=== dco_freq_ctrl ===
==> dco_freq_ctrl/wires.png <==
Drawn at 2 px/µm. Only two layers are drawn.
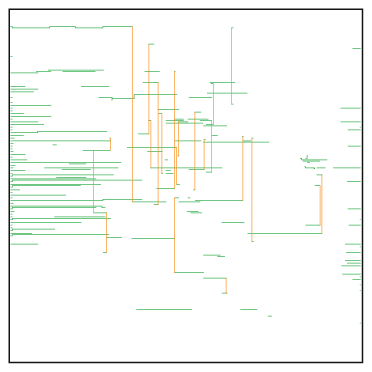

### config.mk
export PLATFORM = sky130hd
export DESIGN_NAME = dco_freq_ctrl
export DESIGN_NICKNAME = d
export VERILOG_FILES = /design/src/rtl/dco_ctrl_pkg.sv /design/src/rtl/dco_edge_cnt.sv /design/src/rtl/dco_freq_ctrl.sv
export SDC_FILE = /design/constraint.sdc
export NUM_CORES = 1
export LEC_CHECK = 0
export CAP_MARGIN = 40
export CORE_MARGIN = 4
export CORE_UTILIZATION = 35
export DETAILED_ROUTE_END_ITERATION = 8
export GPL_ROUTABILITY_DRIVEN = 0
export PLACE_DENSITY = 0.56
export SYNTH_ARGS = -nofsm -noshare
export SYNTH_HDL_FRONTEND = slang
export SYNTH_SLANG_ARGS = --single-unit
export TNS_END_PERCENT = 50
### constraint.sdc
create_clock -name clk -period 4.05 [get_ports clk]
set_input_delay 0.81 -clock clk [delete_from_list [all_inputs] [get_ports clk]]
set_output_delay 0.81 -clock clk [all_outputs]
set_load 0.01 [all_outputs]
### src/rtl/dco_ctrl_pkg.sv
// Shared types and constants for the DCO coarse frequency-lock controller.
package dco_ctrl_pkg;

    typedef enum logic [1:0] {
        ST_IDLE    = 2'd0,
        ST_SETTLE  = 2'd1,
        ST_MEASURE = 2'd2,
        ST_EVAL    = 2'd3
    } state_t;

    typedef enum logic {
        PH_SEARCH = 1'b0,
        PH_TRACK  = 1'b1
    } phase_t;

    localparam int               CODE_W     = 7;
    localparam int               COARSE_W   = 128;
    localparam logic [CODE_W-1:0] START_IDX = 7'd64;
    localparam logic [CODE_W-1:0] CODE_MAX  = 7'd127;
    localparam logic [5:0]        START_STEP = 6'd32;

    // Thermometer expansion: bit i is set when i < idx.
    function automatic logic [COARSE_W-1:0] thermo(input logic [CODE_W-1:0] idx);
        logic [COARSE_W-1:0] t;
        t = '0;
        for (int i = 0; i < COARSE_W; i++) begin
            t[i] = (i < int'(idx));
        end
        return t;
    endfunction

endpackage

### src/rtl/dco_edge_cnt.sv
// Feedback-clock synchronizer, rising-edge detect and saturating window counter.
module dco_edge_cnt
    import dco_ctrl_pkg::*;
#(
    parameter int CNT_W = 12
) (
    input  logic             clk,
    input  logic             reset_,
    input  logic             i_fb,
    input  logic             i_clr,
    input  logic             i_en,
    output logic [CNT_W-1:0] o_cnt
);

    localparam logic [CNT_W-1:0] CNT_MAX = {CNT_W{1'b1}};

    logic             r_sync1;
    logic             r_sync2;
    logic             r_prev;
    logic [CNT_W-1:0] r_cnt;
    logic             w_rise;

    assign w_rise = r_sync2 & ~r_prev;
    assign o_cnt  = r_cnt;

    // Two-flop synchronizer for the asynchronous feedback plus one history flop.
    always_ff @(posedge clk or negedge reset_) begin
        if (!reset_) begin
            r_sync1 <= 1'b0;
            r_sync2 <= 1'b0;
            r_prev  <= 1'b0;
        end else begin
            r_sync1 <= i_fb;
            r_sync2 <= r_sync1;
            r_prev  <= r_sync2;
        end
    end

    // Edge counter: clear wins over counting; sticks at all-ones.
    always_ff @(posedge clk or negedge reset_) begin
        if (!reset_) begin
            r_cnt <= '0;
        end else if (i_clr) begin
            r_cnt <= '0;
        end else if (i_en && w_rise && (r_cnt != CNT_MAX)) begin
            r_cnt <= r_cnt + 1'b1;
        end
    end

endmodule

### src/rtl/dco_freq_ctrl.sv
// DCO coarse-code frequency-lock controller: binary search then +/-1 tracking.
//
// state   | meaning
// IDLE    | disabled, code held
// SETTLE  | waiting for the DCO to settle after a code change
// MEASURE | counting feedback edges over the window
// EVAL    | latch count, update code index, lock bookkeeping
module dco_freq_ctrl
    import dco_ctrl_pkg::*;
#(
    parameter int WIN_CYC    = 256,
    parameter int SETTLE_CYC = 8,
    parameter int CNT_W      = 12,
    parameter int TOL        = 1,
    parameter int LOCK_CNT   = 4
) (
    input  logic                clk,
    input  logic                reset_,
    input  logic                en,
    input  logic [CNT_W-1:0]    target_cnt,
    input  logic                dco_fb,
    output logic [COARSE_W-1:0] coarse,
    output logic [CODE_W-1:0]   code_idx,
    output logic [CNT_W-1:0]    meas_cnt,
    output logic                meas_valid,
    output logic                busy,
    output logic                lock
);

    localparam int TMR_MAX = (WIN_CYC > SETTLE_CYC) ? WIN_CYC : SETTLE_CYC;
    localparam int TMR_W   = (TMR_MAX > 1) ? $clog2(TMR_MAX) : 1;
    localparam int LK_W    = $clog2(LOCK_CNT + 1);
    localparam int DW      = CNT_W + 1;

    localparam logic [TMR_W-1:0] SETTLE_LOAD = TMR_W'(SETTLE_CYC - 1);
    localparam logic [TMR_W-1:0] WIN_LOAD    = TMR_W'(WIN_CYC - 1);
    localparam logic [LK_W-1:0]  LOCK_TC     = LK_W'(LOCK_CNT);

    state_t                r_state;
    phase_t                r_phase;
    logic [5:0]            r_step;
    logic [CODE_W-1:0]     r_code;
    logic [COARSE_W-1:0]   r_coarse;
    logic [CNT_W-1:0]      r_meas;
    logic                  r_meas_valid;
    logic                  r_lock;
    logic [LK_W-1:0]       r_intol;
    logic [TMR_W-1:0]      r_timer;

    logic [CNT_W-1:0]      w_cnt;
    logic                  w_cnt_clr;
    logic                  w_cnt_en;
    logic signed [DW-1:0]  w_diff;
    logic [DW-1:0]         w_abs;
    logic                  w_in_tol;
    logic                  w_lt;
    logic                  w_gt;
    logic                  w_move;
    logic [7:0]            w_mag;
    logic [7:0]            w_up;
    logic [CODE_W-1:0]     w_up_clamp;
    logic [CODE_W-1:0]     w_dn_clamp;
    logic [CODE_W-1:0]     w_next;
    logic [LK_W-1:0]       w_intol_inc;

    dco_edge_cnt #(
        .CNT_W (CNT_W)
    ) u_edge_cnt (
        .clk    (clk),
        .reset_ (reset_),
        .i_fb   (dco_fb),
        .i_clr  (w_cnt_clr),
        .i_en   (w_cnt_en),
        .o_cnt  (w_cnt)
    );

    // Counter is zeroed on the last settle cycle so the window starts clean.
    assign w_cnt_clr = (r_state == ST_SETTLE) && (r_timer == '0);
    assign w_cnt_en  = (r_state == ST_MEASURE);

    // Signed error; negative means the DCO is too slow.
    assign w_diff   = $signed({1'b0, w_cnt}) - $signed({1'b0, target_cnt});
    assign w_abs    = w_diff[DW-1] ? DW'(-w_diff) : DW'(w_diff);
    assign w_in_tol = (w_abs <= DW'(TOL));
    assign w_lt     = w_diff[DW-1];
    assign w_gt     = !w_diff[DW-1] && (w_diff != '0);

    // Step size and clamped up/down candidates for the next code index.
    assign w_mag      = (r_phase == PH_SEARCH) ? {2'b00, r_step} : 8'd1;
    assign w_up       = {1'b0, r_code} + w_mag;
    assign w_up_clamp = (w_up > {1'b0, CODE_MAX}) ? CODE_MAX : w_up[CODE_W-1:0];
    assign w_dn_clamp = (w_mag > {1'b0, r_code}) ? '0 : (r_code - w_mag[CODE_W-1:0]);
    assign w_move     = (r_phase == PH_SEARCH) ? 1'b1 : !w_in_tol;

    assign w_intol_inc = (r_intol == LOCK_TC) ? r_intol : (r_intol + 1'b1);

    // Next code index selected by error sign.
    always_comb begin
        w_next = r_code;
        if (w_move) begin
            if (w_lt) begin
                w_next = w_up_clamp;
            end else if (w_gt) begin
                w_next = w_dn_clamp;
            end
        end
    end

    // Main sequencer with registered outputs.
    always_ff @(posedge clk or negedge reset_) begin
        if (!reset_) begin
            r_state      <= ST_IDLE;
            r_phase      <= PH_SEARCH;
            r_step       <= '0;
            r_code       <= '0;
            r_coarse     <= '0;
            r_meas       <= '0;
            r_meas_valid <= 1'b0;
            r_lock       <= 1'b0;
            r_intol      <= '0;
            r_timer      <= '0;
        end else begin
            r_meas_valid <= 1'b0;
            if (!en) begin
                r_state <= ST_IDLE;
                r_lock  <= 1'b0;
                r_intol <= '0;
                r_timer <= '0;
            end else begin
                case (r_state)
                    ST_IDLE: begin
                        r_code   <= START_IDX;
                        r_coarse <= thermo(START_IDX);
                        r_step   <= START_STEP;
                        r_phase  <= PH_SEARCH;
                        r_intol  <= '0;
                        r_lock   <= 1'b0;
                        r_timer  <= SETTLE_LOAD;
                        r_state  <= ST_SETTLE;
                    end
                    ST_SETTLE: begin
                        if (r_timer == '0) begin
                            r_timer <= WIN_LOAD;
                            r_state <= ST_MEASURE;
                        end else begin
                            r_timer <= r_timer - 1'b1;
                        end
                    end
                    ST_MEASURE: begin
                        if (r_timer == '0) begin
                            r_state <= ST_EVAL;
                        end else begin
                            r_timer <= r_timer - 1'b1;
                        end
                    end
                    ST_EVAL: begin
                        r_meas       <= w_cnt;
                        r_meas_valid <= 1'b1;
                        r_code       <= w_next;
                        r_coarse     <= thermo(w_next);
                        if (r_phase == PH_SEARCH) begin
                            if (r_step == 6'd1) begin
                                r_phase <= PH_TRACK;
                            end else begin
                                r_step <= r_step >> 1;
                            end
                        end else if (w_in_tol) begin
                            r_intol <= w_intol_inc;
                            r_lock  <= (w_intol_inc == LOCK_TC);
                        end else begin
                            r_intol <= '0;
                            r_lock  <= 1'b0;
                        end
                        r_timer <= SETTLE_LOAD;
                        r_state <= ST_SETTLE;
                    end
                    default: r_state <= ST_IDLE;
                endcase
            end
        end
    end

    assign coarse     = r_coarse;
    assign code_idx   = r_code;
    assign meas_cnt   = r_meas;
    assign meas_valid = r_meas_valid;
    assign busy       = (r_state != ST_IDLE);
    assign lock       = r_lock;

endmodule

=== fetch_stage ===
`src/rtl/fetch_stage.sv`:
```
// fetch_stage: instruction fetch between PC and decode.
// Issues one imem request at a time for the current PC, buffers returned
// words together with their PCs in a DEPTH-entry queue, and drops all
// buffered and in-flight work on flush.
// Optional: define FETCH_ALIGN_CHECK_EN to enable the sticky misaligned-fetch
// flag (fetch_err); otherwise fetch_err is tied to 0.
module fetch_stage #(
  parameter int DEPTH = 2,
  parameter int PTR_W = $clog2(DEPTH)
) (
  input  logic        clk,
  input  logic        rst_n,
  input  logic [31:0] pc,
  output logic        pc_adv,
  input  logic        flush,
  output logic        imem_req_valid,
  input  logic        imem_req_ready,
  output logic [31:0] imem_req_addr,
  input  logic        imem_rsp_valid,
  input  logic [31:0] imem_rsp_data,
  output logic        inst_valid,
  input  logic        inst_ready,
  output logic [31:0] inst_data,
  output logic [31:0] inst_pc,
  output logic        fetch_err
);

  typedef enum logic [1:0] {IDLE, REQ, WAIT, DROP} state_t;

  localparam logic [PTR_W:0] FULL = (PTR_W+1)'(DEPTH);

  state_t                  state_q, state_d;
  logic [PTR_W-1:0]        wr_ptr_q, wr_ptr_d;
  logic [PTR_W-1:0]        rd_ptr_q, rd_ptr_d;
  logic [PTR_W:0]          count_q, count_d;
  logic [DEPTH-1:0][31:0]  data_q, data_d;
  logic [DEPTH-1:0][31:0]  ipc_q, ipc_d;
  logic [31:0]             req_pc_q, req_pc_d;
  logic                    hs, push, pop;

  // Request side is decoded straight from the state register
  assign imem_req_valid = (state_q == REQ);
  assign imem_req_addr  = imem_req_valid ? {pc[31:2], 2'b00} : 32'h0;
  assign hs             = imem_req_valid & imem_req_ready;
  // A handshake coincident with flush is accepted but must not advance PC
  assign pc_adv         = hs & ~flush;

  // Queue head goes to decode directly from storage; reads 0 when empty
  assign inst_valid = (count_q != '0);
  assign inst_data  = inst_valid ? data_q[rd_ptr_q] : 32'h0;
  assign inst_pc    = inst_valid ? ipc_q[rd_ptr_q]  : 32'h0;

  assign push = (state_q == WAIT) & imem_rsp_valid & ~flush;
  assign pop  = inst_valid & inst_ready;

  // Queue bookkeeping: flush clears everything, else push/pop update pointers
  always_comb begin
    count_d  = count_q;
    wr_ptr_d = wr_ptr_q;
    rd_ptr_d = rd_ptr_q;
    data_d   = data_q;
    ipc_d    = ipc_q;
    if (flush) begin
      count_d  = '0;
      wr_ptr_d = '0;
      rd_ptr_d = '0;
    end else begin
      if (push) begin
        data_d[wr_ptr_q] = imem_rsp_data;
        ipc_d[wr_ptr_q]  = req_pc_q;
        wr_ptr_d         = wr_ptr_q + PTR_W'(1);
      end
      if (pop) rd_ptr_d = rd_ptr_q + PTR_W'(1);
      case ({push, pop})
        2'b10:   count_d = count_q + (PTR_W+1)'(1);
        2'b01:   count_d = count_q - (PTR_W+1)'(1);
        default: count_d = count_q;
      endcase
    end
  end

  // Fetch FSM next state; flush has priority over every other transition
  always_comb begin
    state_d  = state_q;
    req_pc_d = hs ? pc : req_pc_q;
    unique case (state_q)
      IDLE: if (!flush && count_q < FULL) state_d = REQ;
      REQ: begin
        if (hs)         state_d = flush ? DROP : WAIT;
        else if (flush) state_d = IDLE;
      end
      WAIT: begin
        if (flush)               state_d = imem_rsp_valid ? IDLE : DROP;
        else if (imem_rsp_valid) state_d = (count_d < FULL) ? REQ : IDLE;
      end
      DROP: if (imem_rsp_valid) state_d = IDLE;
      default: state_d = IDLE;
    endcase
  end

  // State and queue registers, synchronous active-low reset
  always_ff @(posedge clk) begin
    if (!rst_n) begin
      state_q  <= IDLE;
      count_q  <= '0;
      wr_ptr_q <= '0;
      rd_ptr_q <= '0;
      data_q   <= '0;
      ipc_q    <= '0;
      req_pc_q <= '0;
    end else begin
      state_q  <= state_d;
      count_q  <= count_d;
      wr_ptr_q <= wr_ptr_d;
      rd_ptr_q <= rd_ptr_d;
      data_q   <= data_d;
      ipc_q    <= ipc_d;
      req_pc_q <= req_pc_d;
    end
  end

`ifdef FETCH_ALIGN_CHECK_EN
  logic err_q, err_d;

  // Sticky flag: set by any accepted request whose PC is not word aligned
  always_comb begin
    err_d = err_q | (hs & (pc[1:0] != 2'b00));
  end

  // Error flag register, cleared only by reset
  always_ff @(posedge clk) begin
    if (!rst_n) err_q <= 1'b0;
    else        err_q <= err_d;
  end

  assign fetch_err = err_q;
`else
  assign fetch_err = 1'b0;
`endif

endmodule
```
`config.mk`:
```
export PLATFORM = sky130hd
export DESIGN_NAME = fetch_stage
export DESIGN_NICKNAME = d
export VERILOG_FILES = /design/src/rtl/fetch_stage.sv
export SDC_FILE = /design/constraint.sdc
export NUM_CORES = 1
export LEC_CHECK = 0
export CAP_MARGIN = 40
export CELL_PAD_IN_SITES_DETAIL_PLACEMENT = 1
export CELL_PAD_IN_SITES_GLOBAL_PLACEMENT = 1
export CORE_ASPECT_RATIO = 0.8
export CORE_MARGIN = 2
export CORE_UTILIZATION = 34
export CTS_BUF_LIST = sky130_fd_sc_hd__clkbuf_8
export DETAILED_ROUTE_END_ITERATION = 10
export MAX_ROUTING_LAYER = met4
export PLACE_DENSITY = 0.8
export SYNTH_ARGS = -nofsm -noshare
export SYNTH_HDL_FRONTEND = slang
export SYNTH_SLANG_ARGS = --single-unit
```
`constraint.sdc`:
```
create_clock -name clk -period 1.7 [get_ports clk]
set_clock_uncertainty 0.05 [all_clocks]
set_input_delay 0.34 -clock clk [delete_from_list [all_inputs] [get_ports clk]]
set_output_delay 0.34 -clock clk [all_outputs]
set_load 0.03 [all_outputs]
```
=== sram_arbiter ===
--- config.mk ---
export PLATFORM = sky130hd
export DESIGN_NAME = sram_arbiter
export DESIGN_NICKNAME = d
export VERILOG_FILES = /design/src/rtl/sram_arbiter.sv
export SDC_FILE = /design/constraint.sdc
export NUM_CORES = 1
export LEC_CHECK = 0
export ABC_CLOCK_PERIOD_IN_PS = 2400
export CAP_MARGIN = 25
export CORE_MARGIN = 2
export CORE_UTILIZATION = 30
export CTS_CLUSTER_DIAMETER = 40
export DETAILED_ROUTE_END_ITERATION = 10
export DONT_BUFFER_PORTS = 1
export PLACE_DENSITY = 0.53
export SLEW_MARGIN = 10
export SYNTH_ARGS = -nofsm -noshare
export SYNTH_HDL_FRONTEND = slang
export SYNTH_SLANG_ARGS = --single-unit
export TNS_END_PERCENT = 1
--- constraint.sdc ---
create_clock -name clk -period 2.4 [get_ports clk]
set_input_delay 0.48 -clock clk [delete_from_list [all_inputs] [get_ports clk]]
set_output_delay 0.48 -clock clk [all_outputs]
set_load 0.02 [all_outputs]
--- src/rtl/sram_arbiter.sv ---
// Two-requester round-robin arbiter that runs each SRAM access as a fixed
// setup / write-pulse / hold (or read) sequence. Every output comes from a register.
module sram_arbiter #(
  parameter int AW       = 2,
  parameter int DW       = 4,
  parameter int WR_PULSE = 1
) (
  input  logic          clk,
  input  logic          rst_n,
  input  logic          req0,
  input  logic          we0,
  input  logic [AW-1:0] addr0,
  input  logic [DW-1:0] wdata0,
  output logic          gnt0,
  output logic          done0,
  input  logic          req1,
  input  logic          we1,
  input  logic [AW-1:0] addr1,
  input  logic [DW-1:0] wdata1,
  output logic          gnt1,
  output logic          done1,
  output logic [DW-1:0] rdata,
  output logic [AW-1:0] mem_addr,
  output logic [DW-1:0] mem_wdata,
  output logic          mem_we,
  input  logic [DW-1:0] mem_rdata
);
  localparam int CW = (WR_PULSE > 1) ? $clog2(WR_PULSE) : 1;

  typedef enum logic [2:0] {IDLE, SETUP, WRITE, HOLD, READ, DONE} state_t;

  state_t        state_reg, state_next;
  logic [CW-1:0] cnt_reg, cnt_next;
  logic          last_reg, last_next;
  logic          who_reg, who_next;
  logic          cmd_we_reg, cmd_we_next;
  logic [AW-1:0] addr_reg, addr_next;
  logic [DW-1:0] wdata_reg, wdata_next;
  logic [DW-1:0] rdata_reg, rdata_next;
  logic          we_reg, we_next;
  logic          gnt0_reg, gnt0_next, gnt1_reg, gnt1_next;
  logic          done0_reg, done0_next, done1_reg, done1_next;
  logic          pick;

  // A lone request always wins; under contention the requester not served last wins.
  assign pick = (req0 && req1) ? ~last_reg : req1;

  always_comb begin
    state_next  = state_reg;
    cnt_next    = cnt_reg;
    last_next   = last_reg;
    who_next    = who_reg;
    cmd_we_next = cmd_we_reg;
    addr_next   = addr_reg;
    wdata_next  = wdata_reg;
    rdata_next  = rdata_reg;
    we_next     = 1'b0;
    gnt0_next   = 1'b0;
    gnt1_next   = 1'b0;
    done0_next  = 1'b0;
    done1_next  = 1'b0;
    case (state_reg)
      IDLE: begin
        if (req0 || req1) begin
          who_next    = pick;
          cmd_we_next = pick ? we1 : we0;
          addr_next   = pick ? addr1 : addr0;
          wdata_next  = pick ? wdata1 : wdata0;
          gnt0_next   = ~pick;
          gnt1_next   = pick;
          state_next  = SETUP;
        end
      end
      SETUP: begin
        cnt_next = '0;
        if (cmd_we_reg) begin
          we_next    = 1'b1;
          state_next = WRITE;
        end else begin
          state_next = READ;
        end
      end
      WRITE: begin
        if (cnt_reg == CW'(WR_PULSE - 1)) begin
          state_next = HOLD;
        end else begin
          cnt_next = cnt_reg + 1'b1;
          we_next  = 1'b1;
        end
      end
      HOLD: begin
        done0_next = ~who_reg;
        done1_next = who_reg;
        state_next = DONE;
      end
      READ: begin
        rdata_next = mem_rdata;
        done0_next = ~who_reg;
        done1_next = who_reg;
        state_next = DONE;
      end
      DONE: begin
        last_next  = who_reg;
        state_next = IDLE;
      end
      default: state_next = IDLE;
    endcase
  end

  always_ff @(posedge clk) begin
    if (!rst_n) begin
      state_reg  <= IDLE;
      cnt_reg    <= '0;
      last_reg   <= 1'b1;
      who_reg    <= 1'b0;
      cmd_we_reg <= 1'b0;
      addr_reg   <= '0;
      wdata_reg  <= '0;
      rdata_reg  <= '0;
      we_reg     <= 1'b0;
      gnt0_reg   <= 1'b0;
      gnt1_reg   <= 1'b0;
      done0_reg  <= 1'b0;
      done1_reg  <= 1'b0;
    end else begin
      state_reg  <= state_next;
      cnt_reg    <= cnt_next;
      last_reg   <= last_next;
      who_reg    <= who_next;
      cmd_we_reg <= cmd_we_next;
      addr_reg   <= addr_next;
      wdata_reg  <= wdata_next;
      rdata_reg  <= rdata_next;
      we_reg     <= we_next;
      gnt0_reg   <= gnt0_next;
      gnt1_reg   <= gnt1_next;
      done0_reg  <= done0_next;
      done1_reg  <= done1_next;
    end
  end

  assign gnt0      = gnt0_reg;
  assign gnt1      = gnt1_reg;
  assign done0     = done0_reg;
  assign done1     = done1_reg;
  assign rdata     = rdata_reg;
  assign mem_addr  = addr_reg;
  assign mem_wdata = wdata_reg;
  assign mem_we    = we_reg;
endmodule

=== image_loader ===
[src/rtl/image_loader.sv]
// rtl/image_loader.sv - streams pixel bytes into 32-bit little-endian memory words (optional IMAGE_LOADER_CHECKSUM_EN)
module image_loader #(
  parameter logic [31:0] BASE_ADDR = 32'h0000_0000,
  parameter int          NUM_BYTES = 65536
) (
  input  logic        clk,
  input  logic        rst_n,
  input  logic        start,
  input  logic        abort,
  input  logic        in_valid,
  input  logic [7:0]  in_data,
  output logic        in_ready,
  output logic        mem_we,
  output logic [31:0] mem_addr,
  output logic [31:0] mem_wd,
  output logic        busy,
  output logic        done
`ifdef IMAGE_LOADER_CHECKSUM_EN
  ,
  output logic [7:0]  checksum
`endif
);

  // One spare bit on each counter so the final increment never wraps.
  localparam int CW = $clog2(NUM_BYTES) + 1;
  localparam int WW = $clog2(NUM_BYTES / 4) + 1;
  localparam logic [CW-1:0] LAST_IDX = CW'(NUM_BYTES - 1);

  typedef enum logic [1:0] {IDLE, LOAD, DRAIN, FINISHED} state_t;

  state_t          state, state_next;
  logic [CW-1:0]   byte_cnt;
  logic [WW-1:0]   word_idx;
  logic [23:0]     pack;
  logic            accept;
  logic            start_load;
  logic [31:0]     word_off;

  assign word_off = 32'(word_idx) << 2;

  // State register.
  always_ff @(posedge clk or negedge rst_n) begin
    if (!rst_n) state <= IDLE;
    else        state <= state_next;
  end

  // Next-state and status outputs; abort always beats a byte or a start.
  always_comb begin
    state_next = state;
    in_ready   = 1'b0;
    busy       = 1'b0;
    done       = 1'b0;
    accept     = 1'b0;
    start_load = 1'b0;
    case (state)
      IDLE: begin
        start_load = start && !abort;
        if (start_load) state_next = LOAD;
      end
      LOAD: begin
        in_ready = 1'b1;
        busy     = 1'b1;
        accept   = in_valid && !abort;
        if (abort)                             state_next = IDLE;
        else if (accept && byte_cnt == LAST_IDX) state_next = DRAIN;
      end
      DRAIN: begin
        busy       = 1'b1;
        state_next = FINISHED;
      end
      FINISHED: begin
        done       = 1'b1;
        start_load = start && !abort;
        if (start && abort)  state_next = IDLE;
        else if (start_load) state_next = LOAD;
      end
      default: state_next = IDLE;
    endcase
  end

  // Byte packing and the registered one-cycle memory write.
  always_ff @(posedge clk or negedge rst_n) begin
    if (!rst_n) begin
      byte_cnt <= '0;
      word_idx <= '0;
      pack     <= '0;
      mem_we   <= 1'b0;
      mem_addr <= '0;
      mem_wd   <= '0;
    end else begin
      mem_we <= 1'b0;
      if (start_load) begin
        byte_cnt <= '0;
        word_idx <= '0;
        pack     <= '0;
      end else if (accept) begin
        byte_cnt <= byte_cnt + CW'(1);
        case (byte_cnt[1:0])
          2'd0: pack[7:0]   <= in_data;
          2'd1: pack[15:8]  <= in_data;
          2'd2: pack[23:16] <= in_data;
          default: begin
            mem_we   <= 1'b1;
            mem_wd   <= {in_data, pack};
            mem_addr <= BASE_ADDR + word_off;
            word_idx <= word_idx + WW'(1);
          end
        endcase
      end
    end
  end

`ifdef IMAGE_LOADER_CHECKSUM_EN
  logic [7:0] csum;

  // Running modulo-256 sum of accepted bytes, restarted by each start.
  always_ff @(posedge clk or negedge rst_n) begin
    if (!rst_n)          csum <= '0;
    else if (start_load) csum <= '0;
    else if (accept)     csum <= csum + in_data;
  end

  assign checksum = csum;
`endif

endmodule

[config.mk]
export PLATFORM = sky130hd
export DESIGN_NAME = image_loader
export DESIGN_NICKNAME = d
export VERILOG_FILES = /design/src/rtl/image_loader.sv
export SDC_FILE = /design/constraint.sdc
export NUM_CORES = 1
export LEC_CHECK = 0
export ABC_AREA = 1
export CORE_MARGIN = 1
export CORE_UTILIZATION = 35
export CTS_CLUSTER_DIAMETER = 100
export DETAILED_ROUTE_END_ITERATION = 7
export GPL_ROUTABILITY_DRIVEN = 0
export PLACE_DENSITY = 0.66
export SETUP_SLACK_MARGIN = 0.1
export SYNTH_ARGS = -nofsm -noshare
export SYNTH_HDL_FRONTEND = slang
export SYNTH_SLANG_ARGS = --single-unit
[constraint.sdc]
create_clock -name clk -period 1.8 [get_ports clk]
set_input_delay 0.27 -clock clk [delete_from_list [all_inputs] [get_ports clk]]
set_output_delay 0.27 -clock clk [all_outputs]
set_load 0.02 [all_outputs]
==> dco_freq_ctrl/detail.png <==
Window x 73 to 103, y 108 to 138 µm. Cells in grey, sequential cells in the stronger grey; small squares are vias.
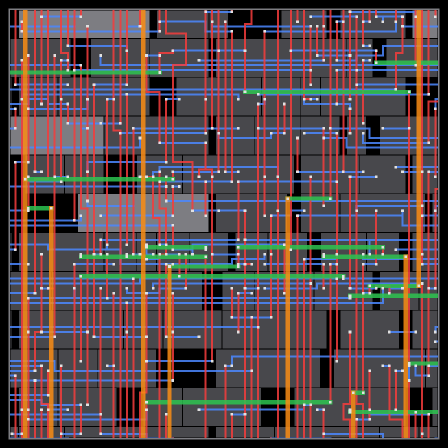
Key: red = metal 2; green = metal 3; orange = metal 4; blue = metal 1
64 logic cells have their middle in the window. Most frequent: buf_4 (14), buf_6 (12), buf_12 (4). Netlist names of flops here include coarse (3). Sequential cells in the window: 3.

## Picture notes: dco_freq_ctrl/wires.png
Key: green = metal 3 [wire length 1930 µm]; orange = metal 4 [wire length 714 µm]

==> PnR_summary.wiki, dco_freq_ctrl <==
== Flow metrics ==
{| class="wikitable"
! Metric !! Value
|-
| Number of clock buffers in the layout || 17
|-
| Hold worst-path end || u_edge_cnt.r_sync2$_DFF_PN0_
|-
| Footprint of the flip-flops and latches || 0.00455 mm²
|-
| Highest routed layer || met4
|-
| Relative slew margins || 0.470
|-
| Antenna Violating Nets Remaining || 0
|-
| Cell with the most instances after synthesis || dfrtp_1
|-
| Final setup violating endpoints || 122
|-
| All-Layer GR Usage || 0.220
|-
| Maximum number of buffers from clock root to sink || 2
|-
| Source of the critical timing path || target_cnt[7]
|-
| Final setup margin || -0.271 ns
|-
| Final non-filler cell total || 1815
|-
| Failing checks || setup timing
|-
| Result of the run || complete, but fails checks
|-
| Inst Count DP || 1711
|-
| Xor/xnor share || 0.0178
|-
| Comb_multi_in || 757
|-
| Dominant delay contributor by cell family on the critical path || AND-OR/OR-AND gates
|-
| Worst Setup EP || coarse[32]$_DFFE_PN0P_
|}
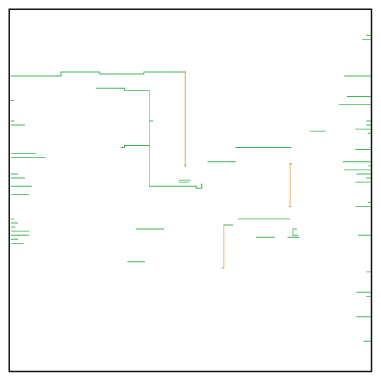
(image_loader/wires.png)
Drawn at 3 px/µm. Only two layers are drawn.
Key: green = metal 3 [wire length 359 µm]; orange = metal 4 [wire length 91.8 µm]

==> PnR_summary.wiki, image_loader <==
== Flow metrics ==
{| class="wikitable"
! Metric !! Value
|-
| Setup TNS after final layout || 0 ns
|-
| FF-to-FF setup slack || 0.1 ns
|-
| Number of warnings the tools reported || 35
|-
| Max H-tree Level || 3
|-
| Grt ovf || 0
|-
| Largest register FFs || 32
|-
| Non-CTS buffers || 95
|-
| Final Hold Viols || 0
|-
| Destination of the worst register-to-register timing path || state[0]$_DFFE_PN0P_
|-
| Filler instances || 1277
|-
| Top cells, area || dfrtp_1, nand2_1, o21ai_0, inv_1, nor2_1
|-
| Number of antenna cells inserted || 0
|-
| Result of the run || finished clean
|-
| Global Route met1 Usage || 0.209
|-
| Met3 wire len || 359 µm
|-
| Clock transition at the registers of the reported paths || about 0.07 ns
|-
| Inst Count DP || approximately 830
|}
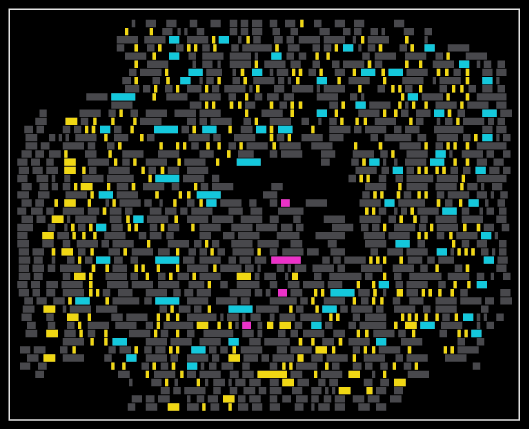
(fetch_stage/logic_types.png)
Drawn at 3 px/µm.
Key: yellow = nand cells [cells 327, where all over the die]; magenta = xor and xnor cells [cells 4]; cyan = mux cells [cells 64, where all over the die]

==> PnR_summary.wiki, fetch_stage <==
== Flow metrics ==
{| class="wikitable"
! Metric !! Value
|-
| Height of the chip || 136 µm
|-
| Result of the run || complete, but fails checks
|-
| Flip-flop and latch count || 166
|-
| Final setup violating endpoints || 128
|-
| Footprint of the flip-flops and latches || 0.00333 mm²
|-
| Last weighted congestion value of the routability-driven placer || between 0.7 and 0.8
|-
| Final setup margin || -0.435 ns
|-
| Final worst-path cycle share || 1.26
|-
| Failing checks || setup timing
|-
| Die width || 170 µm
|-
| Count of buffers inserted at the top-level ports || roughly 170
|-
| Share of layout cells above drive strength 1 || 0.310
|-
| Power Clock || 2.95 mW
|-
| Cell with the most instances after synthesis || nand2_1
|-
| Signal buf overhead || 0.266
|-
| Via count of the routed design || 7062
|-
| Largest fanout of any net on the critical path || 6
|-
| Final Hold Viols || 0
|-
| Clock tree root buffer cell || clkbuf_8
|-
| Number of nets at the end of the flow || roughly 1200
|-
| Worst VDD drop || 0.412 mV
|-
| Power density relative to cell area || 709 mW/mm²
|-
| Pin count of the biggest net entering global routing || 88
|-
| Switching power of the nets || 2.21 mW
|-
| Comb_multi_in || 675
|-
| Length in cells of the worst reg-to-reg path || 9
|-
| Filler instances || 2471
|-
| Clock tree cell share of total cell area || 0.0354
|-
| Number of standard cells after synthesis || 913
|-
| Layout inverter count without the clock tree || 2
|-
| Cell area after layout || 0.0115 mm²
|-
| Top cells, area || dfxtp_1, nand2_1, a21boi_1, mux2i_1, nor2_1
|-
| Initial detailed-routing violation count || roughly 400
|-
| Wire length of the first global-routing pass || 38.6 mm
|-
| Antenna Violating Nets Remaining || 0
|-
| Crit path DAT || 1.74 ns
|-
| FP Util || 0.346
|-
| Final non-filler cell total || between 1000 and 1500
|-
| Cell type with the highest aggregate area in the netlist || dfxtp_1
|}
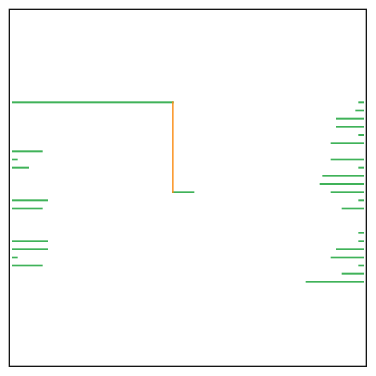
(sram_arbiter/wires.png)
Drawn at 6 px/µm. Only two layers are drawn.
Key: green = metal 3 [wire length 136 µm]; orange = metal 4 [wire length 15.0 µm]

==> PnR_summary.wiki, sram_arbiter <==
== Flow metrics ==
{| class="wikitable"
! Metric !! Value
|-
| Result of the run || finished clean
|-
| Pin count of the biggest net entering global routing || 12
|-
| Path length in cells of the critical path || 3
|-
| Final Hold Viols || 0
|-
| Number of antenna cells inserted || 0
|-
| Worst Setup EP || mem_wdata[3]$_SDFFE_PN0P_
|-
| Dominant power group || registers
|-
| Crit path DAT || approximately 1.6 ns
|-
| Wire length of the first global-routing pass || around 2.3 mm
|-
| Number of unique standard cell types used by synthesis || 27
|-
| Beginning of the worst register-to-register path || state_reg[2]$_SDFFE_PN0P_
|-
| Met3 wire len || 135 µm
|-
| Non-CTS buffers || 1
|-
| Hold path startpoint || rst_n
|-
| Inst Count DP || ~110
|-
| Yosys stat chip area || 916 µm²
|-
| Worst VDD drop || just over 0.2 mV
|-
| Setup TNS after final layout || 0 ns
|-
| Power Clock || 166 µW
|-
| Average instance area after synthesis || 11.6 µm²
|-
| FF-to-FF setup slack || 1.03 ns
|-
| Biggest cell delay along the critical path || 0.60 ns
|-
| Simple share || 0.173
|-
| Layout inverter count without the clock tree || 1
|-
| Max H-tree Level || 1
|-
| Grt ovf || 0
|}

=== tdc_result_avg ===
<file path="config.mk">
export PLATFORM = sky130hd
export DESIGN_NAME = tdc_result_avg
export DESIGN_NICKNAME = d
export VERILOG_FILES = /design/src/rtl/tdc_pkg.sv /design/src/rtl/tdc_avg_channel.sv /design/src/rtl/tdc_result_avg.sv
export SDC_FILE = /design/constraint.sdc
export NUM_CORES = 1
export LEC_CHECK = 0
export CAP_MARGIN = 5
export CORE_UTILIZATION = 40
export CTS_BUF_LIST = sky130_fd_sc_hd__clkbuf_4 sky130_fd_sc_hd__clkbuf_8
export DETAILED_ROUTE_END_ITERATION = 8
export PLACE_DENSITY = 0.61
export SETUP_SLACK_MARGIN = 0.2
export SLEW_MARGIN = 10
export SYNTH_ARGS = -nofsm -noshare
export SYNTH_HDL_FRONTEND = slang
export SYNTH_SLANG_ARGS = --single-unit
</file>
<file path="constraint.sdc">
create_clock -name clk -period 4.6 [get_ports clk]
set_input_delay 0.92 -clock clk [delete_from_list [all_inputs] [get_ports clk]]
set_output_delay 0.92 -clock clk [all_outputs]
set_load 0.005 [all_outputs]
</file>
<file path="src/rtl/tdc_pkg.sv">
// Shared definitions for the TDC result averaging block.
// Contents: channel width, 16.16 fraction width, timedata field offsets and
// the output FSM state encoding.
package tdc_pkg;

    localparam int CH_W      = 32;   // width of one 16.16 channel
    localparam int FRAC_BITS = 16;   // fractional bits of the 16.16 format
    localparam int CH_A_LSB  = 0;    // channel A occupies timedata[31:0]
    localparam int CH_B_LSB  = 32;   // channel B occupies timedata[63:32]

    typedef enum logic [0:0] {
        S_ACC  = 1'b0,               // output register empty
        S_FULL = 1'b1                // output register holds an unread average
    } avg_state_e;

endpackage

</file>
<file path="src/rtl/tdc_avg_channel.sv">
// One averaging channel: accumulator, shift-divide and range compare.
// Ports:
//   clk, reset   - clock, synchronous active-high reset
//   clear        - discard the partial window
//   accept       - the current sample is accepted into the window
//   complete     - the accepted sample closes the window
//   sample       - unsigned 16.16 input value
//   in_range     - sample lies inside [WIN_MIN, WIN_MAX] (always 1 when
//                  TDC_AVG_OUTLIER_EN is not defined)
//   avg          - truncated average of accumulator plus current sample
// Optional feature macro: TDC_AVG_OUTLIER_EN.
module tdc_avg_channel
    import tdc_pkg::*;
#(
    parameter int              LOG2_N  = 4,
    parameter logic [CH_W-1:0] WIN_MIN = 32'h0000_0000,
    parameter logic [CH_W-1:0] WIN_MAX = 32'hFFFF_FFFF
) (
    input  logic            clk,
    input  logic            reset,
    input  logic            clear,
    input  logic            accept,
    input  logic            complete,
    input  logic [CH_W-1:0] sample,
    output logic            in_range,
    output logic [CH_W-1:0] avg
);

    // Holds at most 2^LOG2_N - 1 samples before the completing one is added,
    // so 32+LOG2_N bits cannot overflow.
    localparam int ACC_W = CH_W + LOG2_N;

    logic [ACC_W-1:0] acc_r;
    logic [ACC_W-1:0] sum_s;

    // Running sum including the current sample, and its truncated average
    always_comb begin
        sum_s = acc_r + ACC_W'(sample);
        avg   = CH_W'(sum_s >> LOG2_N);
    end

`ifdef TDC_AVG_OUTLIER_EN
    // Inclusive window check on the incoming sample
    always_comb begin
        if ((sample >= WIN_MIN) && (sample <= WIN_MAX)) begin
            in_range = 1'b1;
        end else begin
            in_range = 1'b0;
        end
    end
`else
    logic unused_window_s;
    assign unused_window_s = ^{WIN_MIN, WIN_MAX};

    // Without outlier rejection every sample is considered valid
    always_comb begin
        in_range = 1'b1;
    end
`endif

    // Accumulator: cleared by reset/clear, restarted when a window completes
    always_ff @(posedge clk) begin
        if (reset) begin
            acc_r <= {ACC_W{1'b0}};
        end else if (clear) begin
            acc_r <= {ACC_W{1'b0}};
        end else if (accept && complete) begin
            acc_r <= {ACC_W{1'b0}};
        end else if (accept) begin
            acc_r <= sum_s;
        end else begin
            acc_r <= acc_r;
        end
    end

endmodule

</file>
<file path="src/rtl/tdc_result_avg.sv">
// Averages 2^LOG2_N accepted TDC samples per channel and presents the
// truncated averages on a valid/ready port.
// Ports:
//   clk, reset          - clock, synchronous active-high reset
//   done, timedata      - sample strobe and 64-bit word (B in [63:32], A in [31:0])
//   clear               - discard the partial window
//   avg_valid/avg_ready - output handshake
//   avg_a, avg_b        - channel averages (16.16)
//   sample_cnt          - accepted samples in the current window
//   reject_cnt          - saturating count of rejected samples
//   overrun             - sticky flag, a completed window was dropped
// Optional feature macro: TDC_AVG_OUTLIER_EN (range-based sample rejection).
module tdc_result_avg
    import tdc_pkg::*;
#(
    parameter int              LOG2_N  = 4,
    parameter logic [CH_W-1:0] WIN_MIN = 32'h0000_0000,
    parameter logic [CH_W-1:0] WIN_MAX = 32'hFFFF_FFFF
) (
    input  logic              clk,
    input  logic              reset,
    input  logic              done,
    input  logic [63:0]       timedata,
    input  logic              clear,
    output logic              avg_valid,
    input  logic              avg_ready,
    output logic [CH_W-1:0]   avg_a,
    output logic [CH_W-1:0]   avg_b,
    output logic [LOG2_N:0]   sample_cnt,
    output logic [15:0]       reject_cnt,
    output logic              overrun
);

    localparam int             CNT_W    = LOG2_N + 1;
    localparam logic [LOG2_N:0] LAST_CNT = CNT_W'((1 << LOG2_N) - 1);

    logic              in_range_a_s;
    logic              in_range_b_s;
    logic [CH_W-1:0]   avg_a_s;
    logic [CH_W-1:0]   avg_b_s;
    logic              accept_s;
    logic              complete_s;

    logic [LOG2_N:0]   sample_cnt_r;
    avg_state_e        state_r;
    logic              avg_valid_r;
    logic [CH_W-1:0]   avg_a_r;
    logic [CH_W-1:0]   avg_b_r;
    logic              overrun_r;

    tdc_avg_channel #(
        .LOG2_N  (LOG2_N),
        .WIN_MIN (WIN_MIN),
        .WIN_MAX (WIN_MAX)
    ) u_chan_a (
        .clk      (clk),
        .reset    (reset),
        .clear    (clear),
        .accept   (accept_s),
        .complete (complete_s),
        .sample   (timedata[CH_A_LSB +: CH_W]),
        .in_range (in_range_a_s),
        .avg      (avg_a_s)
    );

    tdc_avg_channel #(
        .LOG2_N  (LOG2_N),
        .WIN_MIN (WIN_MIN),
        .WIN_MAX (WIN_MAX)
    ) u_chan_b (
        .clk      (clk),
        .reset    (reset),
        .clear    (clear),
        .accept   (accept_s),
        .complete (complete_s),
        .sample   (timedata[CH_B_LSB +: CH_W]),
        .in_range (in_range_b_s),
        .avg      (avg_b_s)
    );

    // clear beats a coincident done; a sample must pass on both channels
    assign accept_s   = done && !clear && in_range_a_s && in_range_b_s;
    assign complete_s = accept_s && (sample_cnt_r == LAST_CNT);

    // Accepted-sample counter for the current window
    always_ff @(posedge clk) begin
        if (reset) begin
            sample_cnt_r <= {CNT_W{1'b0}};
        end else if (clear) begin
            sample_cnt_r <= {CNT_W{1'b0}};
        end else if (complete_s) begin
            sample_cnt_r <= {CNT_W{1'b0}};
        end else if (accept_s) begin
            sample_cnt_r <= sample_cnt_r + CNT_W'(1);
        end else begin
            sample_cnt_r <= sample_cnt_r;
        end
    end

`ifdef TDC_AVG_OUTLIER_EN
    logic        reject_s;
    logic [15:0] reject_cnt_r;

    // A discarded-by-clear sample is not a rejection
    assign reject_s = done && !clear && !(in_range_a_s && in_range_b_s);

    // Saturating count of out-of-range samples
    always_ff @(posedge clk) begin
        if (reset) begin
            reject_cnt_r <= 16'h0000;
        end else if (reject_s && (reject_cnt_r != 16'hFFFF)) begin
            reject_cnt_r <= reject_cnt_r + 16'h0001;
        end else begin
            reject_cnt_r <= reject_cnt_r;
        end
    end

    assign reject_cnt = reject_cnt_r;
`else
    assign reject_cnt = 16'h0000;
`endif

    // Output FSM: holds one result; a completion while full and unread drops
    // the new result and flags overrun
    always_ff @(posedge clk) begin
        if (reset) begin
            state_r     <= S_ACC;
            avg_valid_r <= 1'b0;
            avg_a_r     <= {CH_W{1'b0}};
            avg_b_r     <= {CH_W{1'b0}};
            overrun_r   <= 1'b0;
        end else begin
            case (state_r)
                S_ACC: begin
                    if (complete_s) begin
                        state_r     <= S_FULL;
                        avg_valid_r <= 1'b1;
                        avg_a_r     <= avg_a_s;
                        avg_b_r     <= avg_b_s;
                    end else begin
                        state_r     <= S_ACC;
                        avg_valid_r <= 1'b0;
                    end
                end
                S_FULL: begin
                    if (complete_s && avg_ready) begin
                        state_r     <= S_FULL;
                        avg_valid_r <= 1'b1;
                        avg_a_r     <= avg_a_s;
                        avg_b_r     <= avg_b_s;
                    end else if (complete_s) begin
                        state_r     <= S_FULL;
                        avg_valid_r <= 1'b1;
                        overrun_r   <= 1'b1;
                    end else if (avg_ready) begin
                        state_r     <= S_ACC;
                        avg_valid_r <= 1'b0;
                    end else begin
                        state_r     <= S_FULL;
                        avg_valid_r <= 1'b1;
                    end
                end
                default: begin
                    state_r     <= S_ACC;
                    avg_valid_r <= 1'b0;
                end
            endcase
        end
    end

    assign avg_valid  = avg_valid_r;
    assign avg_a      = avg_a_r;
    assign avg_b      = avg_b_r;
    assign sample_cnt = sample_cnt_r;
    assign overrun    = overrun_r;

endmodule

</file>
=== dsu_register_serializer ===
--- src/rtl/dsu_register_serializer.sv ---
// DSU register serializer: reads one scalar or vector register of a thread
// through the debug read port of the register file and streams it out to the
// debug message handler one bit per cycle, MSB first.
module dsu_register_serializer #(
    parameter int REGISTER_SIZE    = 32,
    parameter int HW_LANE          = 16,
    parameter int THREAD_NUMB      = 8,
    parameter int REGISTER_ADDRESS = 6,
    localparam int W               = REGISTER_SIZE * HW_LANE,
    localparam int THREAD_W        = $clog2(THREAD_NUMB)
) (
    input  logic                        clk,
    input  logic                        reset,
    input  logic                        dsu_en_scalar,
    input  logic                        dsu_en_vector,
    input  logic [REGISTER_ADDRESS-1:0] dsu_reg_addr,
    input  logic [THREAD_W-1:0]         dsu_thread_id,
    input  logic                        dsu_start_shift,
    output logic                        dsu_serial_reg,
    output logic                        dsu_stop_shift,
    output logic                        dsu_rf_rd_req,
    output logic                        dsu_rf_rd_vector,
    output logic [REGISTER_ADDRESS-1:0] dsu_rf_rd_addr,
    output logic [THREAD_W-1:0]         dsu_rf_rd_thread,
    input  logic                        rf_rd_valid,
    input  logic [REGISTER_SIZE-1:0]    rf_rd_scalar_data,
    input  logic [W-1:0]                rf_rd_vector_data
);

    // state   | meaning
    // IDLE    | waiting for a scalar/vector read pulse
    // REQ     | one-cycle read request to the register file
    // WAIT_RF | waiting for read data valid
    // SHIFT   | streaming the word out, one bit per enabled cycle
    // DONE    | word complete, holding stop until the handler drops shift
    localparam logic [2:0] IDLE    = 3'd0;
    localparam logic [2:0] REQ     = 3'd1;
    localparam logic [2:0] WAIT_RF = 3'd2;
    localparam logic [2:0] SHIFT   = 3'd3;
    localparam logic [2:0] DONE    = 3'd4;

    localparam int CNT_W = $clog2(W + 1);
    localparam logic [CNT_W-1:0] CNT_LAST = CNT_W'(W - 1);

    logic [2:0]                  state;
    logic [W-1:0]                shreg;
    logic [CNT_W-1:0]            cnt;
    logic                        lat_vector;
    logic [REGISTER_ADDRESS-1:0] lat_addr;
    logic [THREAD_W-1:0]         lat_thread;

    // Sequencer: command latch, read request, load and bit-serial shift.
    always_ff @(posedge clk or posedge reset) begin
        if (reset) begin
            state      <= IDLE;
            shreg      <= '0;
            cnt        <= '0;
            lat_vector <= 1'b0;
            lat_addr   <= '0;
            lat_thread <= '0;
        end else begin
            case (state)
                IDLE: begin
                    if (dsu_en_scalar || dsu_en_vector) begin
                        // Vector takes priority when both pulses coincide.
                        lat_vector <= dsu_en_vector;
                        lat_addr   <= dsu_reg_addr;
                        lat_thread <= dsu_thread_id;
                        state      <= REQ;
                    end
                end
                REQ: begin
                    state <= WAIT_RF;
                end
                WAIT_RF: begin
                    if (rf_rd_valid) begin
                        // Scalars are zero-extended so the full word always
                        // clears any stale upper bits in the handler.
                        shreg <= lat_vector ? rf_rd_vector_data : W'(rf_rd_scalar_data);
                        cnt   <= '0;
                        state <= SHIFT;
                    end
                end
                SHIFT: begin
                    if (dsu_start_shift) begin
                        shreg <= {shreg[W-2:0], 1'b0};
                        cnt   <= cnt + 1'b1;
                        if (cnt == CNT_LAST) begin
                            state <= DONE;
                        end
                    end
                end
                DONE: begin
                    if (!dsu_start_shift) begin
                        state <= IDLE;
                    end
                end
                default: begin
                    state <= IDLE;
                end
            endcase
        end
    end

    // Outputs decoded from state; serial data is only live while shifting.
    always_comb begin
        dsu_serial_reg   = (state == SHIFT) ? shreg[W-1] : 1'b0;
        dsu_stop_shift   = (state == DONE);
        dsu_rf_rd_req    = (state == REQ);
        dsu_rf_rd_vector = lat_vector;
        dsu_rf_rd_addr   = lat_addr;
        dsu_rf_rd_thread = lat_thread;
    end

endmodule

--- config.mk ---
export PLATFORM = sky130hd
export DESIGN_NAME = dsu_register_serializer
export DESIGN_NICKNAME = d
export VERILOG_FILES = /design/src/rtl/dsu_register_serializer.sv
export SDC_FILE = /design/constraint.sdc
export NUM_CORES = 2
export LEC_CHECK = 0
export ABC_AREA = 1
export CORE_MARGIN = 2
export CORE_UTILIZATION = 38
export DETAILED_ROUTE_END_ITERATION = 6
export PLACE_DENSITY = 0.64
export SYNTH_ARGS = -nofsm -noshare
export SYNTH_HDL_FRONTEND = slang
export SYNTH_SLANG_ARGS = --single-unit
--- constraint.sdc ---
create_clock -name clk -period 25.5 [get_ports clk]
set_input_delay 5.1 -clock clk [delete_from_list [all_inputs] [get_ports clk]]
set_output_delay 5.1 -clock clk [all_outputs]
set_load 0.01 [all_outputs]
==> tdc_result_avg/wires.png <==
Drawn at 2 px/µm. Only two layers are drawn.
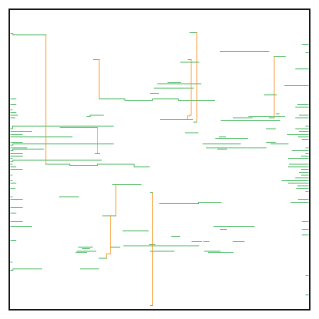
Key: green = metal 3 [wire length 1190 µm]; orange = metal 4 [wire length 300 µm]

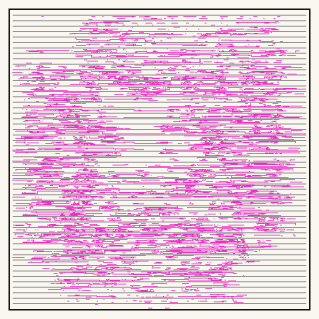
(tdc_result_avg/layer_met1.png)
Drawn at 2 px/µm. Supply wires on this layer in grey.
1221 nets have wire on it. The layer holds 49% of the routed length.

==> PnR_summary.wiki, tdc_result_avg <==
== Flow metrics ==
{| class="wikitable"
! Metric !! Value
|-
| RSZ-0062 raised after global routing || no
|-
| Detailed-route vias per instance || between 5 and 6
|-
| Clock tree root buffer cell || clkbuf_8
|-
| Worst setup slack before clock tree synthesis || 0.363 ns
|-
| Dominant non-sequential cell family after synthesis || AND-OR/OR-AND gates
|-
| Clock tree from TritonCTS || built
|-
| Comb_multi_in || 875
|-
| Filler instances || 2121
|-
| Highest routed layer || met4
|-
| Met3 Usage GRT || 0.0402
|-
| Post-placement cell area || 0.0102 mm²
|-
| Post-Route Skew || around 0.016 ns
|-
| Multi-input gate area || approximately 0.0055 mm²
|-
| Result of the run || finished clean
|-
| All-Layer GR Usage || 0.215
|-
| Worst VDD drop || 0.181 mV
|-
| Flop share of the area || 0.268
|-
| Power consumed by sequential cells || 1.26 mW
|-
| Overall power after layout || 2.84 mW
|-
| Leak || 4.03 nW
|-
| Average instance area after synthesis || roughly 8 µm²
|-
| Number of synthesized flops with an enable pin || 0
|-
| Dominant delay contributor by cell family on the critical path || AND-OR/OR-AND gates
|-
| Biggest cell delay along the critical path || between 0.4 and 0.5 ns
|-
| Last weighted congestion value of the routability-driven placer || 0.874
|-
| Number of nets at the end of the flow || 1344
|-
| Synthesis-stage register bit count || around 140
|-
| Hold worst-path end || avg_b[8]$_SDFFE_PP0P_
|-
| Taps Inserted || 275
|-
| Dominant power group || registers
|-
| TritonCTS buffer count || 17
|-
| Beginning of the worst register-to-register path || u_chan_b.acc_r[0]$_SDFFE_PP0P_
|-
| Wire length of the first global-routing pass || 37.8 mm
|}
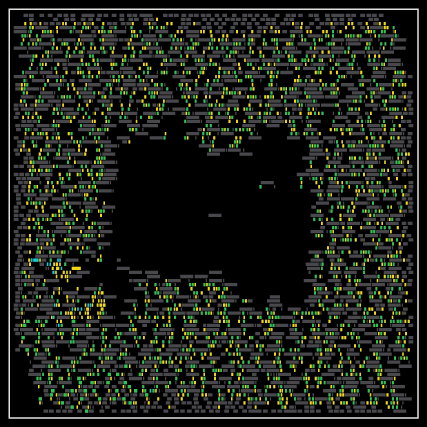
(dsu_register_serializer/logic_types.png)
Drawn at 1.5 px/µm.
Key: cyan = nor cells [cells 17, where lower left]; yellow = nand cells [cells 1093, where all over the die]; green = aoi and oai cells [cells 1075, where all over the die]
commonest non-fill, non-tap cell in the layout: o21ai_0
multi-input gate share of the layout cell area: 0.295
final non-filler cell total: 4959

==> PnR_summary.wiki, dsu_register_serializer <==
== Flow metrics ==
{| class="wikitable"
! Metric !! Value
|-
| Result of the run || finished clean
|-
| Comb_multi_in || 2187
|-
| Setup TNS after final layout || 0 ns
|-
| Total cells reported by yosys after synthesis || 3582
|-
| Combinational group power || between 1.5 and 2 mW
|-
| Max H-tree Level || 2
|-
| Largest register FFs || 512
|-
| Antenna violations before repair || 13
|-
| Detailed Place HPWL || about 48 mm
|-
| HP Class || flop to flop
|-
| Wl on met1 || between 30 and 40 mm
|-
| Number of sinks handled by clock tree synthesis || 535
|-
| Cells along the critical path || clkdlybuf4s50_1 > inv_1 > nand3_1 > nand2_1 > nor2_4 > buf_4 > buf_4 > buf_4 > buf_12 > o21ai_0
|-
| Post-Syn Area || 0.0272 mm²
|-
| Flop share of the area || 0.383
|-
| FP Util || 0.382
|-
| TritonCTS buffer count || 58
|-
| Path type of the worst setup path || primary input to flop
|-
| Share of layout cells above drive strength 1 || 0.0283
|-
| Count of buffers inserted at the top-level ports || 571
|}

=== mem_stage_lsu ===
[src/rtl/mem_stage_lsu.sv]
// MEM-stage load/store unit: alignment checks, store lane replication, load extension,
// and an SRAM-like req/addr_ok/data_ok bus master that stalls the pipeline until the access completes.
module mem_stage_lsu #(
    parameter int MAX_WAIT = 255
) (
    input  logic        clk,
    input  logic        rst,
    input  logic        memenM,
    input  logic [2:0]  memopM,
    input  logic [31:0] addrM,
    input  logic [31:0] wdataM,
    input  logic        pipe_stallM,
    input  logic        flushM,
    output logic [31:0] readdataM,
    output logic        stall_reqM,
    output logic        adelM,
    output logic        adesM,
    output logic        bus_err,
    output logic        data_req,
    output logic        data_wr,
    output logic [1:0]  data_size,
    output logic [31:0] data_addr,
    output logic [31:0] data_wdata,
    input  logic        data_addr_ok,
    input  logic [31:0] data_rdata,
    input  logic        data_data_ok
);
    localparam int CW = $clog2(MAX_WAIT + 1);

    typedef enum logic [2:0] {IDLE, WAIT_ADDR, WAIT_DATA, DONE, CANCEL} state_t;

    state_t        state, nextState;
    logic [CW-1:0] waitCnt;
    logic [31:0]   resultReg;
    logic [31:0]   loadVal;
    logic [7:0]    byteVal;
    logic [15:0]   halfVal;
    logic          isStore, isHalf, isWord, misaligned, acc, expired, capture;

    assign isStore    = memopM[2] & (memopM[1:0] != 2'b00);
    assign isWord     = (memopM == 3'b100) | (memopM == 3'b111);
    assign isHalf     = (memopM[2:1] == 2'b01) | (memopM == 3'b110);
    assign misaligned = isWord ? (addrM[1:0] != 2'b00) : (isHalf & addrM[0]);
    assign adelM      = memenM & ~isStore & misaligned;
    assign adesM      = memenM & isStore & misaligned;
    assign acc        = memenM & ~flushM & ~adelM & ~adesM;
    assign expired    = (waitCnt == CW'(MAX_WAIT));

    assign byteVal = data_rdata[{addrM[1:0], 3'b000} +: 8];
    assign halfVal = data_rdata[{addrM[1], 4'b0000} +: 16];

    always_comb begin
        case (memopM)
            3'b000:  loadVal = {{24{byteVal[7]}}, byteVal};
            3'b001:  loadVal = {24'b0, byteVal};
            3'b010:  loadVal = {{16{halfVal[15]}}, halfVal};
            3'b011:  loadVal = {16'b0, halfVal};
            3'b100:  loadVal = data_rdata;
            default: loadVal = '0;
        endcase
    end

    // Bus handshake: data_req with addr/size/wr/wdata is a request held stable until a cycle
    // with data_addr_ok accepts it; each accepted request gets exactly one data_data_ok later.
    assign data_wr   = data_req & isStore;
    assign data_size = data_req ? (isWord ? 2'd2 : (isHalf ? 2'd1 : 2'd0)) : 2'd0;
    assign data_addr = data_req ? addrM : '0;

    always_comb begin
        data_wdata = '0;
        if (data_req) begin
            case (memopM)
                3'b101:  data_wdata = {4{wdataM[7:0]}};
                3'b110:  data_wdata = {2{wdataM[15:0]}};
                default: data_wdata = wdataM;
            endcase
        end
    end

    always_comb begin
        nextState  = state;
        data_req   = 1'b0;
        stall_reqM = 1'b0;
        bus_err    = 1'b0;
        readdataM  = '0;
        capture    = 1'b0;
        case (state)
            IDLE: begin
                data_req   = acc;
                stall_reqM = acc;
                if (acc) nextState = data_addr_ok ? WAIT_DATA : WAIT_ADDR;
            end
            WAIT_ADDR: begin
                data_req   = 1'b1;
                stall_reqM = 1'b1;
                if (flushM) begin
                    nextState = data_addr_ok ? CANCEL : IDLE;
                end else if (data_addr_ok) begin
                    nextState = WAIT_DATA;
                end else if (expired) begin
                    bus_err   = 1'b1;
                    nextState = IDLE;
                end
            end
            WAIT_DATA: begin
                if (data_data_ok) begin
                    capture   = 1'b1;
                    readdataM = loadVal;
                    nextState = (pipe_stallM & ~flushM) ? DONE : IDLE;
                end else begin
                    stall_reqM = 1'b1;
                    if (flushM) begin
                        nextState = CANCEL;
                    end else if (expired) begin
                        bus_err   = 1'b1;
                        nextState = CANCEL;
                    end
                end
            end
            DONE: begin
                // Holding here rather than in IDLE keeps a held instruction from re-issuing.
                readdataM = resultReg;
                if (~pipe_stallM | flushM) nextState = IDLE;
            end
            CANCEL: begin
                stall_reqM = 1'b1;
                if (data_data_ok) nextState = IDLE;
            end
            default: nextState = IDLE;
        endcase
    end

    always_ff @(posedge clk) begin
        if (rst) begin
            state     <= IDLE;
            waitCnt   <= '0;
            resultReg <= '0;
        end else begin
            state <= nextState;
            if (capture) resultReg <= loadVal;
            if ((state == WAIT_ADDR || state == WAIT_DATA) &&
                (nextState == WAIT_ADDR || nextState == WAIT_DATA))
                waitCnt <= expired ? waitCnt : waitCnt + CW'(1);
            else
                waitCnt <= '0;
        end
    end
endmodule

[config.mk]
export PLATFORM = sky130hd
export DESIGN_NAME = mem_stage_lsu
export DESIGN_NICKNAME = d
export VERILOG_FILES = /design/src/rtl/mem_stage_lsu.sv
export SDC_FILE = /design/constraint.sdc
export NUM_CORES = 1
export LEC_CHECK = 0
export ABC_CLOCK_PERIOD_IN_PS = 3260
export CORE_ASPECT_RATIO = 0.8
export CORE_MARGIN = 5
export CORE_UTILIZATION = 40
export CTS_CLUSTER_DIAMETER = 120
export CTS_CLUSTER_SIZE = 30
export DETAILED_ROUTE_END_ITERATION = 12
export PLACE_DENSITY = 0.95
export SLEW_MARGIN = 15
export SYNTH_ARGS = -nofsm -noshare
export SYNTH_HDL_FRONTEND = slang
export SYNTH_SLANG_ARGS = --single-unit
[constraint.sdc]
create_clock -name clk -period 3.26 [get_ports clk]
set_input_delay 0.652 -clock clk [delete_from_list [all_inputs] [get_ports clk]]
set_output_delay 0.652 -clock clk [all_outputs]
set_load 0.005 [all_outputs]
=== locked_mult_key_loader ===
==> config.mk <==
export PLATFORM = sky130hd
export DESIGN_NAME = locked_mult_key_loader
export DESIGN_NICKNAME = d
export VERILOG_FILES = /design/src/rtl/locked_mult_pkg.sv /design/src/rtl/lfsr16_misr.sv /design/src/rtl/locked_mult_key_loader.sv
export SDC_FILE = /design/constraint.sdc
export NUM_CORES = 1
export LEC_CHECK = 0
export ABC_AREA = 1
export CAP_MARGIN = 5
export CELL_PAD_IN_SITES_DETAIL_PLACEMENT = 1
export CELL_PAD_IN_SITES_GLOBAL_PLACEMENT = 1
export CORE_UTILIZATION = 42
export CTS_BUF_LIST = sky130_fd_sc_hd__clkbuf_4
export CTS_CLUSTER_SIZE = 28
export DETAILED_ROUTE_END_ITERATION = 10
export HOLD_SLACK_MARGIN = 0.05
export PLACE_DENSITY = 0.85
export REMOVE_ABC_BUFFERS = 1
export SLEW_MARGIN = 20
export SYNTH_ARGS = -nofsm -noshare
export SYNTH_HDL_FRONTEND = slang
export SYNTH_HIERARCHICAL = 1
export SYNTH_SLANG_ARGS = --single-unit
==> constraint.sdc <==
create_clock -name clk_i -period 2.05 [get_ports clk_i]
set_clock_uncertainty 0.15 [all_clocks]
set_input_delay 0.41 -clock clk_i [delete_from_list [all_inputs] [get_ports clk_i]]
set_output_delay 0.41 -clock clk_i [all_outputs]
set_load 0.05 [all_outputs]
==> src/rtl/locked_mult_pkg.sv <==
// Shared types and constants for the locked-multiplier key loader.
// State encoding, LFSR taps, default widths and the LFSR step function.
package locked_mult_pkg;

  localparam int KEY_W_DEF = 32;
  localparam int OP_W_DEF  = 8;

  // x^16 + x^14 + x^13 + x^11 + 1 -> feedback from bits 15,13,12,10
  localparam logic [15:0] LFSR_TAPS = 16'hB400;

  typedef enum logic [2:0] {
    S_IDLE,
    S_SHIFT,
    S_LOAD,
    S_TEST,
    S_CHECK,
    S_UNLOCKED,
    S_LOCKOUT
  } state_t;

  function automatic logic [15:0] lfsr_step(
    input logic [15:0] s
  );
    return {s[14:0], ^(s & LFSR_TAPS)};
  endfunction

endpackage

==> src/rtl/lfsr16_misr.sv <==
// 16-bit Fibonacci shift register with parallel input.
// Ports: clk_i, rst_i (sync), en_i, load_seed_i, data_i (0 = LFSR), state_o.
module lfsr16_misr
  import locked_mult_pkg::*;
#(
  parameter logic [15:0] SEED = 16'h0001
) (
  input  logic        clk_i,
  input  logic        rst_i,
  input  logic        en_i,
  input  logic        load_seed_i,
  input  logic [15:0] data_i,
  output logic [15:0] state_o
);

  always_ff @(posedge clk_i) begin
    if (rst_i || load_seed_i) begin
      state_o <= SEED;
    end else if (en_i) begin
      state_o <= lfsr_step(state_o) ^ data_i;
    end
  end

endmodule

==> src/rtl/locked_mult_key_loader.sv <==
// Serial key loader and self-test unlock controller for the locked 8x8 multiplier.
// Ports: clk_i/rst_i, key_load_i/key_bit_i/key_bit_valid_i in, key_o, op1_o/op2_o,
// product_i, busy_o/unlocked_o/fail_o/lockout_o.
module locked_mult_key_loader
  import locked_mult_pkg::*;
#(
  parameter int          KEY_W      = KEY_W_DEF,
  parameter int          OP_W       = OP_W_DEF,
  parameter int          NUM_PAT    = 16,
  parameter logic [15:0] LFSR_SEED  = 16'hACE1,
  parameter logic [15:0] GOLDEN_SIG = 16'h0000,
  parameter int          MAX_RETRY  = 3
) (
  input  logic              clk_i,
  input  logic              rst_i,
  input  logic              key_load_i,
  input  logic              key_bit_i,
  input  logic              key_bit_valid_i,
  output logic [KEY_W-1:0]  key_o,
  output logic [OP_W-1:0]   op1_o,
  output logic [OP_W-1:0]   op2_o,
  input  logic [2*OP_W-1:0] product_i,
  output logic              busy_o,
  output logic              unlocked_o,
  output logic              fail_o,
  output logic              lockout_o
);

  // Operand pair and product both map onto the 16-bit LFSR/MISR,
  // so 2*OP_W is expected to be 16.
  localparam int CW = $clog2(KEY_W + 1);
  localparam logic [CW-1:0] LAST_BIT = CW'(KEY_W - 1);
  localparam logic [7:0]    NP       = 8'(NUM_PAT);
  localparam logic [2:0]    RMAX     = 3'(MAX_RETRY);

  state_t state;
  state_t state_nx;

  logic [KEY_W-1:0] shadow;
  logic [KEY_W-1:0] key_q;
  logic [CW-1:0]    bit_cnt;
  logic [7:0]       tcnt;
  logic [2:0]       retry_cnt;
  logic [OP_W-1:0]  op1_q;
  logic [OP_W-1:0]  op2_q;

  logic [15:0] pat;
  logic [15:0] sig;
  logic        pat_phase;
  logic        lfsr_en;
  logic        misr_en;
  logic        reseed;
  logic        sig_ok;
  logic        last_bit;
  logic        retry_last;

  // Patterns are issued on TEST cycles 0..NUM_PAT-1; the product of
  // each one is folded into the MISR one cycle later.
  assign pat_phase  = (tcnt < NP);
  assign lfsr_en    = (state == S_TEST) && pat_phase;
  assign misr_en    = (state == S_TEST) && (tcnt != 8'd0);
  assign reseed     = (state == S_CHECK);
  assign sig_ok     = (sig == GOLDEN_SIG);
  assign last_bit   = (bit_cnt == LAST_BIT);
  assign retry_last = ((retry_cnt + 3'd1) == RMAX);

  lfsr16_misr #(
    .SEED (LFSR_SEED)
  ) u_pat (
    .clk_i       (clk_i),
    .rst_i       (rst_i),
    .en_i        (lfsr_en),
    .load_seed_i (reseed),
    .data_i      (16'h0000),
    .state_o     (pat)
  );

  lfsr16_misr #(
    .SEED (16'h0000)
  ) u_sig (
    .clk_i       (clk_i),
    .rst_i       (rst_i),
    .en_i        (misr_en),
    .load_seed_i (reseed),
    .data_i      (product_i),
    .state_o     (sig)
  );

  always_comb begin
    state_nx = state;
    unique case (state)
      S_IDLE: begin
        if (key_load_i) state_nx = S_SHIFT;
      end
      S_SHIFT: begin
        if (key_bit_valid_i && last_bit) state_nx = S_LOAD;
      end
      S_LOAD: begin
        state_nx = S_TEST;
      end
      S_TEST: begin
        if (tcnt == NP) state_nx = S_CHECK;
      end
      S_CHECK: begin
        if (sig_ok)          state_nx = S_UNLOCKED;
        else if (retry_last) state_nx = S_LOCKOUT;
        else                 state_nx = S_IDLE;
      end
      S_UNLOCKED: state_nx = S_UNLOCKED;
      S_LOCKOUT:  state_nx = S_LOCKOUT;
      default:    state_nx = S_IDLE;
    endcase
  end

  always_ff @(posedge clk_i) begin
    if (rst_i) begin
      state     <= S_IDLE;
      shadow    <= '0;
      key_q     <= '0;
      bit_cnt   <= '0;
      tcnt      <= '0;
      retry_cnt <= '0;
      op1_q     <= '0;
      op2_q     <= '0;
    end else begin
      state <= state_nx;
      unique case (state)
        S_IDLE: begin
          if (key_load_i) begin
            shadow  <= '0;
            bit_cnt <= '0;
          end
        end
        S_SHIFT: begin
          if (key_bit_valid_i) begin
            shadow  <= {shadow[KEY_W-2:0], key_bit_i};
            bit_cnt <= bit_cnt + CW'(1);
          end
        end
        S_LOAD: begin
          key_q <= shadow;
          tcnt  <= '0;
        end
        S_TEST: begin
          tcnt <= tcnt + 8'd1;
          if (pat_phase) {op1_q, op2_q} <= pat;
          else           {op1_q, op2_q} <= '0;
        end
        S_CHECK: begin
          if (!sig_ok) begin
            retry_cnt <= retry_cnt + 3'd1;
            key_q     <= '0;
          end
        end
        default: ;
      endcase
    end
  end

  always_comb begin
    busy_o     = 1'b0;
    unlocked_o = 1'b0;
    lockout_o  = 1'b0;
    fail_o     = 1'b0;
    unique case (1'b1)
      (state == S_SHIFT),
      (state == S_LOAD),
      (state == S_TEST):     busy_o = 1'b1;
      (state == S_CHECK): begin
        busy_o = 1'b1;
        fail_o = !sig_ok;
      end
      (state == S_UNLOCKED): unlocked_o = 1'b1;
      (state == S_LOCKOUT):  lockout_o = 1'b1;
      default: ;
    endcase
  end

  assign key_o = key_q;
  assign op1_o = op1_q;
  assign op2_o = op2_q;

endmodule

=== bsg_fsb_traffic_node ===
[config.mk]
export PLATFORM = sky130hd
export DESIGN_NAME = bsg_fsb_traffic_node
export DESIGN_NICKNAME = d
export VERILOG_FILES = /design/src/rtl/bsg_fsb_traffic_node.sv
export SDC_FILE = /design/constraint.sdc
export NUM_CORES = 1
export LEC_CHECK = 0
export ABC_AREA = 1
export CAP_MARGIN = 20
export CORE_MARGIN = 2
export CORE_UTILIZATION = 40
export CTS_CLUSTER_SIZE = 24
export DETAILED_ROUTE_END_ITERATION = 8
export PLACE_DENSITY = 0.68
export SYNTH_ARGS = -nofsm -noshare
export SYNTH_HDL_FRONTEND = slang
export SYNTH_SLANG_ARGS = --single-unit
[constraint.sdc]
create_clock -name clk_i -period 4.8 [get_ports clk_i]
set_clock_uncertainty 0.1 [all_clocks]
set_input_delay 0.96 -clock clk_i [delete_from_list [all_inputs] [get_ports clk_i]]
set_output_delay 0.96 -clock clk_i [all_outputs]
set_load 0.03 [all_outputs]
[src/rtl/bsg_fsb_traffic_node.sv]
// FSB traffic node: runtime-selectable loopback echo, packet generator and packet checker on one FSB port.
// Define BSG_FSB_TRAFFIC_NODE_LFSR_EN to scramble the low 16 payload bits with a 16-bit LFSR.

module bsg_fsb_traffic_node #(
  parameter int         ring_width_p      = 80,
  parameter logic [3:0] client_id_p       = 4'd0,
  parameter int         fifo_els_p        = 4,
  parameter int         pkt_count_width_p = 16
) (
  input  logic                         clk_i,
  input  logic                         async_reset_n_i,
  input  logic                         en_i,
  input  logic [1:0]                   mode_i,
  input  logic [pkt_count_width_p-1:0] num_pkts_i,
  input  logic                         v_i,
  input  logic [ring_width_p-1:0]      data_i,
  output logic                         ready_o,
  output logic                         v_o,
  output logic [ring_width_p-1:0]      data_o,
  input  logic                         yumi_i,
  output logic [pkt_count_width_p-1:0] sent_count_o,
  output logic [pkt_count_width_p-1:0] recv_count_o,
  output logic [pkt_count_width_p-1:0] error_count_o,
  output logic                         error_o,
  output logic                         done_o
);

  localparam int payload_w_lp = ring_width_p - 4;
  localparam int ptr_w_lp     = (fifo_els_p > 1) ? $clog2(fifo_els_p) : 1;
  localparam int cnt_w_lp     = $clog2(fifo_els_p + 1);

  localparam logic [ptr_w_lp-1:0] last_ptr_lp = ptr_w_lp'(fifo_els_p - 1);
  localparam logic [cnt_w_lp-1:0] full_cnt_lp = cnt_w_lp'(fifo_els_p);

  localparam logic [1:0] mode_loop_lp  = 2'd1;
  localparam logic [1:0] mode_gen_lp   = 2'd2;
  localparam logic [1:0] mode_check_lp = 2'd3;

  typedef enum logic [1:0] {
    IDLE = 2'd0,
    RUN  = 2'd1,
    DONE = 2'd2
  } state_e;

  state_e                         state_q, state_d;
  logic [1:0]                     mode_q, mode_d;
  logic [pkt_count_width_p-1:0]   num_q, num_d;
  logic [pkt_count_width_p-1:0]   sent_q, sent_d;
  logic [pkt_count_width_p-1:0]   recv_q, recv_d;
  logic [pkt_count_width_p-1:0]   err_cnt_q, err_cnt_d;
  logic                           error_q, error_d;
  logic [pkt_count_width_p-1:0]   seq_q, seq_d;
  logic                           gen_v_q, gen_v_d;
`ifdef BSG_FSB_TRAFFIC_NODE_LFSR_EN
  logic [15:0]                    lfsr_q, lfsr_d;
`endif

  logic [ring_width_p-1:0]        mem_q [fifo_els_p];
  logic [ptr_w_lp-1:0]            wr_ptr_q, wr_ptr_d;
  logic [ptr_w_lp-1:0]            rd_ptr_q, rd_ptr_d;
  logic [cnt_w_lp-1:0]            fifo_cnt_q, fifo_cnt_d;

  logic                           run, is_loop, is_gen, is_check;
  logic                           fifo_full, fifo_empty, loop_v;
  logic                           in_fire, out_fire, seq_step, mismatch;
  logic                           fifo_enq, fifo_deq;
  logic [payload_w_lp-1:0]        seq_payload;
  logic [pkt_count_width_p-1:0]   gov_count;

  function automatic logic [ptr_w_lp-1:0] ptr_inc(input logic [ptr_w_lp-1:0] p);
    return (p == last_ptr_lp) ? '0 : p + 1'b1;
  endfunction

  always_comb begin
    seq_payload = '0;
    seq_payload[pkt_count_width_p-1:0] = seq_q;
`ifdef BSG_FSB_TRAFFIC_NODE_LFSR_EN
    seq_payload[15:0] = seq_payload[15:0] ^ lfsr_q;
`endif
  end

  always_comb begin
    run        = (state_q == RUN);
    is_loop    = (mode_q == mode_loop_lp);
    is_gen     = (mode_q == mode_gen_lp);
    is_check   = (mode_q == mode_check_lp);
    fifo_full  = (fifo_cnt_q == full_cnt_lp);
    fifo_empty = (fifo_cnt_q == '0);
    loop_v     = run && is_loop && !fifo_empty;

    ready_o = run && (!is_loop || !fifo_full);
    v_o     = loop_v || gen_v_q;
    data_o  = '0;
    if (loop_v) begin
      data_o = mem_q[rd_ptr_q];
    end else if (gen_v_q) begin
      data_o = {client_id_p, seq_payload};
    end

    in_fire  = v_i && ready_o;
    out_fire = v_o && yumi_i;
    seq_step = (is_gen && out_fire) || (is_check && in_fire);
    mismatch = (data_i[payload_w_lp-1:0] != seq_payload);
  end

  // Mode and packet count are only sampled on the IDLE->RUN edge.
  always_comb begin
    state_d   = state_q;
    mode_d    = mode_q;
    num_d     = num_q;
    sent_d    = sent_q;
    recv_d    = recv_q;
    err_cnt_d = err_cnt_q;
    error_d   = error_q;
    seq_d     = seq_q;
`ifdef BSG_FSB_TRAFFIC_NODE_LFSR_EN
    lfsr_d    = lfsr_q;
`endif

    if (out_fire) sent_d = sent_q + 1'b1;
    if (in_fire)  recv_d = recv_q + 1'b1;

    if (seq_step) begin
      seq_d = seq_q + 1'b1;
`ifdef BSG_FSB_TRAFFIC_NODE_LFSR_EN
      lfsr_d = {lfsr_q[14:0], lfsr_q[15] ^ lfsr_q[13] ^ lfsr_q[12] ^ lfsr_q[10]};
`endif
    end

    if (is_check && in_fire && mismatch) begin
      error_d = 1'b1;
      if (err_cnt_q != '1) err_cnt_d = err_cnt_q + 1'b1;
    end

    gov_count = is_check ? recv_d : sent_d;

    case (state_q)
      IDLE: begin
        if (en_i && (mode_i != 2'd0)) begin
          state_d   = RUN;
          mode_d    = mode_i;
          num_d     = num_pkts_i;
          sent_d    = '0;
          recv_d    = '0;
          err_cnt_d = '0;
          error_d   = 1'b0;
          seq_d     = '0;
`ifdef BSG_FSB_TRAFFIC_NODE_LFSR_EN
          lfsr_d    = 16'hACE1;
`endif
        end
      end
      RUN: begin
        if ((num_q != '0) && (gov_count == num_q)) state_d = DONE;
      end
      default: ;
    endcase

    if (!en_i) state_d = IDLE;

    // Generator output is registered so v_o appears one cycle into RUN.
    gen_v_d = run && (state_d == RUN) && is_gen;
  end

  // The loopback FIFO only holds data while RUN persists.
  always_comb begin
    fifo_enq   = in_fire && is_loop;
    fifo_deq   = out_fire && is_loop;
    wr_ptr_d   = fifo_enq ? ptr_inc(wr_ptr_q) : wr_ptr_q;
    rd_ptr_d   = fifo_deq ? ptr_inc(rd_ptr_q) : rd_ptr_q;
    fifo_cnt_d = fifo_cnt_q;
    case ({fifo_enq, fifo_deq})
      2'b10:   fifo_cnt_d = fifo_cnt_q + 1'b1;
      2'b01:   fifo_cnt_d = fifo_cnt_q - 1'b1;
      default: ;
    endcase
    if (state_d != RUN) begin
      wr_ptr_d   = '0;
      rd_ptr_d   = '0;
      fifo_cnt_d = '0;
    end
  end

  always_ff @(posedge clk_i or negedge async_reset_n_i) begin
    if (!async_reset_n_i) begin
      state_q    <= IDLE;
      mode_q     <= 2'd0;
      num_q      <= '0;
      sent_q     <= '0;
      recv_q     <= '0;
      err_cnt_q  <= '0;
      error_q    <= 1'b0;
      seq_q      <= '0;
      gen_v_q    <= 1'b0;
      wr_ptr_q   <= '0;
      rd_ptr_q   <= '0;
      fifo_cnt_q <= '0;
`ifdef BSG_FSB_TRAFFIC_NODE_LFSR_EN
      lfsr_q     <= 16'hACE1;
`endif
    end else begin
      state_q    <= state_d;
      mode_q     <= mode_d;
      num_q      <= num_d;
      sent_q     <= sent_d;
      recv_q     <= recv_d;
      err_cnt_q  <= err_cnt_d;
      error_q    <= error_d;
      seq_q      <= seq_d;
      gen_v_q    <= gen_v_d;
      wr_ptr_q   <= wr_ptr_d;
      rd_ptr_q   <= rd_ptr_d;
      fifo_cnt_q <= fifo_cnt_d;
`ifdef BSG_FSB_TRAFFIC_NODE_LFSR_EN
      lfsr_q     <= lfsr_d;
`endif
    end
  end

  // Storage needs no reset: it is only observed through a nonzero occupancy.
  always_ff @(posedge clk_i) begin
    if (fifo_enq) mem_q[wr_ptr_q] <= data_i;
  end

  assign sent_count_o  = sent_q;
  assign recv_count_o  = recv_q;
  assign error_count_o = err_cnt_q;
  assign error_o       = error_q;
  assign done_o        = (state_q == DONE);

endmodule

=== roughness_mc ===
### config.mk
export PLATFORM = sky130hd
export DESIGN_NAME = roughness_mc
export DESIGN_NICKNAME = d
export VERILOG_FILES = /design/src/rtl/roughness_mc.sv
export SDC_FILE = /design/constraint.sdc
export NUM_CORES = 2
export LEC_CHECK = 0
export ABC_AREA = 1
export ABC_CLOCK_PERIOD_IN_PS = 8400
export CAP_MARGIN = 40
export CORE_ASPECT_RATIO = 1.25
export CORE_MARGIN = 2
export CORE_UTILIZATION = 25
export DETAILED_ROUTE_END_ITERATION = 12
export HOLD_SLACK_MARGIN = 0.03
export PLACE_DENSITY = 0.41
export SYNTH_ARGS = -nofsm -noshare
export SYNTH_HDL_FRONTEND = slang
export SYNTH_SLANG_ARGS = --single-unit
### constraint.sdc
create_clock -name clk -period 8.4 [get_ports clk]
set_input_delay 1.68 -clock clk [delete_from_list [all_inputs] [get_ports clk]]
set_output_delay 1.68 -clock clk [all_outputs]
set_load 0.01 [all_outputs]
### src/rtl/roughness_mc.sv
// Multichannel roughness extractor: rectify, modulate, 2nd-order IIR, decimate.
// All channels share one multiplier and one MAC sequencer, 7 cycles per channel.
module roughness_mc #(
  parameter int unsigned DW   = 16,
  parameter int unsigned CW   = 18,
  parameter int unsigned NCH  = 4,
  parameter int unsigned DECW = 8
) (
  input  logic                clk,
  input  logic                reset_n,
  input  logic                in_valid,
  input  logic [NCH*DW-1:0]   in_data,
  input  logic [NCH*DW-1:0]   mod_data,
  input  logic [CW-1:0]       b0,
  input  logic [CW-1:0]       b1,
  input  logic [CW-1:0]       b2,
  input  logic [CW-1:0]       a1,
  input  logic [CW-1:0]       a2,
  input  logic                filt_en,
  input  logic [DECW-1:0]     decim_rate,
  output logic                busy,
  output logic                overrun,
  output logic                out_valid,
  output logic [NCH*DW-1:0]   out_data
);

  localparam int unsigned AW  = DW + CW + 3;
  localparam int unsigned PW  = DW + CW;
  localparam int unsigned CHW = (NCH > 1) ? $clog2(NCH) : 1;

  typedef enum logic [3:0] {
    S_IDLE, S_RECT, S_MAC0, S_MAC1, S_MAC2, S_MAC3, S_MAC4, S_UPD, S_DONE
  } state_t;

  state_t                 state, state_nxt;
  logic [NCH*DW-1:0]      x_lat, m_lat;
  logic signed [CW-1:0]   b0_q, b1_q, b2_q, a1_q, a2_q;
  logic                   filt_en_q;
  logic [DECW-1:0]        rate_q;
  logic [CHW-1:0]         ch;
  logic signed [DW-1:0]   p_q;
  logic signed [AW-1:0]   acc;
  logic signed [DW-1:0]   x1 [NCH];
  logic signed [DW-1:0]   x2 [NCH];
  logic signed [DW-1:0]   y1 [NCH];
  logic signed [DW-1:0]   y2 [NCH];
  logic signed [DW-1:0]   res [NCH];
  logic [DECW-1:0]        fc;

  logic signed [DW-1:0]   x_cur_c, m_cur_c, r_c;
  logic signed [CW-1:0]   mul_a_c;
  logic signed [DW-1:0]   mul_b_c;
  logic                   sub_c;
  logic signed [PW-1:0]   prod_c;
  logic signed [AW-1:0]   prod_ext_c, p_shift_c, y_shift_c;
  logic                   last_ch_c;
  logic [DECW-1:0]        rate_eff_c, fc_inc_c;

  // Clamp a wide signed value into DW bits without wrapping.
  function automatic logic signed [DW-1:0] sat_dw(input logic signed [AW-1:0] v);
    if (!v[AW-1] && (|v[AW-2:DW-1]))
      sat_dw = {1'b0, {(DW-1){1'b1}}};
    else if (v[AW-1] && !(&v[AW-2:DW-1]))
      sat_dw = {1'b1, {(DW-1){1'b0}}};
    else
      sat_dw = v[DW-1:0];
  endfunction

  // Shared datapath: current channel operands, rectifier, multiplier, shifts.
  always_comb begin
    x_cur_c = x_lat[int'(ch)*DW +: DW];
    m_cur_c = m_lat[int'(ch)*DW +: DW];
    if (x_cur_c == {1'b1, {(DW-1){1'b0}}})
      r_c = {1'b0, {(DW-1){1'b1}}};
    else if (x_cur_c[DW-1])
      r_c = -x_cur_c;
    else
      r_c = x_cur_c;
    prod_c     = mul_a_c * mul_b_c;
    prod_ext_c = {{(AW-PW){prod_c[PW-1]}}, prod_c};
    p_shift_c  = prod_ext_c >>> (DW-1);
    y_shift_c  = acc >>> (CW-2);
    last_ch_c  = (ch == CHW'(NCH-1));
    rate_eff_c = (rate_q == '0) ? DECW'(1) : rate_q;
    fc_inc_c   = fc + DECW'(1);
  end

  always_ff @(posedge clk or negedge reset_n) begin
    if (!reset_n) state <= S_IDLE;
    else          state <= state_nxt;
  end

  always_comb begin
    state_nxt = state;
    case (state)
      S_IDLE:  if (in_valid) state_nxt = S_RECT;
      S_RECT:  state_nxt = S_MAC0;
      S_MAC0:  state_nxt = S_MAC1;
      S_MAC1:  state_nxt = S_MAC2;
      S_MAC2:  state_nxt = S_MAC3;
      S_MAC3:  state_nxt = S_MAC4;
      S_MAC4:  state_nxt = S_UPD;
      S_UPD:   state_nxt = last_ch_c ? S_DONE : S_RECT;
      S_DONE:  state_nxt = S_IDLE;
      default: state_nxt = S_IDLE;
    endcase
  end

  // Multiplier operand steering; feedback terms are subtracted.
  always_comb begin
    mul_a_c = '0;
    mul_b_c = '0;
    sub_c   = 1'b0;
    case (state)
      S_RECT: begin mul_a_c = CW'(r_c); mul_b_c = m_cur_c; end
      S_MAC0: begin mul_a_c = b0_q; mul_b_c = p_q;    end
      S_MAC1: begin mul_a_c = b1_q; mul_b_c = x1[ch]; end
      S_MAC2: begin mul_a_c = b2_q; mul_b_c = x2[ch]; end
      S_MAC3: begin mul_a_c = a1_q; mul_b_c = y1[ch]; sub_c = 1'b1; end
      S_MAC4: begin mul_a_c = a2_q; mul_b_c = y2[ch]; sub_c = 1'b1; end
      default: ;
    endcase
  end

  always_ff @(posedge clk or negedge reset_n) begin
    if (!reset_n) begin
      busy      <= 1'b0;
      overrun   <= 1'b0;
      out_valid <= 1'b0;
      out_data  <= '0;
      x_lat     <= '0;
      m_lat     <= '0;
      b0_q      <= '0;
      b1_q      <= '0;
      b2_q      <= '0;
      a1_q      <= '0;
      a2_q      <= '0;
      filt_en_q <= 1'b0;
      rate_q    <= '0;
      ch        <= '0;
      p_q       <= '0;
      acc       <= '0;
      fc        <= '0;
      for (int c = 0; c < NCH; c++) begin
        x1[c]  <= '0;
        x2[c]  <= '0;
        y1[c]  <= '0;
        y2[c]  <= '0;
        res[c] <= '0;
      end
    end else begin
      busy      <= (state_nxt != S_IDLE);
      overrun   <= in_valid && (state != S_IDLE);
      out_valid <= 1'b0;
      case (state)
        S_IDLE: if (in_valid) begin
          x_lat     <= in_data;
          m_lat     <= mod_data;
          b0_q      <= b0;
          b1_q      <= b1;
          b2_q      <= b2;
          a1_q      <= a1;
          a2_q      <= a2;
          filt_en_q <= filt_en;
          rate_q    <= decim_rate;
          ch        <= '0;
        end
        S_RECT: begin
          p_q <= sat_dw(p_shift_c);
          acc <= '0;
        end
        S_MAC0, S_MAC1, S_MAC2, S_MAC3, S_MAC4:
          acc <= sub_c ? (acc - prod_ext_c) : (acc + prod_ext_c);
        S_UPD: begin
          if (filt_en_q) begin
            x2[ch]  <= x1[ch];
            x1[ch]  <= p_q;
            y2[ch]  <= y1[ch];
            y1[ch]  <= sat_dw(y_shift_c);
            res[ch] <= sat_dw(y_shift_c);
          end else begin
            x1[ch]  <= '0;
            x2[ch]  <= '0;
            y1[ch]  <= '0;
            y2[ch]  <= '0;
            res[ch] <= p_q;
          end
          ch <= last_ch_c ? '0 : ch + CHW'(1);
        end
        S_DONE: begin
          if (fc == '0) begin
            for (int c = 0; c < NCH; c++) out_data[c*DW +: DW] <= res[c];
            out_valid <= 1'b1;
          end
          fc <= (fc_inc_c >= rate_eff_c) ? '0 : fc_inc_c;
        end
        default: ;
      endcase
    end
  end

endmodule
==> locked_mult_key_loader/layer_met1.png <==
Drawn at 3 px/µm. Supply wires on this layer in grey.
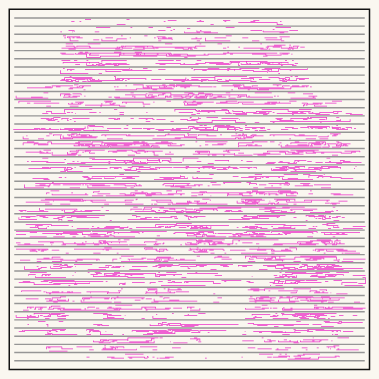
The wires run mostly horizontal. 802 nets have wire on it. The longest straight run is 33.6 µm. The layer carries 6830 µm of wire. The layer holds 44% of the routed length.
final wirelength: 15.5 mm
Global Route met1 Usage: 0.265

==> PnR_summary.wiki, locked_mult_key_loader <==
== Flow metrics ==
{| class="wikitable"
! Metric !! Value
|-
| Clock latency of the later-clocked register in the worst-skew pair || around 0.55 ns
|-
| Final setup margin || -0.181 ns
|-
| Number of warnings the tools reported || 29
|-
| Filler instances || 1687
|-
| Final Hold Viols || 0
|-
| Hold path startpoint || key_bit_i
|-
| Wire length of the first global-routing pass || about 25 mm
|-
| Sequential fraction of the synthesis area || 0.455
|-
| Commonest cells in the synthesized netlist || dfxtp_1, nand2_1, a21oi_1, nor2_1, nand3_1
|-
| Failing checks || setup timing
|-
| Number of antenna cells inserted || 0
|-
| RSZ-0062 raised after global routing || yes
|-
| Share of layout cells above drive strength 1 || 0.176
|-
| Source of the critical timing path || u_sig/state_o[13]$_SDFFE_PP0P_
|-
| TritonCTS buffer count || 17
|-
| Most used flip-flop cell || dfxtp_1
|-
| Multiplexer share || 0
|-
| Total cells reported by yosys after synthesis || 752
|-
| Resized Gates After CTS || 32
|-
| Final setup violating endpoints || 2
|-
| Crit path max-delay cell type || dfxtp_4
|-
| Result of the run || complete, but fails checks
|}
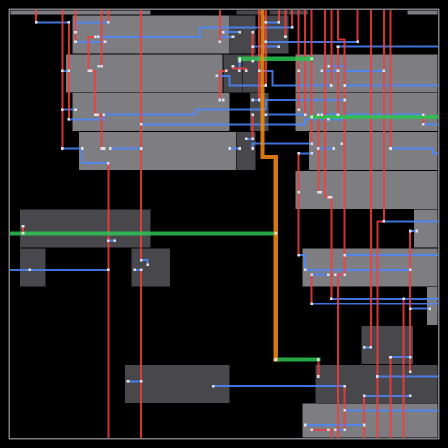
(bsg_fsb_traffic_node/detail.png)
Window x 95 to 125, y 139 to 169 µm. Cells in grey, sequential cells in the stronger grey; small squares are vias.
Key: red = metal 2; orange = metal 4; blue = metal 1; green = metal 3
22 logic cells have their middle in the window. Most frequent: edfxtp_1 (10), nor2_1 (4), clkbuf_16 (2). Netlist names of flops here include mem_q (10). Sequential cells in the window: 10.

==> PnR_summary.wiki, bsg_fsb_traffic_node <==
== Flow metrics ==
{| class="wikitable"
! Metric !! Value
|-
| Result of the run || finished clean
|-
| Footprint of the flip-flops and latches || ~0.012 mm²
|-
| Synthesis-stage register bit count || 413
|-
| Hold slack final || 0.368 ns
|-
| Met3 Usage GRT || 0.0344
|-
| Clock tree root buffer cell || clkbuf_16
|-
| Final critical path time including I/O delays and setup || 4.39 ns
|-
| Simple share || 0.196
|-
| Multi-input gate area || ~0.006 mm²
|-
| Source of the critical timing path || rd_ptr_q[1]$_DFFE_PN0P_
|-
| Sequential fraction of the synthesis area || 0.641
|-
| Global-route track usage on met2 || 0.329
|-
| HP Class || primary input to asynchronous set/reset pin
|-
| Count of maximum capacitance violations || 0
|-
| Core area || 0.0463 mm²
|-
| Worst Setup EP || data_o[8]
|-
| Biggest cell delay along the critical path || ~0.8 ns
|-
| Met2 wire length || 23.3 mm
|-
| All-Layer GR Usage || 0.201
|-
| Number of hold-repair buffers added at the cts stage || 0
|}
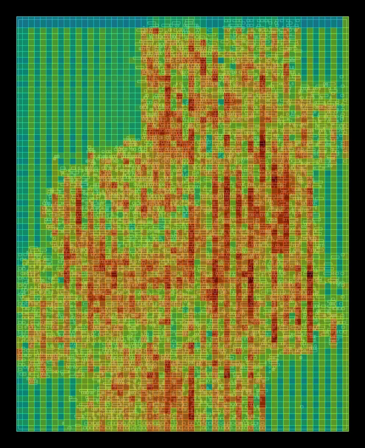
(roughness_mc/congestion.png)
All-Layer GR Usage: 0.193
global-route track usage on met2: 0.359
most crowded layer after global routing: met2

==> PnR_summary.wiki, roughness_mc <==
== Flow metrics ==
{| class="wikitable"
! Metric !! Value
|-
| Result of the run || complete, but fails checks
|-
| Failing checks || setup timing
|-
| Dominant delay contributor by cell family on the critical path || adder cells
|-
| Clock latency of the later-clocked register in the worst-skew pair || 0.72 ns
|-
| Fraction of registers with async set or reset after synthesis || 1.00
|-
| Final setup violating endpoints || 26
|-
| Yosys stat chip area || 0.0457 mm²
|-
| Share of layout cells above drive strength 1 || 0.241
|-
| Biggest cell delay along the critical path || 0.64 ns
|-
| Fa+ha+maj area frac || 0.165
|-
| Post-route core utilization || 0.352
|-
| Multi-input gate share of the layout cell area || 0.410
|-
| Filler instances || around 19000
|-
| Flop share of the area || 0.266
|-
| Source of the critical timing path || ch[0]$_DFFE_PN0P_
|-
| Average wire length per cell after detail routing || 19.4 µm
|-
| Number of global-route vias before repair || 44450
|-
| Highest routed layer || met5
|-
| Worst Max-Slew Pin Slew || 0.991 ns
|-
| Total cells reported by yosys after synthesis || approximately 5800
|-
| Post-Syn Area || 0.0457 mm²
|-
| Final setup margin || -1.28 ns
|-
| Hold slack final || 0.463 ns
|-
| Length in cells of the worst reg-to-reg path || 49
|-
| Non-CTS buffers || 1241
|-
| Clock tree cell share of total cell area || 0.0453
|-
| Achievable clock frequency || between 100 and 150 MHz
|-
| Clock tree root buffer cell || clkbuf_16
|-
| Met3 wire len || between 6 and 7 mm
|-
| Layout inverter count without the clock tree || roughly 950
|-
| Total nets after synthesis || 6456
|-
| Footprint of the flip-flops and latches || 0.0170 mm²
|}
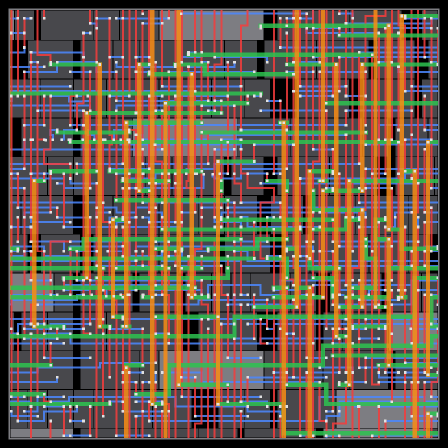
(mem_stage_lsu/detail.png)
Window x 42 to 72, y 51 to 81 µm. Cells in grey, sequential cells in the stronger grey; small squares are vias.
Key: green = metal 3; orange = metal 4; blue = metal 1; red = metal 2
Sequential cells in the window: 4. Most frequent: buf_4 (13), clkdlybuf4s50_1 (12), nand2_1 (11). 100 logic cells have their middle in the window. Netlist names of flops here include resultReg (4).

==> PnR_summary.wiki, mem_stage_lsu <==
== Flow metrics ==
{| class="wikitable"
! Metric !! Value
|-
| Last weighted congestion value of the routability-driven placer || around 0.93
|-
| Number of sinks handled by clock tree synthesis || between 40 and 50
|-
| Cells along the critical path || clkbuf_2 > buf_6 > buf_4 > nand2b_1 > nor2b_1 > buf_4 > a222oi_1 > nand2b_1 > a21oi_1 > clkdlybuf4s50_1
|-
| Non-CTS buffers || 325
|-
| Registers with the most flip-flops || resultReg x32, waitCnt x8, state x3
|-
| Final wirelength || ~20 mm
|-
| Antenna Violating Nets Remaining || 0
|-
| Clock tree from TritonCTS || built
|-
| Final setup margin || -0.0705 ns
|-
| Number of pins with negative max-slew slack in the final report || 0
|-
| Source of the critical timing path || memopM[2]
|-
| Achievable clock frequency || 300 MHz
|-
| Cell area after layout || 0.00658 mm²
|-
| Antenna violations before repair || 1
|-
| Post-Syn Area || 0.00350 mm²
|-
| Top cells, area || dfxtp_1, nand2_1, a21oi_1, and2_1, o21ai_0
|-
| Share of layout cells above drive strength 1 || 0.222
|-
| Met2 wire length || 9.27 mm
|-
| Die width || 115 µm
|-
| Global-route track usage on met2 || 0.586
|-
| I/O pin count || approximately 210
|-
| Clock transition at the registers of the reported paths || roughly 0.090 ns
|-
| Footprint of the flip-flops and latches || 862 µm²
|-
| Wl on met1 || 6.59 mm
|-
| Grt ovf || 0
|-
| Relative slew margins || 0.651
|-
| Number of warnings the tools reported || 27
|-
| Yosys warns || 0
|-
| Compound-Gate Fraction of Synth Area || 0.276
|-
| Path type of the worst setup path || primary input to output port
|-
| Final worst-path cycle share || 1.02
|-
| Largest register FFs || 32
|-
| Commonest non-fill, non-tap cell in the layout || nand2_1
|-
| Result of the run || complete, but fails checks
|-
| Final setup violating endpoints || 4
|-
| Resized Gates After CTS || 142
|-
| Yosys stat chip area || about 0.0035 mm²
|-
| Met3 Usage GRT || 0.125
|-
| Failing checks || setup timing
|-
| All-Layer GR Usage || 0.348
|-
| FP Util || 0.411
|-
| Hold depth || 2
|-
| Detailed-route vias per instance || between 6 and 7
|-
| Crit path max-delay cell type || clkdlybuf4s50_1
|-
| Taps Inserted || 112
|-
| Commonest cells in the synthesized netlist || nand2_1, a21oi_1, and2_1, dfxtp_1, o21ai_0
|-
| Most crowded layer after global routing || met2
|-
| Number of antenna cells inserted || 1
|}

## Gallery

Metal layers overlaid.
Plate I
Drawn at 1.5 px/µm. Only two layers are drawn.
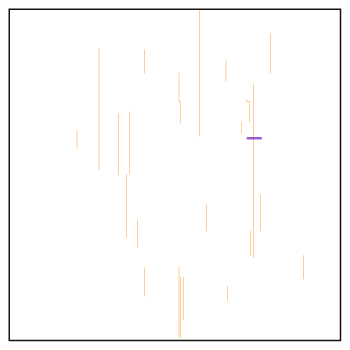
Plate II
Drawn at 3 px/µm. Only two layers are drawn.
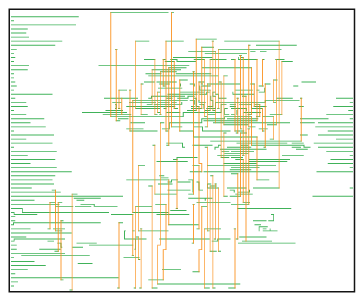
Plate III
Drawn at 3 px/µm. Only two layers are drawn.
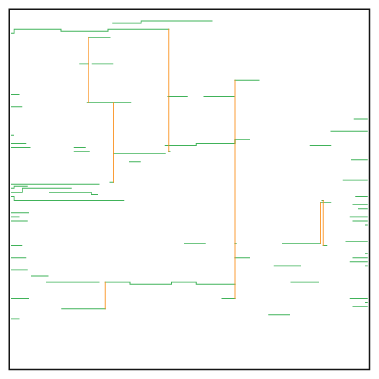
Plate IV
Drawn at 1 px/µm. Only two layers are drawn.
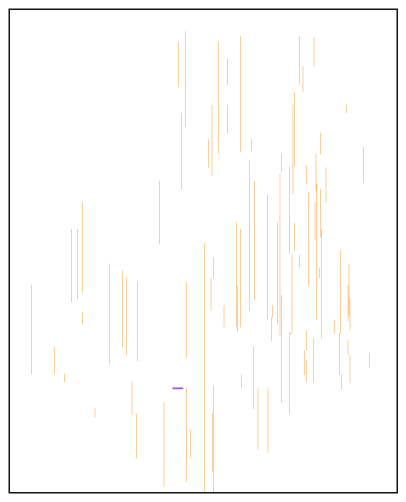
Plate IV: roughness_mc
Plate II: mem_stage_lsu
Plate I: bsg_fsb_traffic_node
Plate III: locked_mult_key_loader
Of these, least wire: Plate III
Of these, largest die: Plate IV


=== signed_msub_div_flat ===
<file path="config.mk">
export PLATFORM = sky130hd
export DESIGN_NAME = signed_msub_div_flat
export DESIGN_NICKNAME = d
export VERILOG_FILES = /design/src/rtl/signed_msub_div_if.sv /design/src/rtl/signed_msub_div.sv /design/src/flat_wrapper.sv
export SDC_FILE = /design/constraint.sdc
export NUM_CORES = 1
export LEC_CHECK = 0
export ABC_AREA = 1
export CORE_ASPECT_RATIO = 0.9
export CORE_UTILIZATION = 53
export CTS_CLUSTER_SIZE = 8
export DETAILED_ROUTE_END_ITERATION = 16
export PLACE_DENSITY = 0.83
export RECOVER_POWER = 100
export SKIP_LAST_GASP = 1
export SYNTH_ARGS = -nofsm -noshare
export SYNTH_HDL_FRONTEND = slang
export SYNTH_SLANG_ARGS = --single-unit
</file>
<file path="constraint.sdc">
create_clock -name clk -period 2.6 [get_ports clk]
set_input_delay 0.26 -clock clk [delete_from_list [all_inputs] [get_ports clk]]
set_output_delay 0.26 -clock clk [all_outputs]
set_load 0.005 [all_outputs]
</file>
<file path="src/rtl/signed_msub_div_if.sv">
// Operand/result handshake bundle for signed_msub_div.
// The slave modport is the divider side; the master modport is the producer/consumer side.
interface signed_msub_div_if;
  logic        in_valid;
  logic        in_ready;
  logic [31:0] n;
  logic [31:0] c;
  logic [15:0] d;
  logic        out_valid;
  logic        out_ready;
  logic [32:0] q;
  logic [15:0] r;
  logic        dz;

  modport slave (
    input  in_valid, n, c, d, out_ready,
    output in_ready, out_valid, q, r, dz
  );

  modport master (
    output in_valid, n, c, d, out_ready,
    input  in_ready, out_valid, q, r, dz
  );
endinterface

</file>
<file path="src/rtl/signed_msub_div.sv">
// Sequential signed (n - c) / d: restoring divider, one quotient bit per cycle.
// Optional macro SIGNED_MSUB_DIV_ZDET_EN enables the divide-by-zero fast path (dz flag).
module signed_msub_div (
  input logic               clk,
  input logic               rst_n,
  signed_msub_div_if.slave  bus
);

  typedef enum logic [2:0] {
    IDLE  = 3'd0,
    SETUP = 3'd1,
    ITER  = 3'd2,
    SIGN  = 3'd3,
    DONE  = 3'd4
  } state_t;

  state_t      state_r;
  logic [31:0] n_r;
  logic [31:0] c_r;
  logic [15:0] d_r;
  logic [32:0] dvd_r;      // |D| shifting out, quotient bits shifting in
  logic [15:0] div_r;
  logic [15:0] rem_r;
  logic [5:0]  cnt_r;
  logic        qneg_r;
  logic        rneg_r;
  logic        zero_r;
  logic [15:0] dlow_r;
  logic [32:0] q_r;
  logic [15:0] r_r;
  logic        dz_r;
  logic        out_valid_r;
  logic        in_ready_r;

  logic [32:0] diff_s;
  logic [32:0] abs_diff_s;
  logic [15:0] abs_d_s;
  logic [16:0] trial_s;
  logic [16:0] rem_nxt_s;
  logic        ge_s;
  logic        zdet_s;

`ifdef SIGNED_MSUB_DIV_ZDET_EN
  assign zdet_s = zero_r;
`else
  assign zdet_s = 1'b0;
`endif

  // Difference, magnitudes and one restoring-division step.
  always_comb begin
    diff_s     = {n_r[31], n_r} - {c_r[31], c_r};
    abs_diff_s = diff_s;
    abs_d_s    = d_r;
    ge_s       = 1'b0;
    trial_s    = {rem_r, dvd_r[32]};
    rem_nxt_s  = trial_s;
    if (diff_s[32]) begin
      abs_diff_s = 33'd0 - diff_s;
    end else begin
      abs_diff_s = diff_s;
    end
    if (d_r[15]) begin
      abs_d_s = 16'd0 - d_r;
    end else begin
      abs_d_s = d_r;
    end
    if (trial_s >= {1'b0, div_r}) begin
      ge_s      = 1'b1;
      rem_nxt_s = trial_s - {1'b0, div_r};
    end else begin
      ge_s      = 1'b0;
      rem_nxt_s = trial_s;
    end
  end

  // Control FSM with registered datapath and outputs.
  always_ff @(posedge clk or negedge rst_n) begin
    if (!rst_n) begin
      state_r     <= IDLE;
      n_r         <= 32'd0;
      c_r         <= 32'd0;
      d_r         <= 16'd0;
      dvd_r       <= 33'd0;
      div_r       <= 16'd0;
      rem_r       <= 16'd0;
      cnt_r       <= 6'd0;
      qneg_r      <= 1'b0;
      rneg_r      <= 1'b0;
      zero_r      <= 1'b0;
      dlow_r      <= 16'd0;
      q_r         <= 33'd0;
      r_r         <= 16'd0;
      dz_r        <= 1'b0;
      out_valid_r <= 1'b0;
      in_ready_r  <= 1'b1;
    end else begin
      case (state_r)
        IDLE: begin
          if (bus.in_valid) begin
            n_r        <= bus.n;
            c_r        <= bus.c;
            d_r        <= bus.d;
            dz_r       <= 1'b0;
            in_ready_r <= 1'b0;
            state_r    <= SETUP;
          end else begin
            state_r    <= IDLE;
          end
        end
        SETUP: begin
          dvd_r   <= abs_diff_s;
          div_r   <= abs_d_s;
          rem_r   <= 16'd0;
          rneg_r  <= diff_s[32];
          qneg_r  <= diff_s[32] ^ d_r[15];
          zero_r  <= (d_r == 16'd0);
          dlow_r  <= diff_s[15:0];
          cnt_r   <= 6'd32;
          state_r <= ITER;
        end
        ITER: begin
          if (zdet_s) begin
            // Zero divisor: publish the fixed result without iterating.
            q_r         <= 33'h1FFFFFFFF;
            r_r         <= dlow_r;
            dz_r        <= 1'b1;
            out_valid_r <= 1'b1;
            state_r     <= DONE;
          end else begin
            rem_r <= rem_nxt_s[15:0];
            dvd_r <= {dvd_r[31:0], ge_s};
            if (cnt_r == 6'd0) begin
              state_r <= SIGN;
            end else begin
              cnt_r   <= cnt_r - 6'd1;
            end
          end
        end
        SIGN: begin
          if (zero_r) begin
            q_r <= 33'h1FFFFFFFF;
            r_r <= dlow_r;
          end else begin
            q_r <= qneg_r ? (33'd0 - dvd_r) : dvd_r;
            r_r <= rneg_r ? (16'd0 - rem_r) : rem_r;
          end
          out_valid_r <= 1'b1;
          state_r     <= DONE;
        end
        DONE: begin
          if (bus.out_ready) begin
            out_valid_r <= 1'b0;
            in_ready_r  <= 1'b1;
            state_r     <= IDLE;
          end else begin
            state_r     <= DONE;
          end
        end
        default: begin
          out_valid_r <= 1'b0;
          in_ready_r  <= 1'b1;
          state_r     <= IDLE;
        end
      endcase
    end
  end

  assign bus.in_ready  = in_ready_r;
  assign bus.out_valid = out_valid_r;
  assign bus.q         = q_r;
  assign bus.r         = r_r;
  assign bus.dz        = dz_r;

endmodule

</file>
<file path="src/flat_wrapper.sv">
// flat-port wrapper written by rule: the top's interface ports become plain ports
module signed_msub_div_flat 
  (clk, rst_n, bus_in_valid, bus_n, bus_c, bus_d, bus_out_ready, bus_in_ready, bus_out_valid, bus_q, bus_r, bus_dz);
  signed_msub_div_if bus_i ();
  input logic clk;
  input logic rst_n;
  input wire logic [$bits(bus_i.in_valid)-1:0] bus_in_valid;
  input wire logic [$bits(bus_i.n)-1:0] bus_n;
  input wire logic [$bits(bus_i.c)-1:0] bus_c;
  input wire logic [$bits(bus_i.d)-1:0] bus_d;
  input wire logic [$bits(bus_i.out_ready)-1:0] bus_out_ready;
  output wire logic [$bits(bus_i.in_ready)-1:0] bus_in_ready;
  output wire logic [$bits(bus_i.out_valid)-1:0] bus_out_valid;
  output wire logic [$bits(bus_i.q)-1:0] bus_q;
  output wire logic [$bits(bus_i.r)-1:0] bus_r;
  output wire logic [$bits(bus_i.dz)-1:0] bus_dz;
  assign bus_i.in_valid = bus_in_valid;
  assign bus_i.n = bus_n;
  assign bus_i.c = bus_c;
  assign bus_i.d = bus_d;
  assign bus_i.out_ready = bus_out_ready;
  assign bus_in_ready = bus_i.in_ready;
  assign bus_out_valid = bus_i.out_valid;
  assign bus_q = bus_i.q;
  assign bus_r = bus_i.r;
  assign bus_dz = bus_i.dz;
  signed_msub_div u_core (.clk(clk), .rst_n(rst_n), .bus(bus_i));
endmodule
</file>
=== sub_seq_ctrl_flat ===
## config.mk

```make
export PLATFORM = sky130hd
export DESIGN_NAME = sub_seq_ctrl_flat
export DESIGN_NICKNAME = d
export VERILOG_FILES = /design/src/rtl/sub_seq_ctrl_if.sv /design/src/rtl/sub_seq_ctrl.sv /design/src/flat_wrapper.sv
export SDC_FILE = /design/constraint.sdc
export NUM_CORES = 1
export LEC_CHECK = 0
export ABC_AREA = 1
export CORE_ASPECT_RATIO = 1.75
export CORE_MARGIN = 1
export CORE_UTILIZATION = 55
export CTS_BUF_LIST = sky130_fd_sc_hd__clkbuf_4 sky130_fd_sc_hd__clkbuf_8 sky130_fd_sc_hd__clkbuf_16
export CTS_CLUSTER_DIAMETER = 40
export DETAILED_ROUTE_END_ITERATION = 8
export PLACE_DENSITY = 0.82
export SLEW_MARGIN = 20
export SYNTH_ARGS = -nofsm -noshare
export SYNTH_HDL_FRONTEND = slang
export SYNTH_SLANG_ARGS = --single-unit
```

## constraint.sdc

```tcl
create_clock -name clk -period 9.4 [get_ports clk]
set_input_delay 0.94 -clock clk [delete_from_list [all_inputs] [get_ports clk]]
set_output_delay 0.94 -clock clk [all_outputs]
set_load 0.1 [all_outputs]
```

## src/rtl/sub_seq_ctrl_if.sv

```systemverilog
// Start/done handshake and operand/result bus for the nibble-serial subtractor.
// master drives the request side; slave is the sub_seq_ctrl side.
interface sub_seq_ctrl_if #(
    parameter int unsigned WIDTH = 16
);
    logic             start;
    logic [WIDTH-1:0] a;
    logic [WIDTH-1:0] b;
    logic             bin;
    logic             busy;
    logic             done;
    logic [WIDTH-1:0] d;
    logic             bout;
    logic             zero;

    modport master (
        output start, a, b, bin,
        input  busy, done, d, bout, zero
    );

    modport slave (
        input  start, a, b, bin,
        output busy, done, d, bout, zero
    );
endinterface

```

## src/rtl/sub_seq_ctrl.sv

```systemverilog
// Multi-cycle WIDTH-bit subtractor d = a - b - bin, one 4-bit ripple-borrow nibble per clock.
// Optional macro SUB_SEQ_SAT_EN: unsigned saturation of d to 0 on a final borrow.
module sub_seq_ctrl #(
    parameter int unsigned WIDTH = 16
) (
    input logic          clk,
    input logic          rst_n,
    sub_seq_ctrl_if.slave bus
);
    localparam int unsigned NSLICE = WIDTH / 4;
    localparam int unsigned IdxW   = $clog2(NSLICE);
    localparam logic [IdxW-1:0] LastIdx = IdxW'(NSLICE - 1);

    typedef enum logic [1:0] {StIdle, StRun, StDone} state_e;

    state_e           state_q, state_d;
    logic [IdxW-1:0]  idx_q, idx_d;
    logic [WIDTH-1:0] a_q, a_d;
    logic [WIDTH-1:0] b_q, b_d;
    logic             br_q, br_d;
    logic [WIDTH-1:0] acc_q, acc_d;
    logic [WIDTH-1:0] d_q, d_d;
    logic             bout_q, bout_d;
    logic             zero_q, zero_d;

    logic [3:0]       a_nib, b_nib, slice_d;
    logic [4:0]       bchain;
    logic             slice_bo;
    logic [WIDTH-1:0] res_wrap, res;

    // Ripple-borrow slice on the current nibble.
    always_comb begin
        a_nib     = a_q[{idx_q, 2'b00} +: 4];
        b_nib     = b_q[{idx_q, 2'b00} +: 4];
        bchain    = '0;
        bchain[0] = br_q;
        slice_d   = '0;
        for (int i = 0; i < 4; i++) begin
            slice_d[i]    = a_nib[i] ^ b_nib[i] ^ bchain[i];
            bchain[i + 1] = (~a_nib[i] & b_nib[i]) | (bchain[i] & ~(a_nib[i] ^ b_nib[i]));
        end
        slice_bo = bchain[4];
    end

    // Full result as it stands once the current nibble is merged in.
    always_comb begin
        res_wrap = acc_q;
        res_wrap[{idx_q, 2'b00} +: 4] = slice_d;
`ifdef SUB_SEQ_SAT_EN
        res = slice_bo ? '0 : res_wrap;
`else
        res = res_wrap;
`endif
    end

    always_comb begin
        state_d = state_q;
        idx_d   = idx_q;
        a_d     = a_q;
        b_d     = b_q;
        br_d    = br_q;
        acc_d   = acc_q;
        d_d     = d_q;
        bout_d  = bout_q;
        zero_d  = zero_q;
        unique case (state_q)
            StIdle, StDone: begin
                if (bus.start) begin
                    state_d = StRun;
                    a_d     = bus.a;
                    b_d     = bus.b;
                    br_d    = bus.bin;
                    idx_d   = '0;
                end else begin
                    state_d = StIdle;
                end
            end
            StRun: begin
                acc_d = res_wrap;
                br_d  = slice_bo;
                idx_d = idx_q + 1'b1;
                // Outputs change only on entry to DONE so d stays stable mid-run.
                if (idx_q == LastIdx) begin
                    state_d = StDone;
                    d_d     = res;
                    bout_d  = slice_bo;
                    zero_d  = (res == '0);
                end
            end
            default: state_d = StIdle;
        endcase
    end

    always_ff @(posedge clk) begin
        if (!rst_n) begin
            state_q <= StIdle;
            idx_q   <= '0;
            a_q     <= '0;
            b_q     <= '0;
            br_q    <= 1'b0;
            acc_q   <= '0;
            d_q     <= '0;
            bout_q  <= 1'b0;
            zero_q  <= 1'b0;
        end else begin
            state_q <= state_d;
            idx_q   <= idx_d;
            a_q     <= a_d;
            b_q     <= b_d;
            br_q    <= br_d;
            acc_q   <= acc_d;
            d_q     <= d_d;
            bout_q  <= bout_d;
            zero_q  <= zero_d;
        end
    end

    assign bus.busy = (state_q == StRun);
    assign bus.done = (state_q == StDone);
    assign bus.d    = d_q;
    assign bus.bout = bout_q;
    assign bus.zero = zero_q;
endmodule

```

## src/flat_wrapper.sv

```systemverilog
// flat-port wrapper written by rule: the top's interface ports become plain ports
module sub_seq_ctrl_flat 
#(
    parameter int unsigned WIDTH = 16
)
  (clk, rst_n, bus_start, bus_a, bus_b, bus_bin, bus_busy, bus_done, bus_d, bus_bout, bus_zero);
  sub_seq_ctrl_if #(.WIDTH(WIDTH)) bus_i ();
  input logic clk;
  input logic rst_n;
  input wire logic [$bits(bus_i.start)-1:0] bus_start;
  input wire logic [$bits(bus_i.a)-1:0] bus_a;
  input wire logic [$bits(bus_i.b)-1:0] bus_b;
  input wire logic [$bits(bus_i.bin)-1:0] bus_bin;
  output wire logic [$bits(bus_i.busy)-1:0] bus_busy;
  output wire logic [$bits(bus_i.done)-1:0] bus_done;
  output wire logic [$bits(bus_i.d)-1:0] bus_d;
  output wire logic [$bits(bus_i.bout)-1:0] bus_bout;
  output wire logic [$bits(bus_i.zero)-1:0] bus_zero;
  assign bus_i.start = bus_start;
  assign bus_i.a = bus_a;
  assign bus_i.b = bus_b;
  assign bus_i.bin = bus_bin;
  assign bus_busy = bus_i.busy;
  assign bus_done = bus_i.done;
  assign bus_d = bus_i.d;
  assign bus_bout = bus_i.bout;
  assign bus_zero = bus_i.zero;
  sub_seq_ctrl #(.WIDTH(WIDTH)) u_core (.clk(clk), .rst_n(rst_n), .bus(bus_i));
endmodule
```

==> signed_msub_div_flat/congestion.png <==
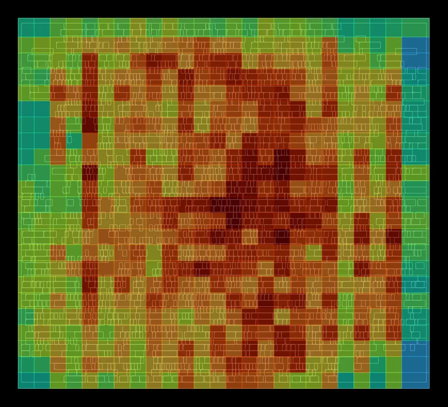
average wire length per cell after detail routing: 16.4 µm
All-Layer GR Usage: 0.317
met3 Usage GRT: 0.0431
most crowded layer after global routing: met2

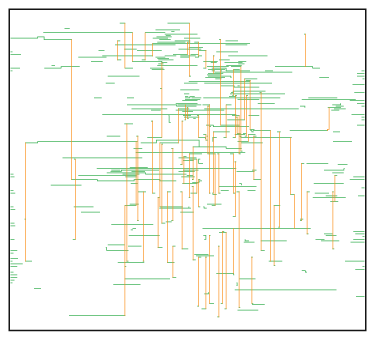
(signed_msub_div_flat/wires.png)
Drawn at 2 px/µm. Only two layers are drawn.
Key: orange = metal 4 [wire length 2120 µm]; green = metal 3 [wire length 2840 µm]
final wirelength: 45.8 mm
via count of the routed design: 15449

==> PnR_summary.wiki, signed_msub_div_flat <==
== Flow metrics ==
{| class="wikitable"
! Metric !! Value
|-
| Result of the run || complete, but fails checks
|-
| Failing checks || capacitance limit, slew limit, setup timing
|-
| Filler instances || 2156
|-
| Number of warnings the tools reported || 29
|-
| Detailed Place HPWL || 32.8 mm
|-
| FF-to-FF setup slack || -0.20 ns
|-
| Number of clock buffers in the layout || 46
|-
| Number of DRC violations after detailed routing || 0
|-
| Compound-Gate Fraction of Synth Area || 0.128
|-
| Crit path max-delay cell type || dfrtp_2
|-
| Non-CTS buffers || 317
|-
| Comb_multi_in || 1547
|-
| Hold worst-path end || u_core.n_r[10]$_DFFE_PN0P_
|-
| Post-placement cell area || 0.0174 mm²
|-
| Achievable clock frequency || 358 MHz
|-
| Post-route core utilization || 0.711
|-
| Clock tree root buffer cell || clkbuf_16
|-
| Footprint of the flip-flops and latches || 0.00561 mm²
|-
| Count of maximum capacitance violations || 1
|-
| Dominant delay contributor by cell family on the critical path || simple AND/OR/NAND/NOR gates
|-
| Taps Inserted || 354
|-
| Number of nets at the end of the flow || 2563
|-
| Most used flip-flop cell || dfrtp_1
|-
| Core area || roughly 0.027 mm²
|-
| Detailed-route vias per instance || 5.54
|-
| Worst Max-Slew Pin Slew || approximately 2.1 ns
|-
| Final setup margin || -0.196 ns
|-
| Wl on met1 || 18.2 mm
|-
| Worst endpoint required time || 3.12 ns
|-
| Final Hold Viols || 0
|-
| Antenna violations before repair || 0
|-
| Signal buf overhead || 0.143
|-
| Highest routed layer || met4
|-
| Final critical path time including I/O delays and setup || 2.80 ns
|-
| Row cnt || 57
|-
| Total cells reported by yosys after synthesis || roughly 2100
|-
| Final setup violating endpoints || 31
|-
| Hold slack final || approximately 0.22 ns
|-
| Clock transition at the registers of the reported paths || about 0.05 ns
|-
| Capturing element type of the critical path || flop
|-
| Post-CTS setup buffer count || 17
|-
| Worst Setup EP || u_core.bus.q[31]$_DFFE_PN0P_
|-
| Global-route track usage on met2 || 0.556
|-
| Synth top area share || 0.380
|-
| Antenna Violating Nets Remaining || 0
|-
| Cell type with the highest aggregate area in the netlist || dfrtp_1
|-
| Top class by area || multi-input combinational cells
|-
| Synthesis-stage register bit count || 224
|-
| Largest fanout of any net on the critical path || 5
|-
| Resized Gates After CTS || between 60 and 70
|-
| Number of pins with negative max-slew slack in the final report || 82
|-
| Sequential fraction of the synthesis area || 0.382
|-
| Commonest non-fill, non-tap cell in the layout || nand2_1
|-
| Number of hold-repair buffers added at the cts stage || 1
|-
| Path type of the worst setup path || flop to flop
|-
| Yosys stat chip area || 0.0147 mm²
|}
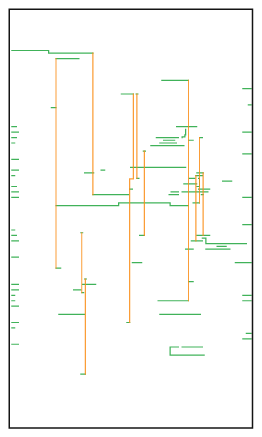
(sub_seq_ctrl_flat/wires.png)
Drawn at 4 px/µm. Only two layers are drawn.
Key: orange = metal 4 [wire length 330 µm]; green = metal 3 [wire length 292 µm]
final wirelength: 7.65 mm
All-Layer GR Usage: 0.263
average wire length per cell after detail routing: 13.0 µm
via count of the routed design: 3108

==> PnR_summary.wiki, sub_seq_ctrl_flat <==
== Flow metrics ==
{| class="wikitable"
! Metric !! Value
|-
| RSZ-0062 raised after global routing || no
|-
| Multiplexer share || 0
|-
| Cells along the critical path || clkinv_1 > o21ai_0 > o22ai_1 > fa_1 > inv_1 > fa_1 > inv_1 > fa_1 > inv_1 > fa_1 > nor2_1 > nand3_2 > nand2_1 > nor2_1 > nand2_1 > nor2_1 > nand3_1 > a21oi_2
|-
| FF-to-FF setup slack || 4.85 ns
|-
| Non-CTS buffers || 56
|-
| Synth top area share || 0.432
|-
| Most frequent cell on the critical path || fa_1
|-
| Multi-input gate area || 0.00156 mm²
|-
| Number of warnings the tools reported || 31
|-
| Top class by area || multi-input combinational cells
|-
| Post-Route Skew || 0.00906 ns
|-
| Inst Count DP || 572
|-
| Number of synthesized flops with an enable pin || 0
|-
| Worst Max-Slew Pin Slew || 0.979 ns
|-
| Fraction of registers with async set or reset after synthesis || 0
|-
| Final worst-path cycle share || 0.484
|-
| Row cnt || 36
|-
| Met3 Usage GRT || 0.0498
|-
| Worst Setup EP || u_core.bus.zero$_SDFFE_PN0P_
|-
| Most common logic cells in the final layout || nor2_1, nand2_1, dfxtp_1
|-
| Signal buf overhead || 0.139
|-
| Crit path max-delay cell type || dfxtp_1
|-
| Comb_multi_in || 325
|-
| HP Class || flop to flop
|-
| Xor/xnor share || 0
|-
| Dominant non-sequential cell family after synthesis || simple AND/OR/NAND/NOR gates
|-
| Area growth from synthesis to layout || 22.2%
|-
| Sequential fraction of the synthesis area || 0.432
|-
| Commonest non-fill, non-tap cell in the layout || nor2_1
|-
| Compound-Gate Fraction of Synth Area || 0.148
|-
| Detailed-route vias per instance || 5.29
|-
| Worst endpoint required time || 9.63 ns
|-
| Count of maximum capacitance violations || 0
|-
| Number of unique standard cell types used by synthesis || 30
|-
| Length in cells of the worst reg-to-reg path || 18
|-
| Biggest cell delay along the critical path || 0.97 ns
|-
| Path length in cells of the critical path || 18
|-
| Beginning of the worst register-to-register path || u_core.idx_q[0]$_SDFFE_PN0P_
|-
| Pin count of the biggest net entering global routing || around 56
|-
| Yosys stat chip area || approximately 0.0033 mm²
|-
| Share of layout cells above drive strength 1 || 0.0605
|-
| Die width || 60.5 µm
|-
| Clock transition at the registers of the reported paths || 0.08 ns
|-
| Buf/Inv on CP || 4
|-
| Number of clock buffers in the layout || 10
|-
| 1st-pass router iterations || 5
|-
| Detailed Place HPWL || 5.41 mm
|-
| Total nets after synthesis || slightly above 500
|-
| Result of the run || finished clean
|}

## Gallery

The metal 1 layer.
picture 1
Drawn at 2 px/µm. Supply wires on this layer in grey.
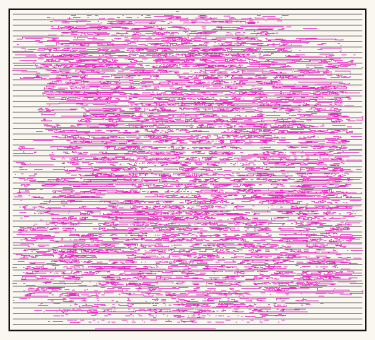
picture 2
Drawn at 4 px/µm. Supply wires on this layer in grey.
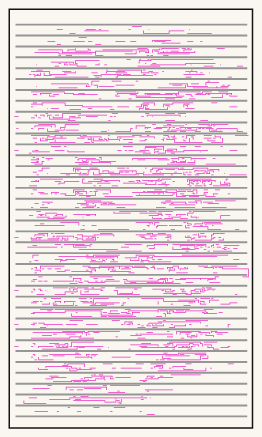
Picture 2 comes from sub_seq_ctrl_flat.
Picture 1 comes from signed_msub_div_flat.
- largest die: picture 1



==> notes/layouts.md <==
Pictures saved along the way, in no particular order.

Gate-type map.
(a)
Drawn at 3 px/µm.
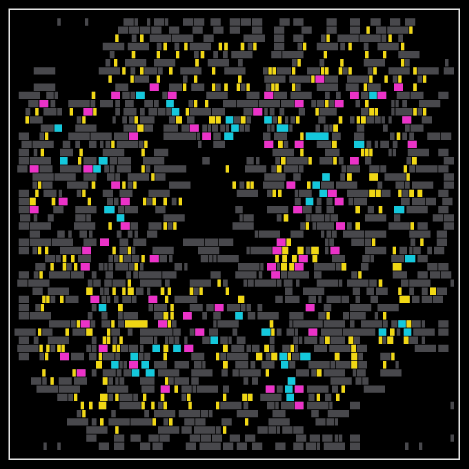
(b)
Drawn at 4 px/µm.
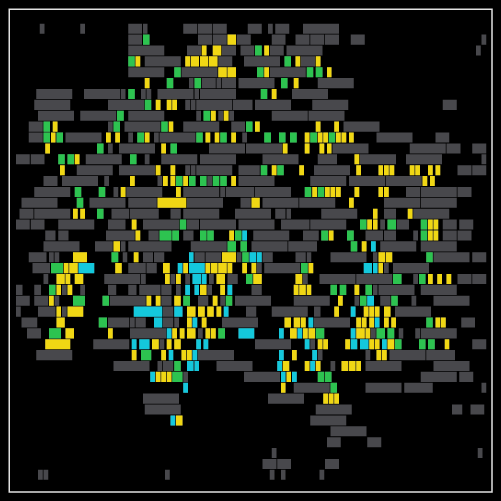
(c)
Drawn at 4 px/µm.
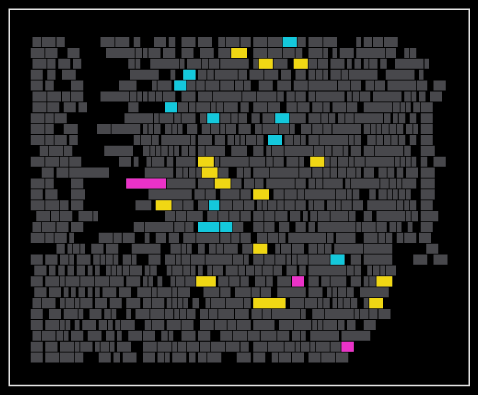
(d)
Drawn at 2 px/µm.
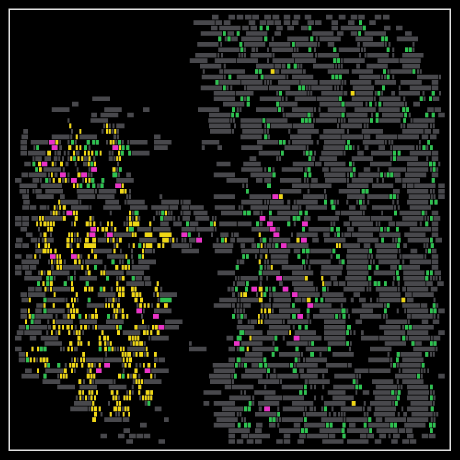
(e)
Drawn at 6 px/µm.
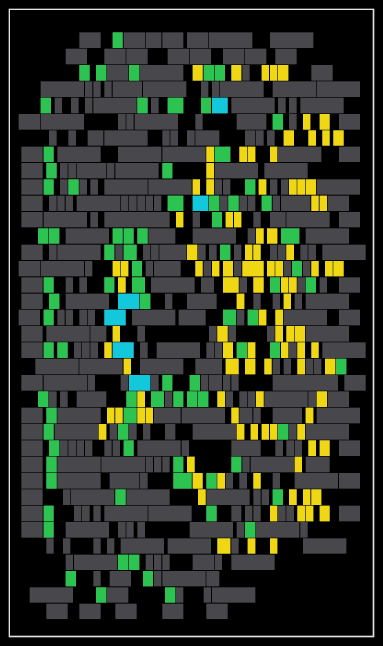
(f)
Drawn at 4 px/µm.
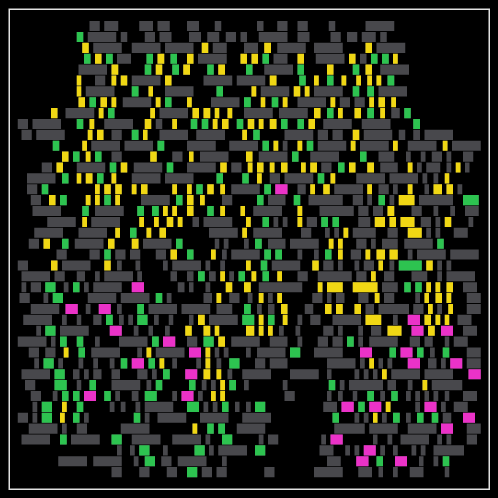
(f) is locked_mult_key_loader.
(d) is bsg_fsb_traffic_node.
(b) is image_loader.
(a) is tdc_result_avg.
(c) is mem_stage_lsu.
(e) is sub_seq_ctrl_flat.

Key to (d):
Key: yellow = nand cells [cells 392]; magenta = xor and xnor cells [cells 40]; green = aoi and oai cells [cells 338, where all over the die]


## Gallery

The metal 1 layer.
panel A
Drawn at 6 px/µm. Supply wires on this layer in grey.
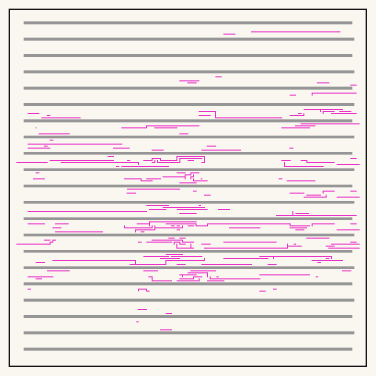
panel B
Drawn at 2 px/µm. Supply wires on this layer in grey.
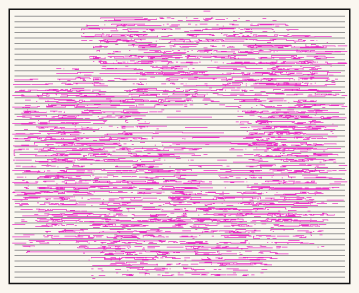
panel C
Drawn at 1.5 px/µm. Supply wires on this layer in grey.
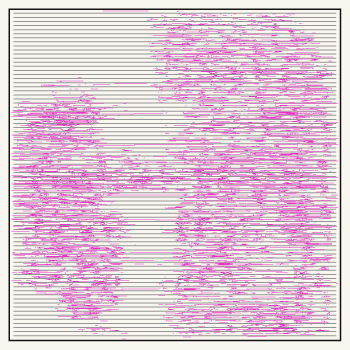
panel D
Drawn at 3 px/µm. Supply wires on this layer in grey.
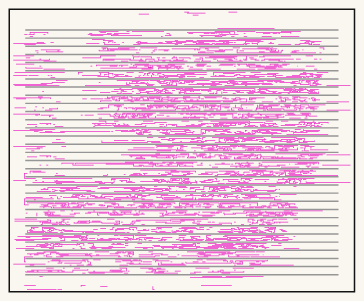
panel E
Drawn at 3 px/µm. Supply wires on this layer in grey.
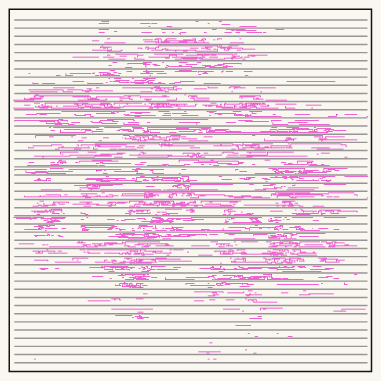
panel F
Drawn at 1.5 px/µm. Supply wires on this layer in grey.
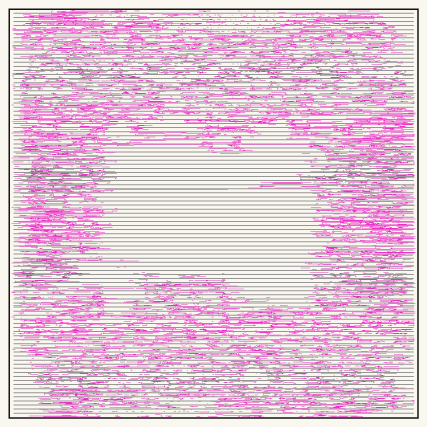
For sram_arbiter, see panel A.
For mem_stage_lsu, see panel D.
For image_loader, see panel E.
For fetch_stage, see panel B.
For bsg_fsb_traffic_node, see panel C.
For dsu_register_serializer, see panel F.

Key to panel C:
The layer carries 21.3 mm of wire. 2045 nets have wire on it. The longest straight run is 53.1 µm. The layer holds 43% of the routed length.

Power and IR drop assume default switching activity.
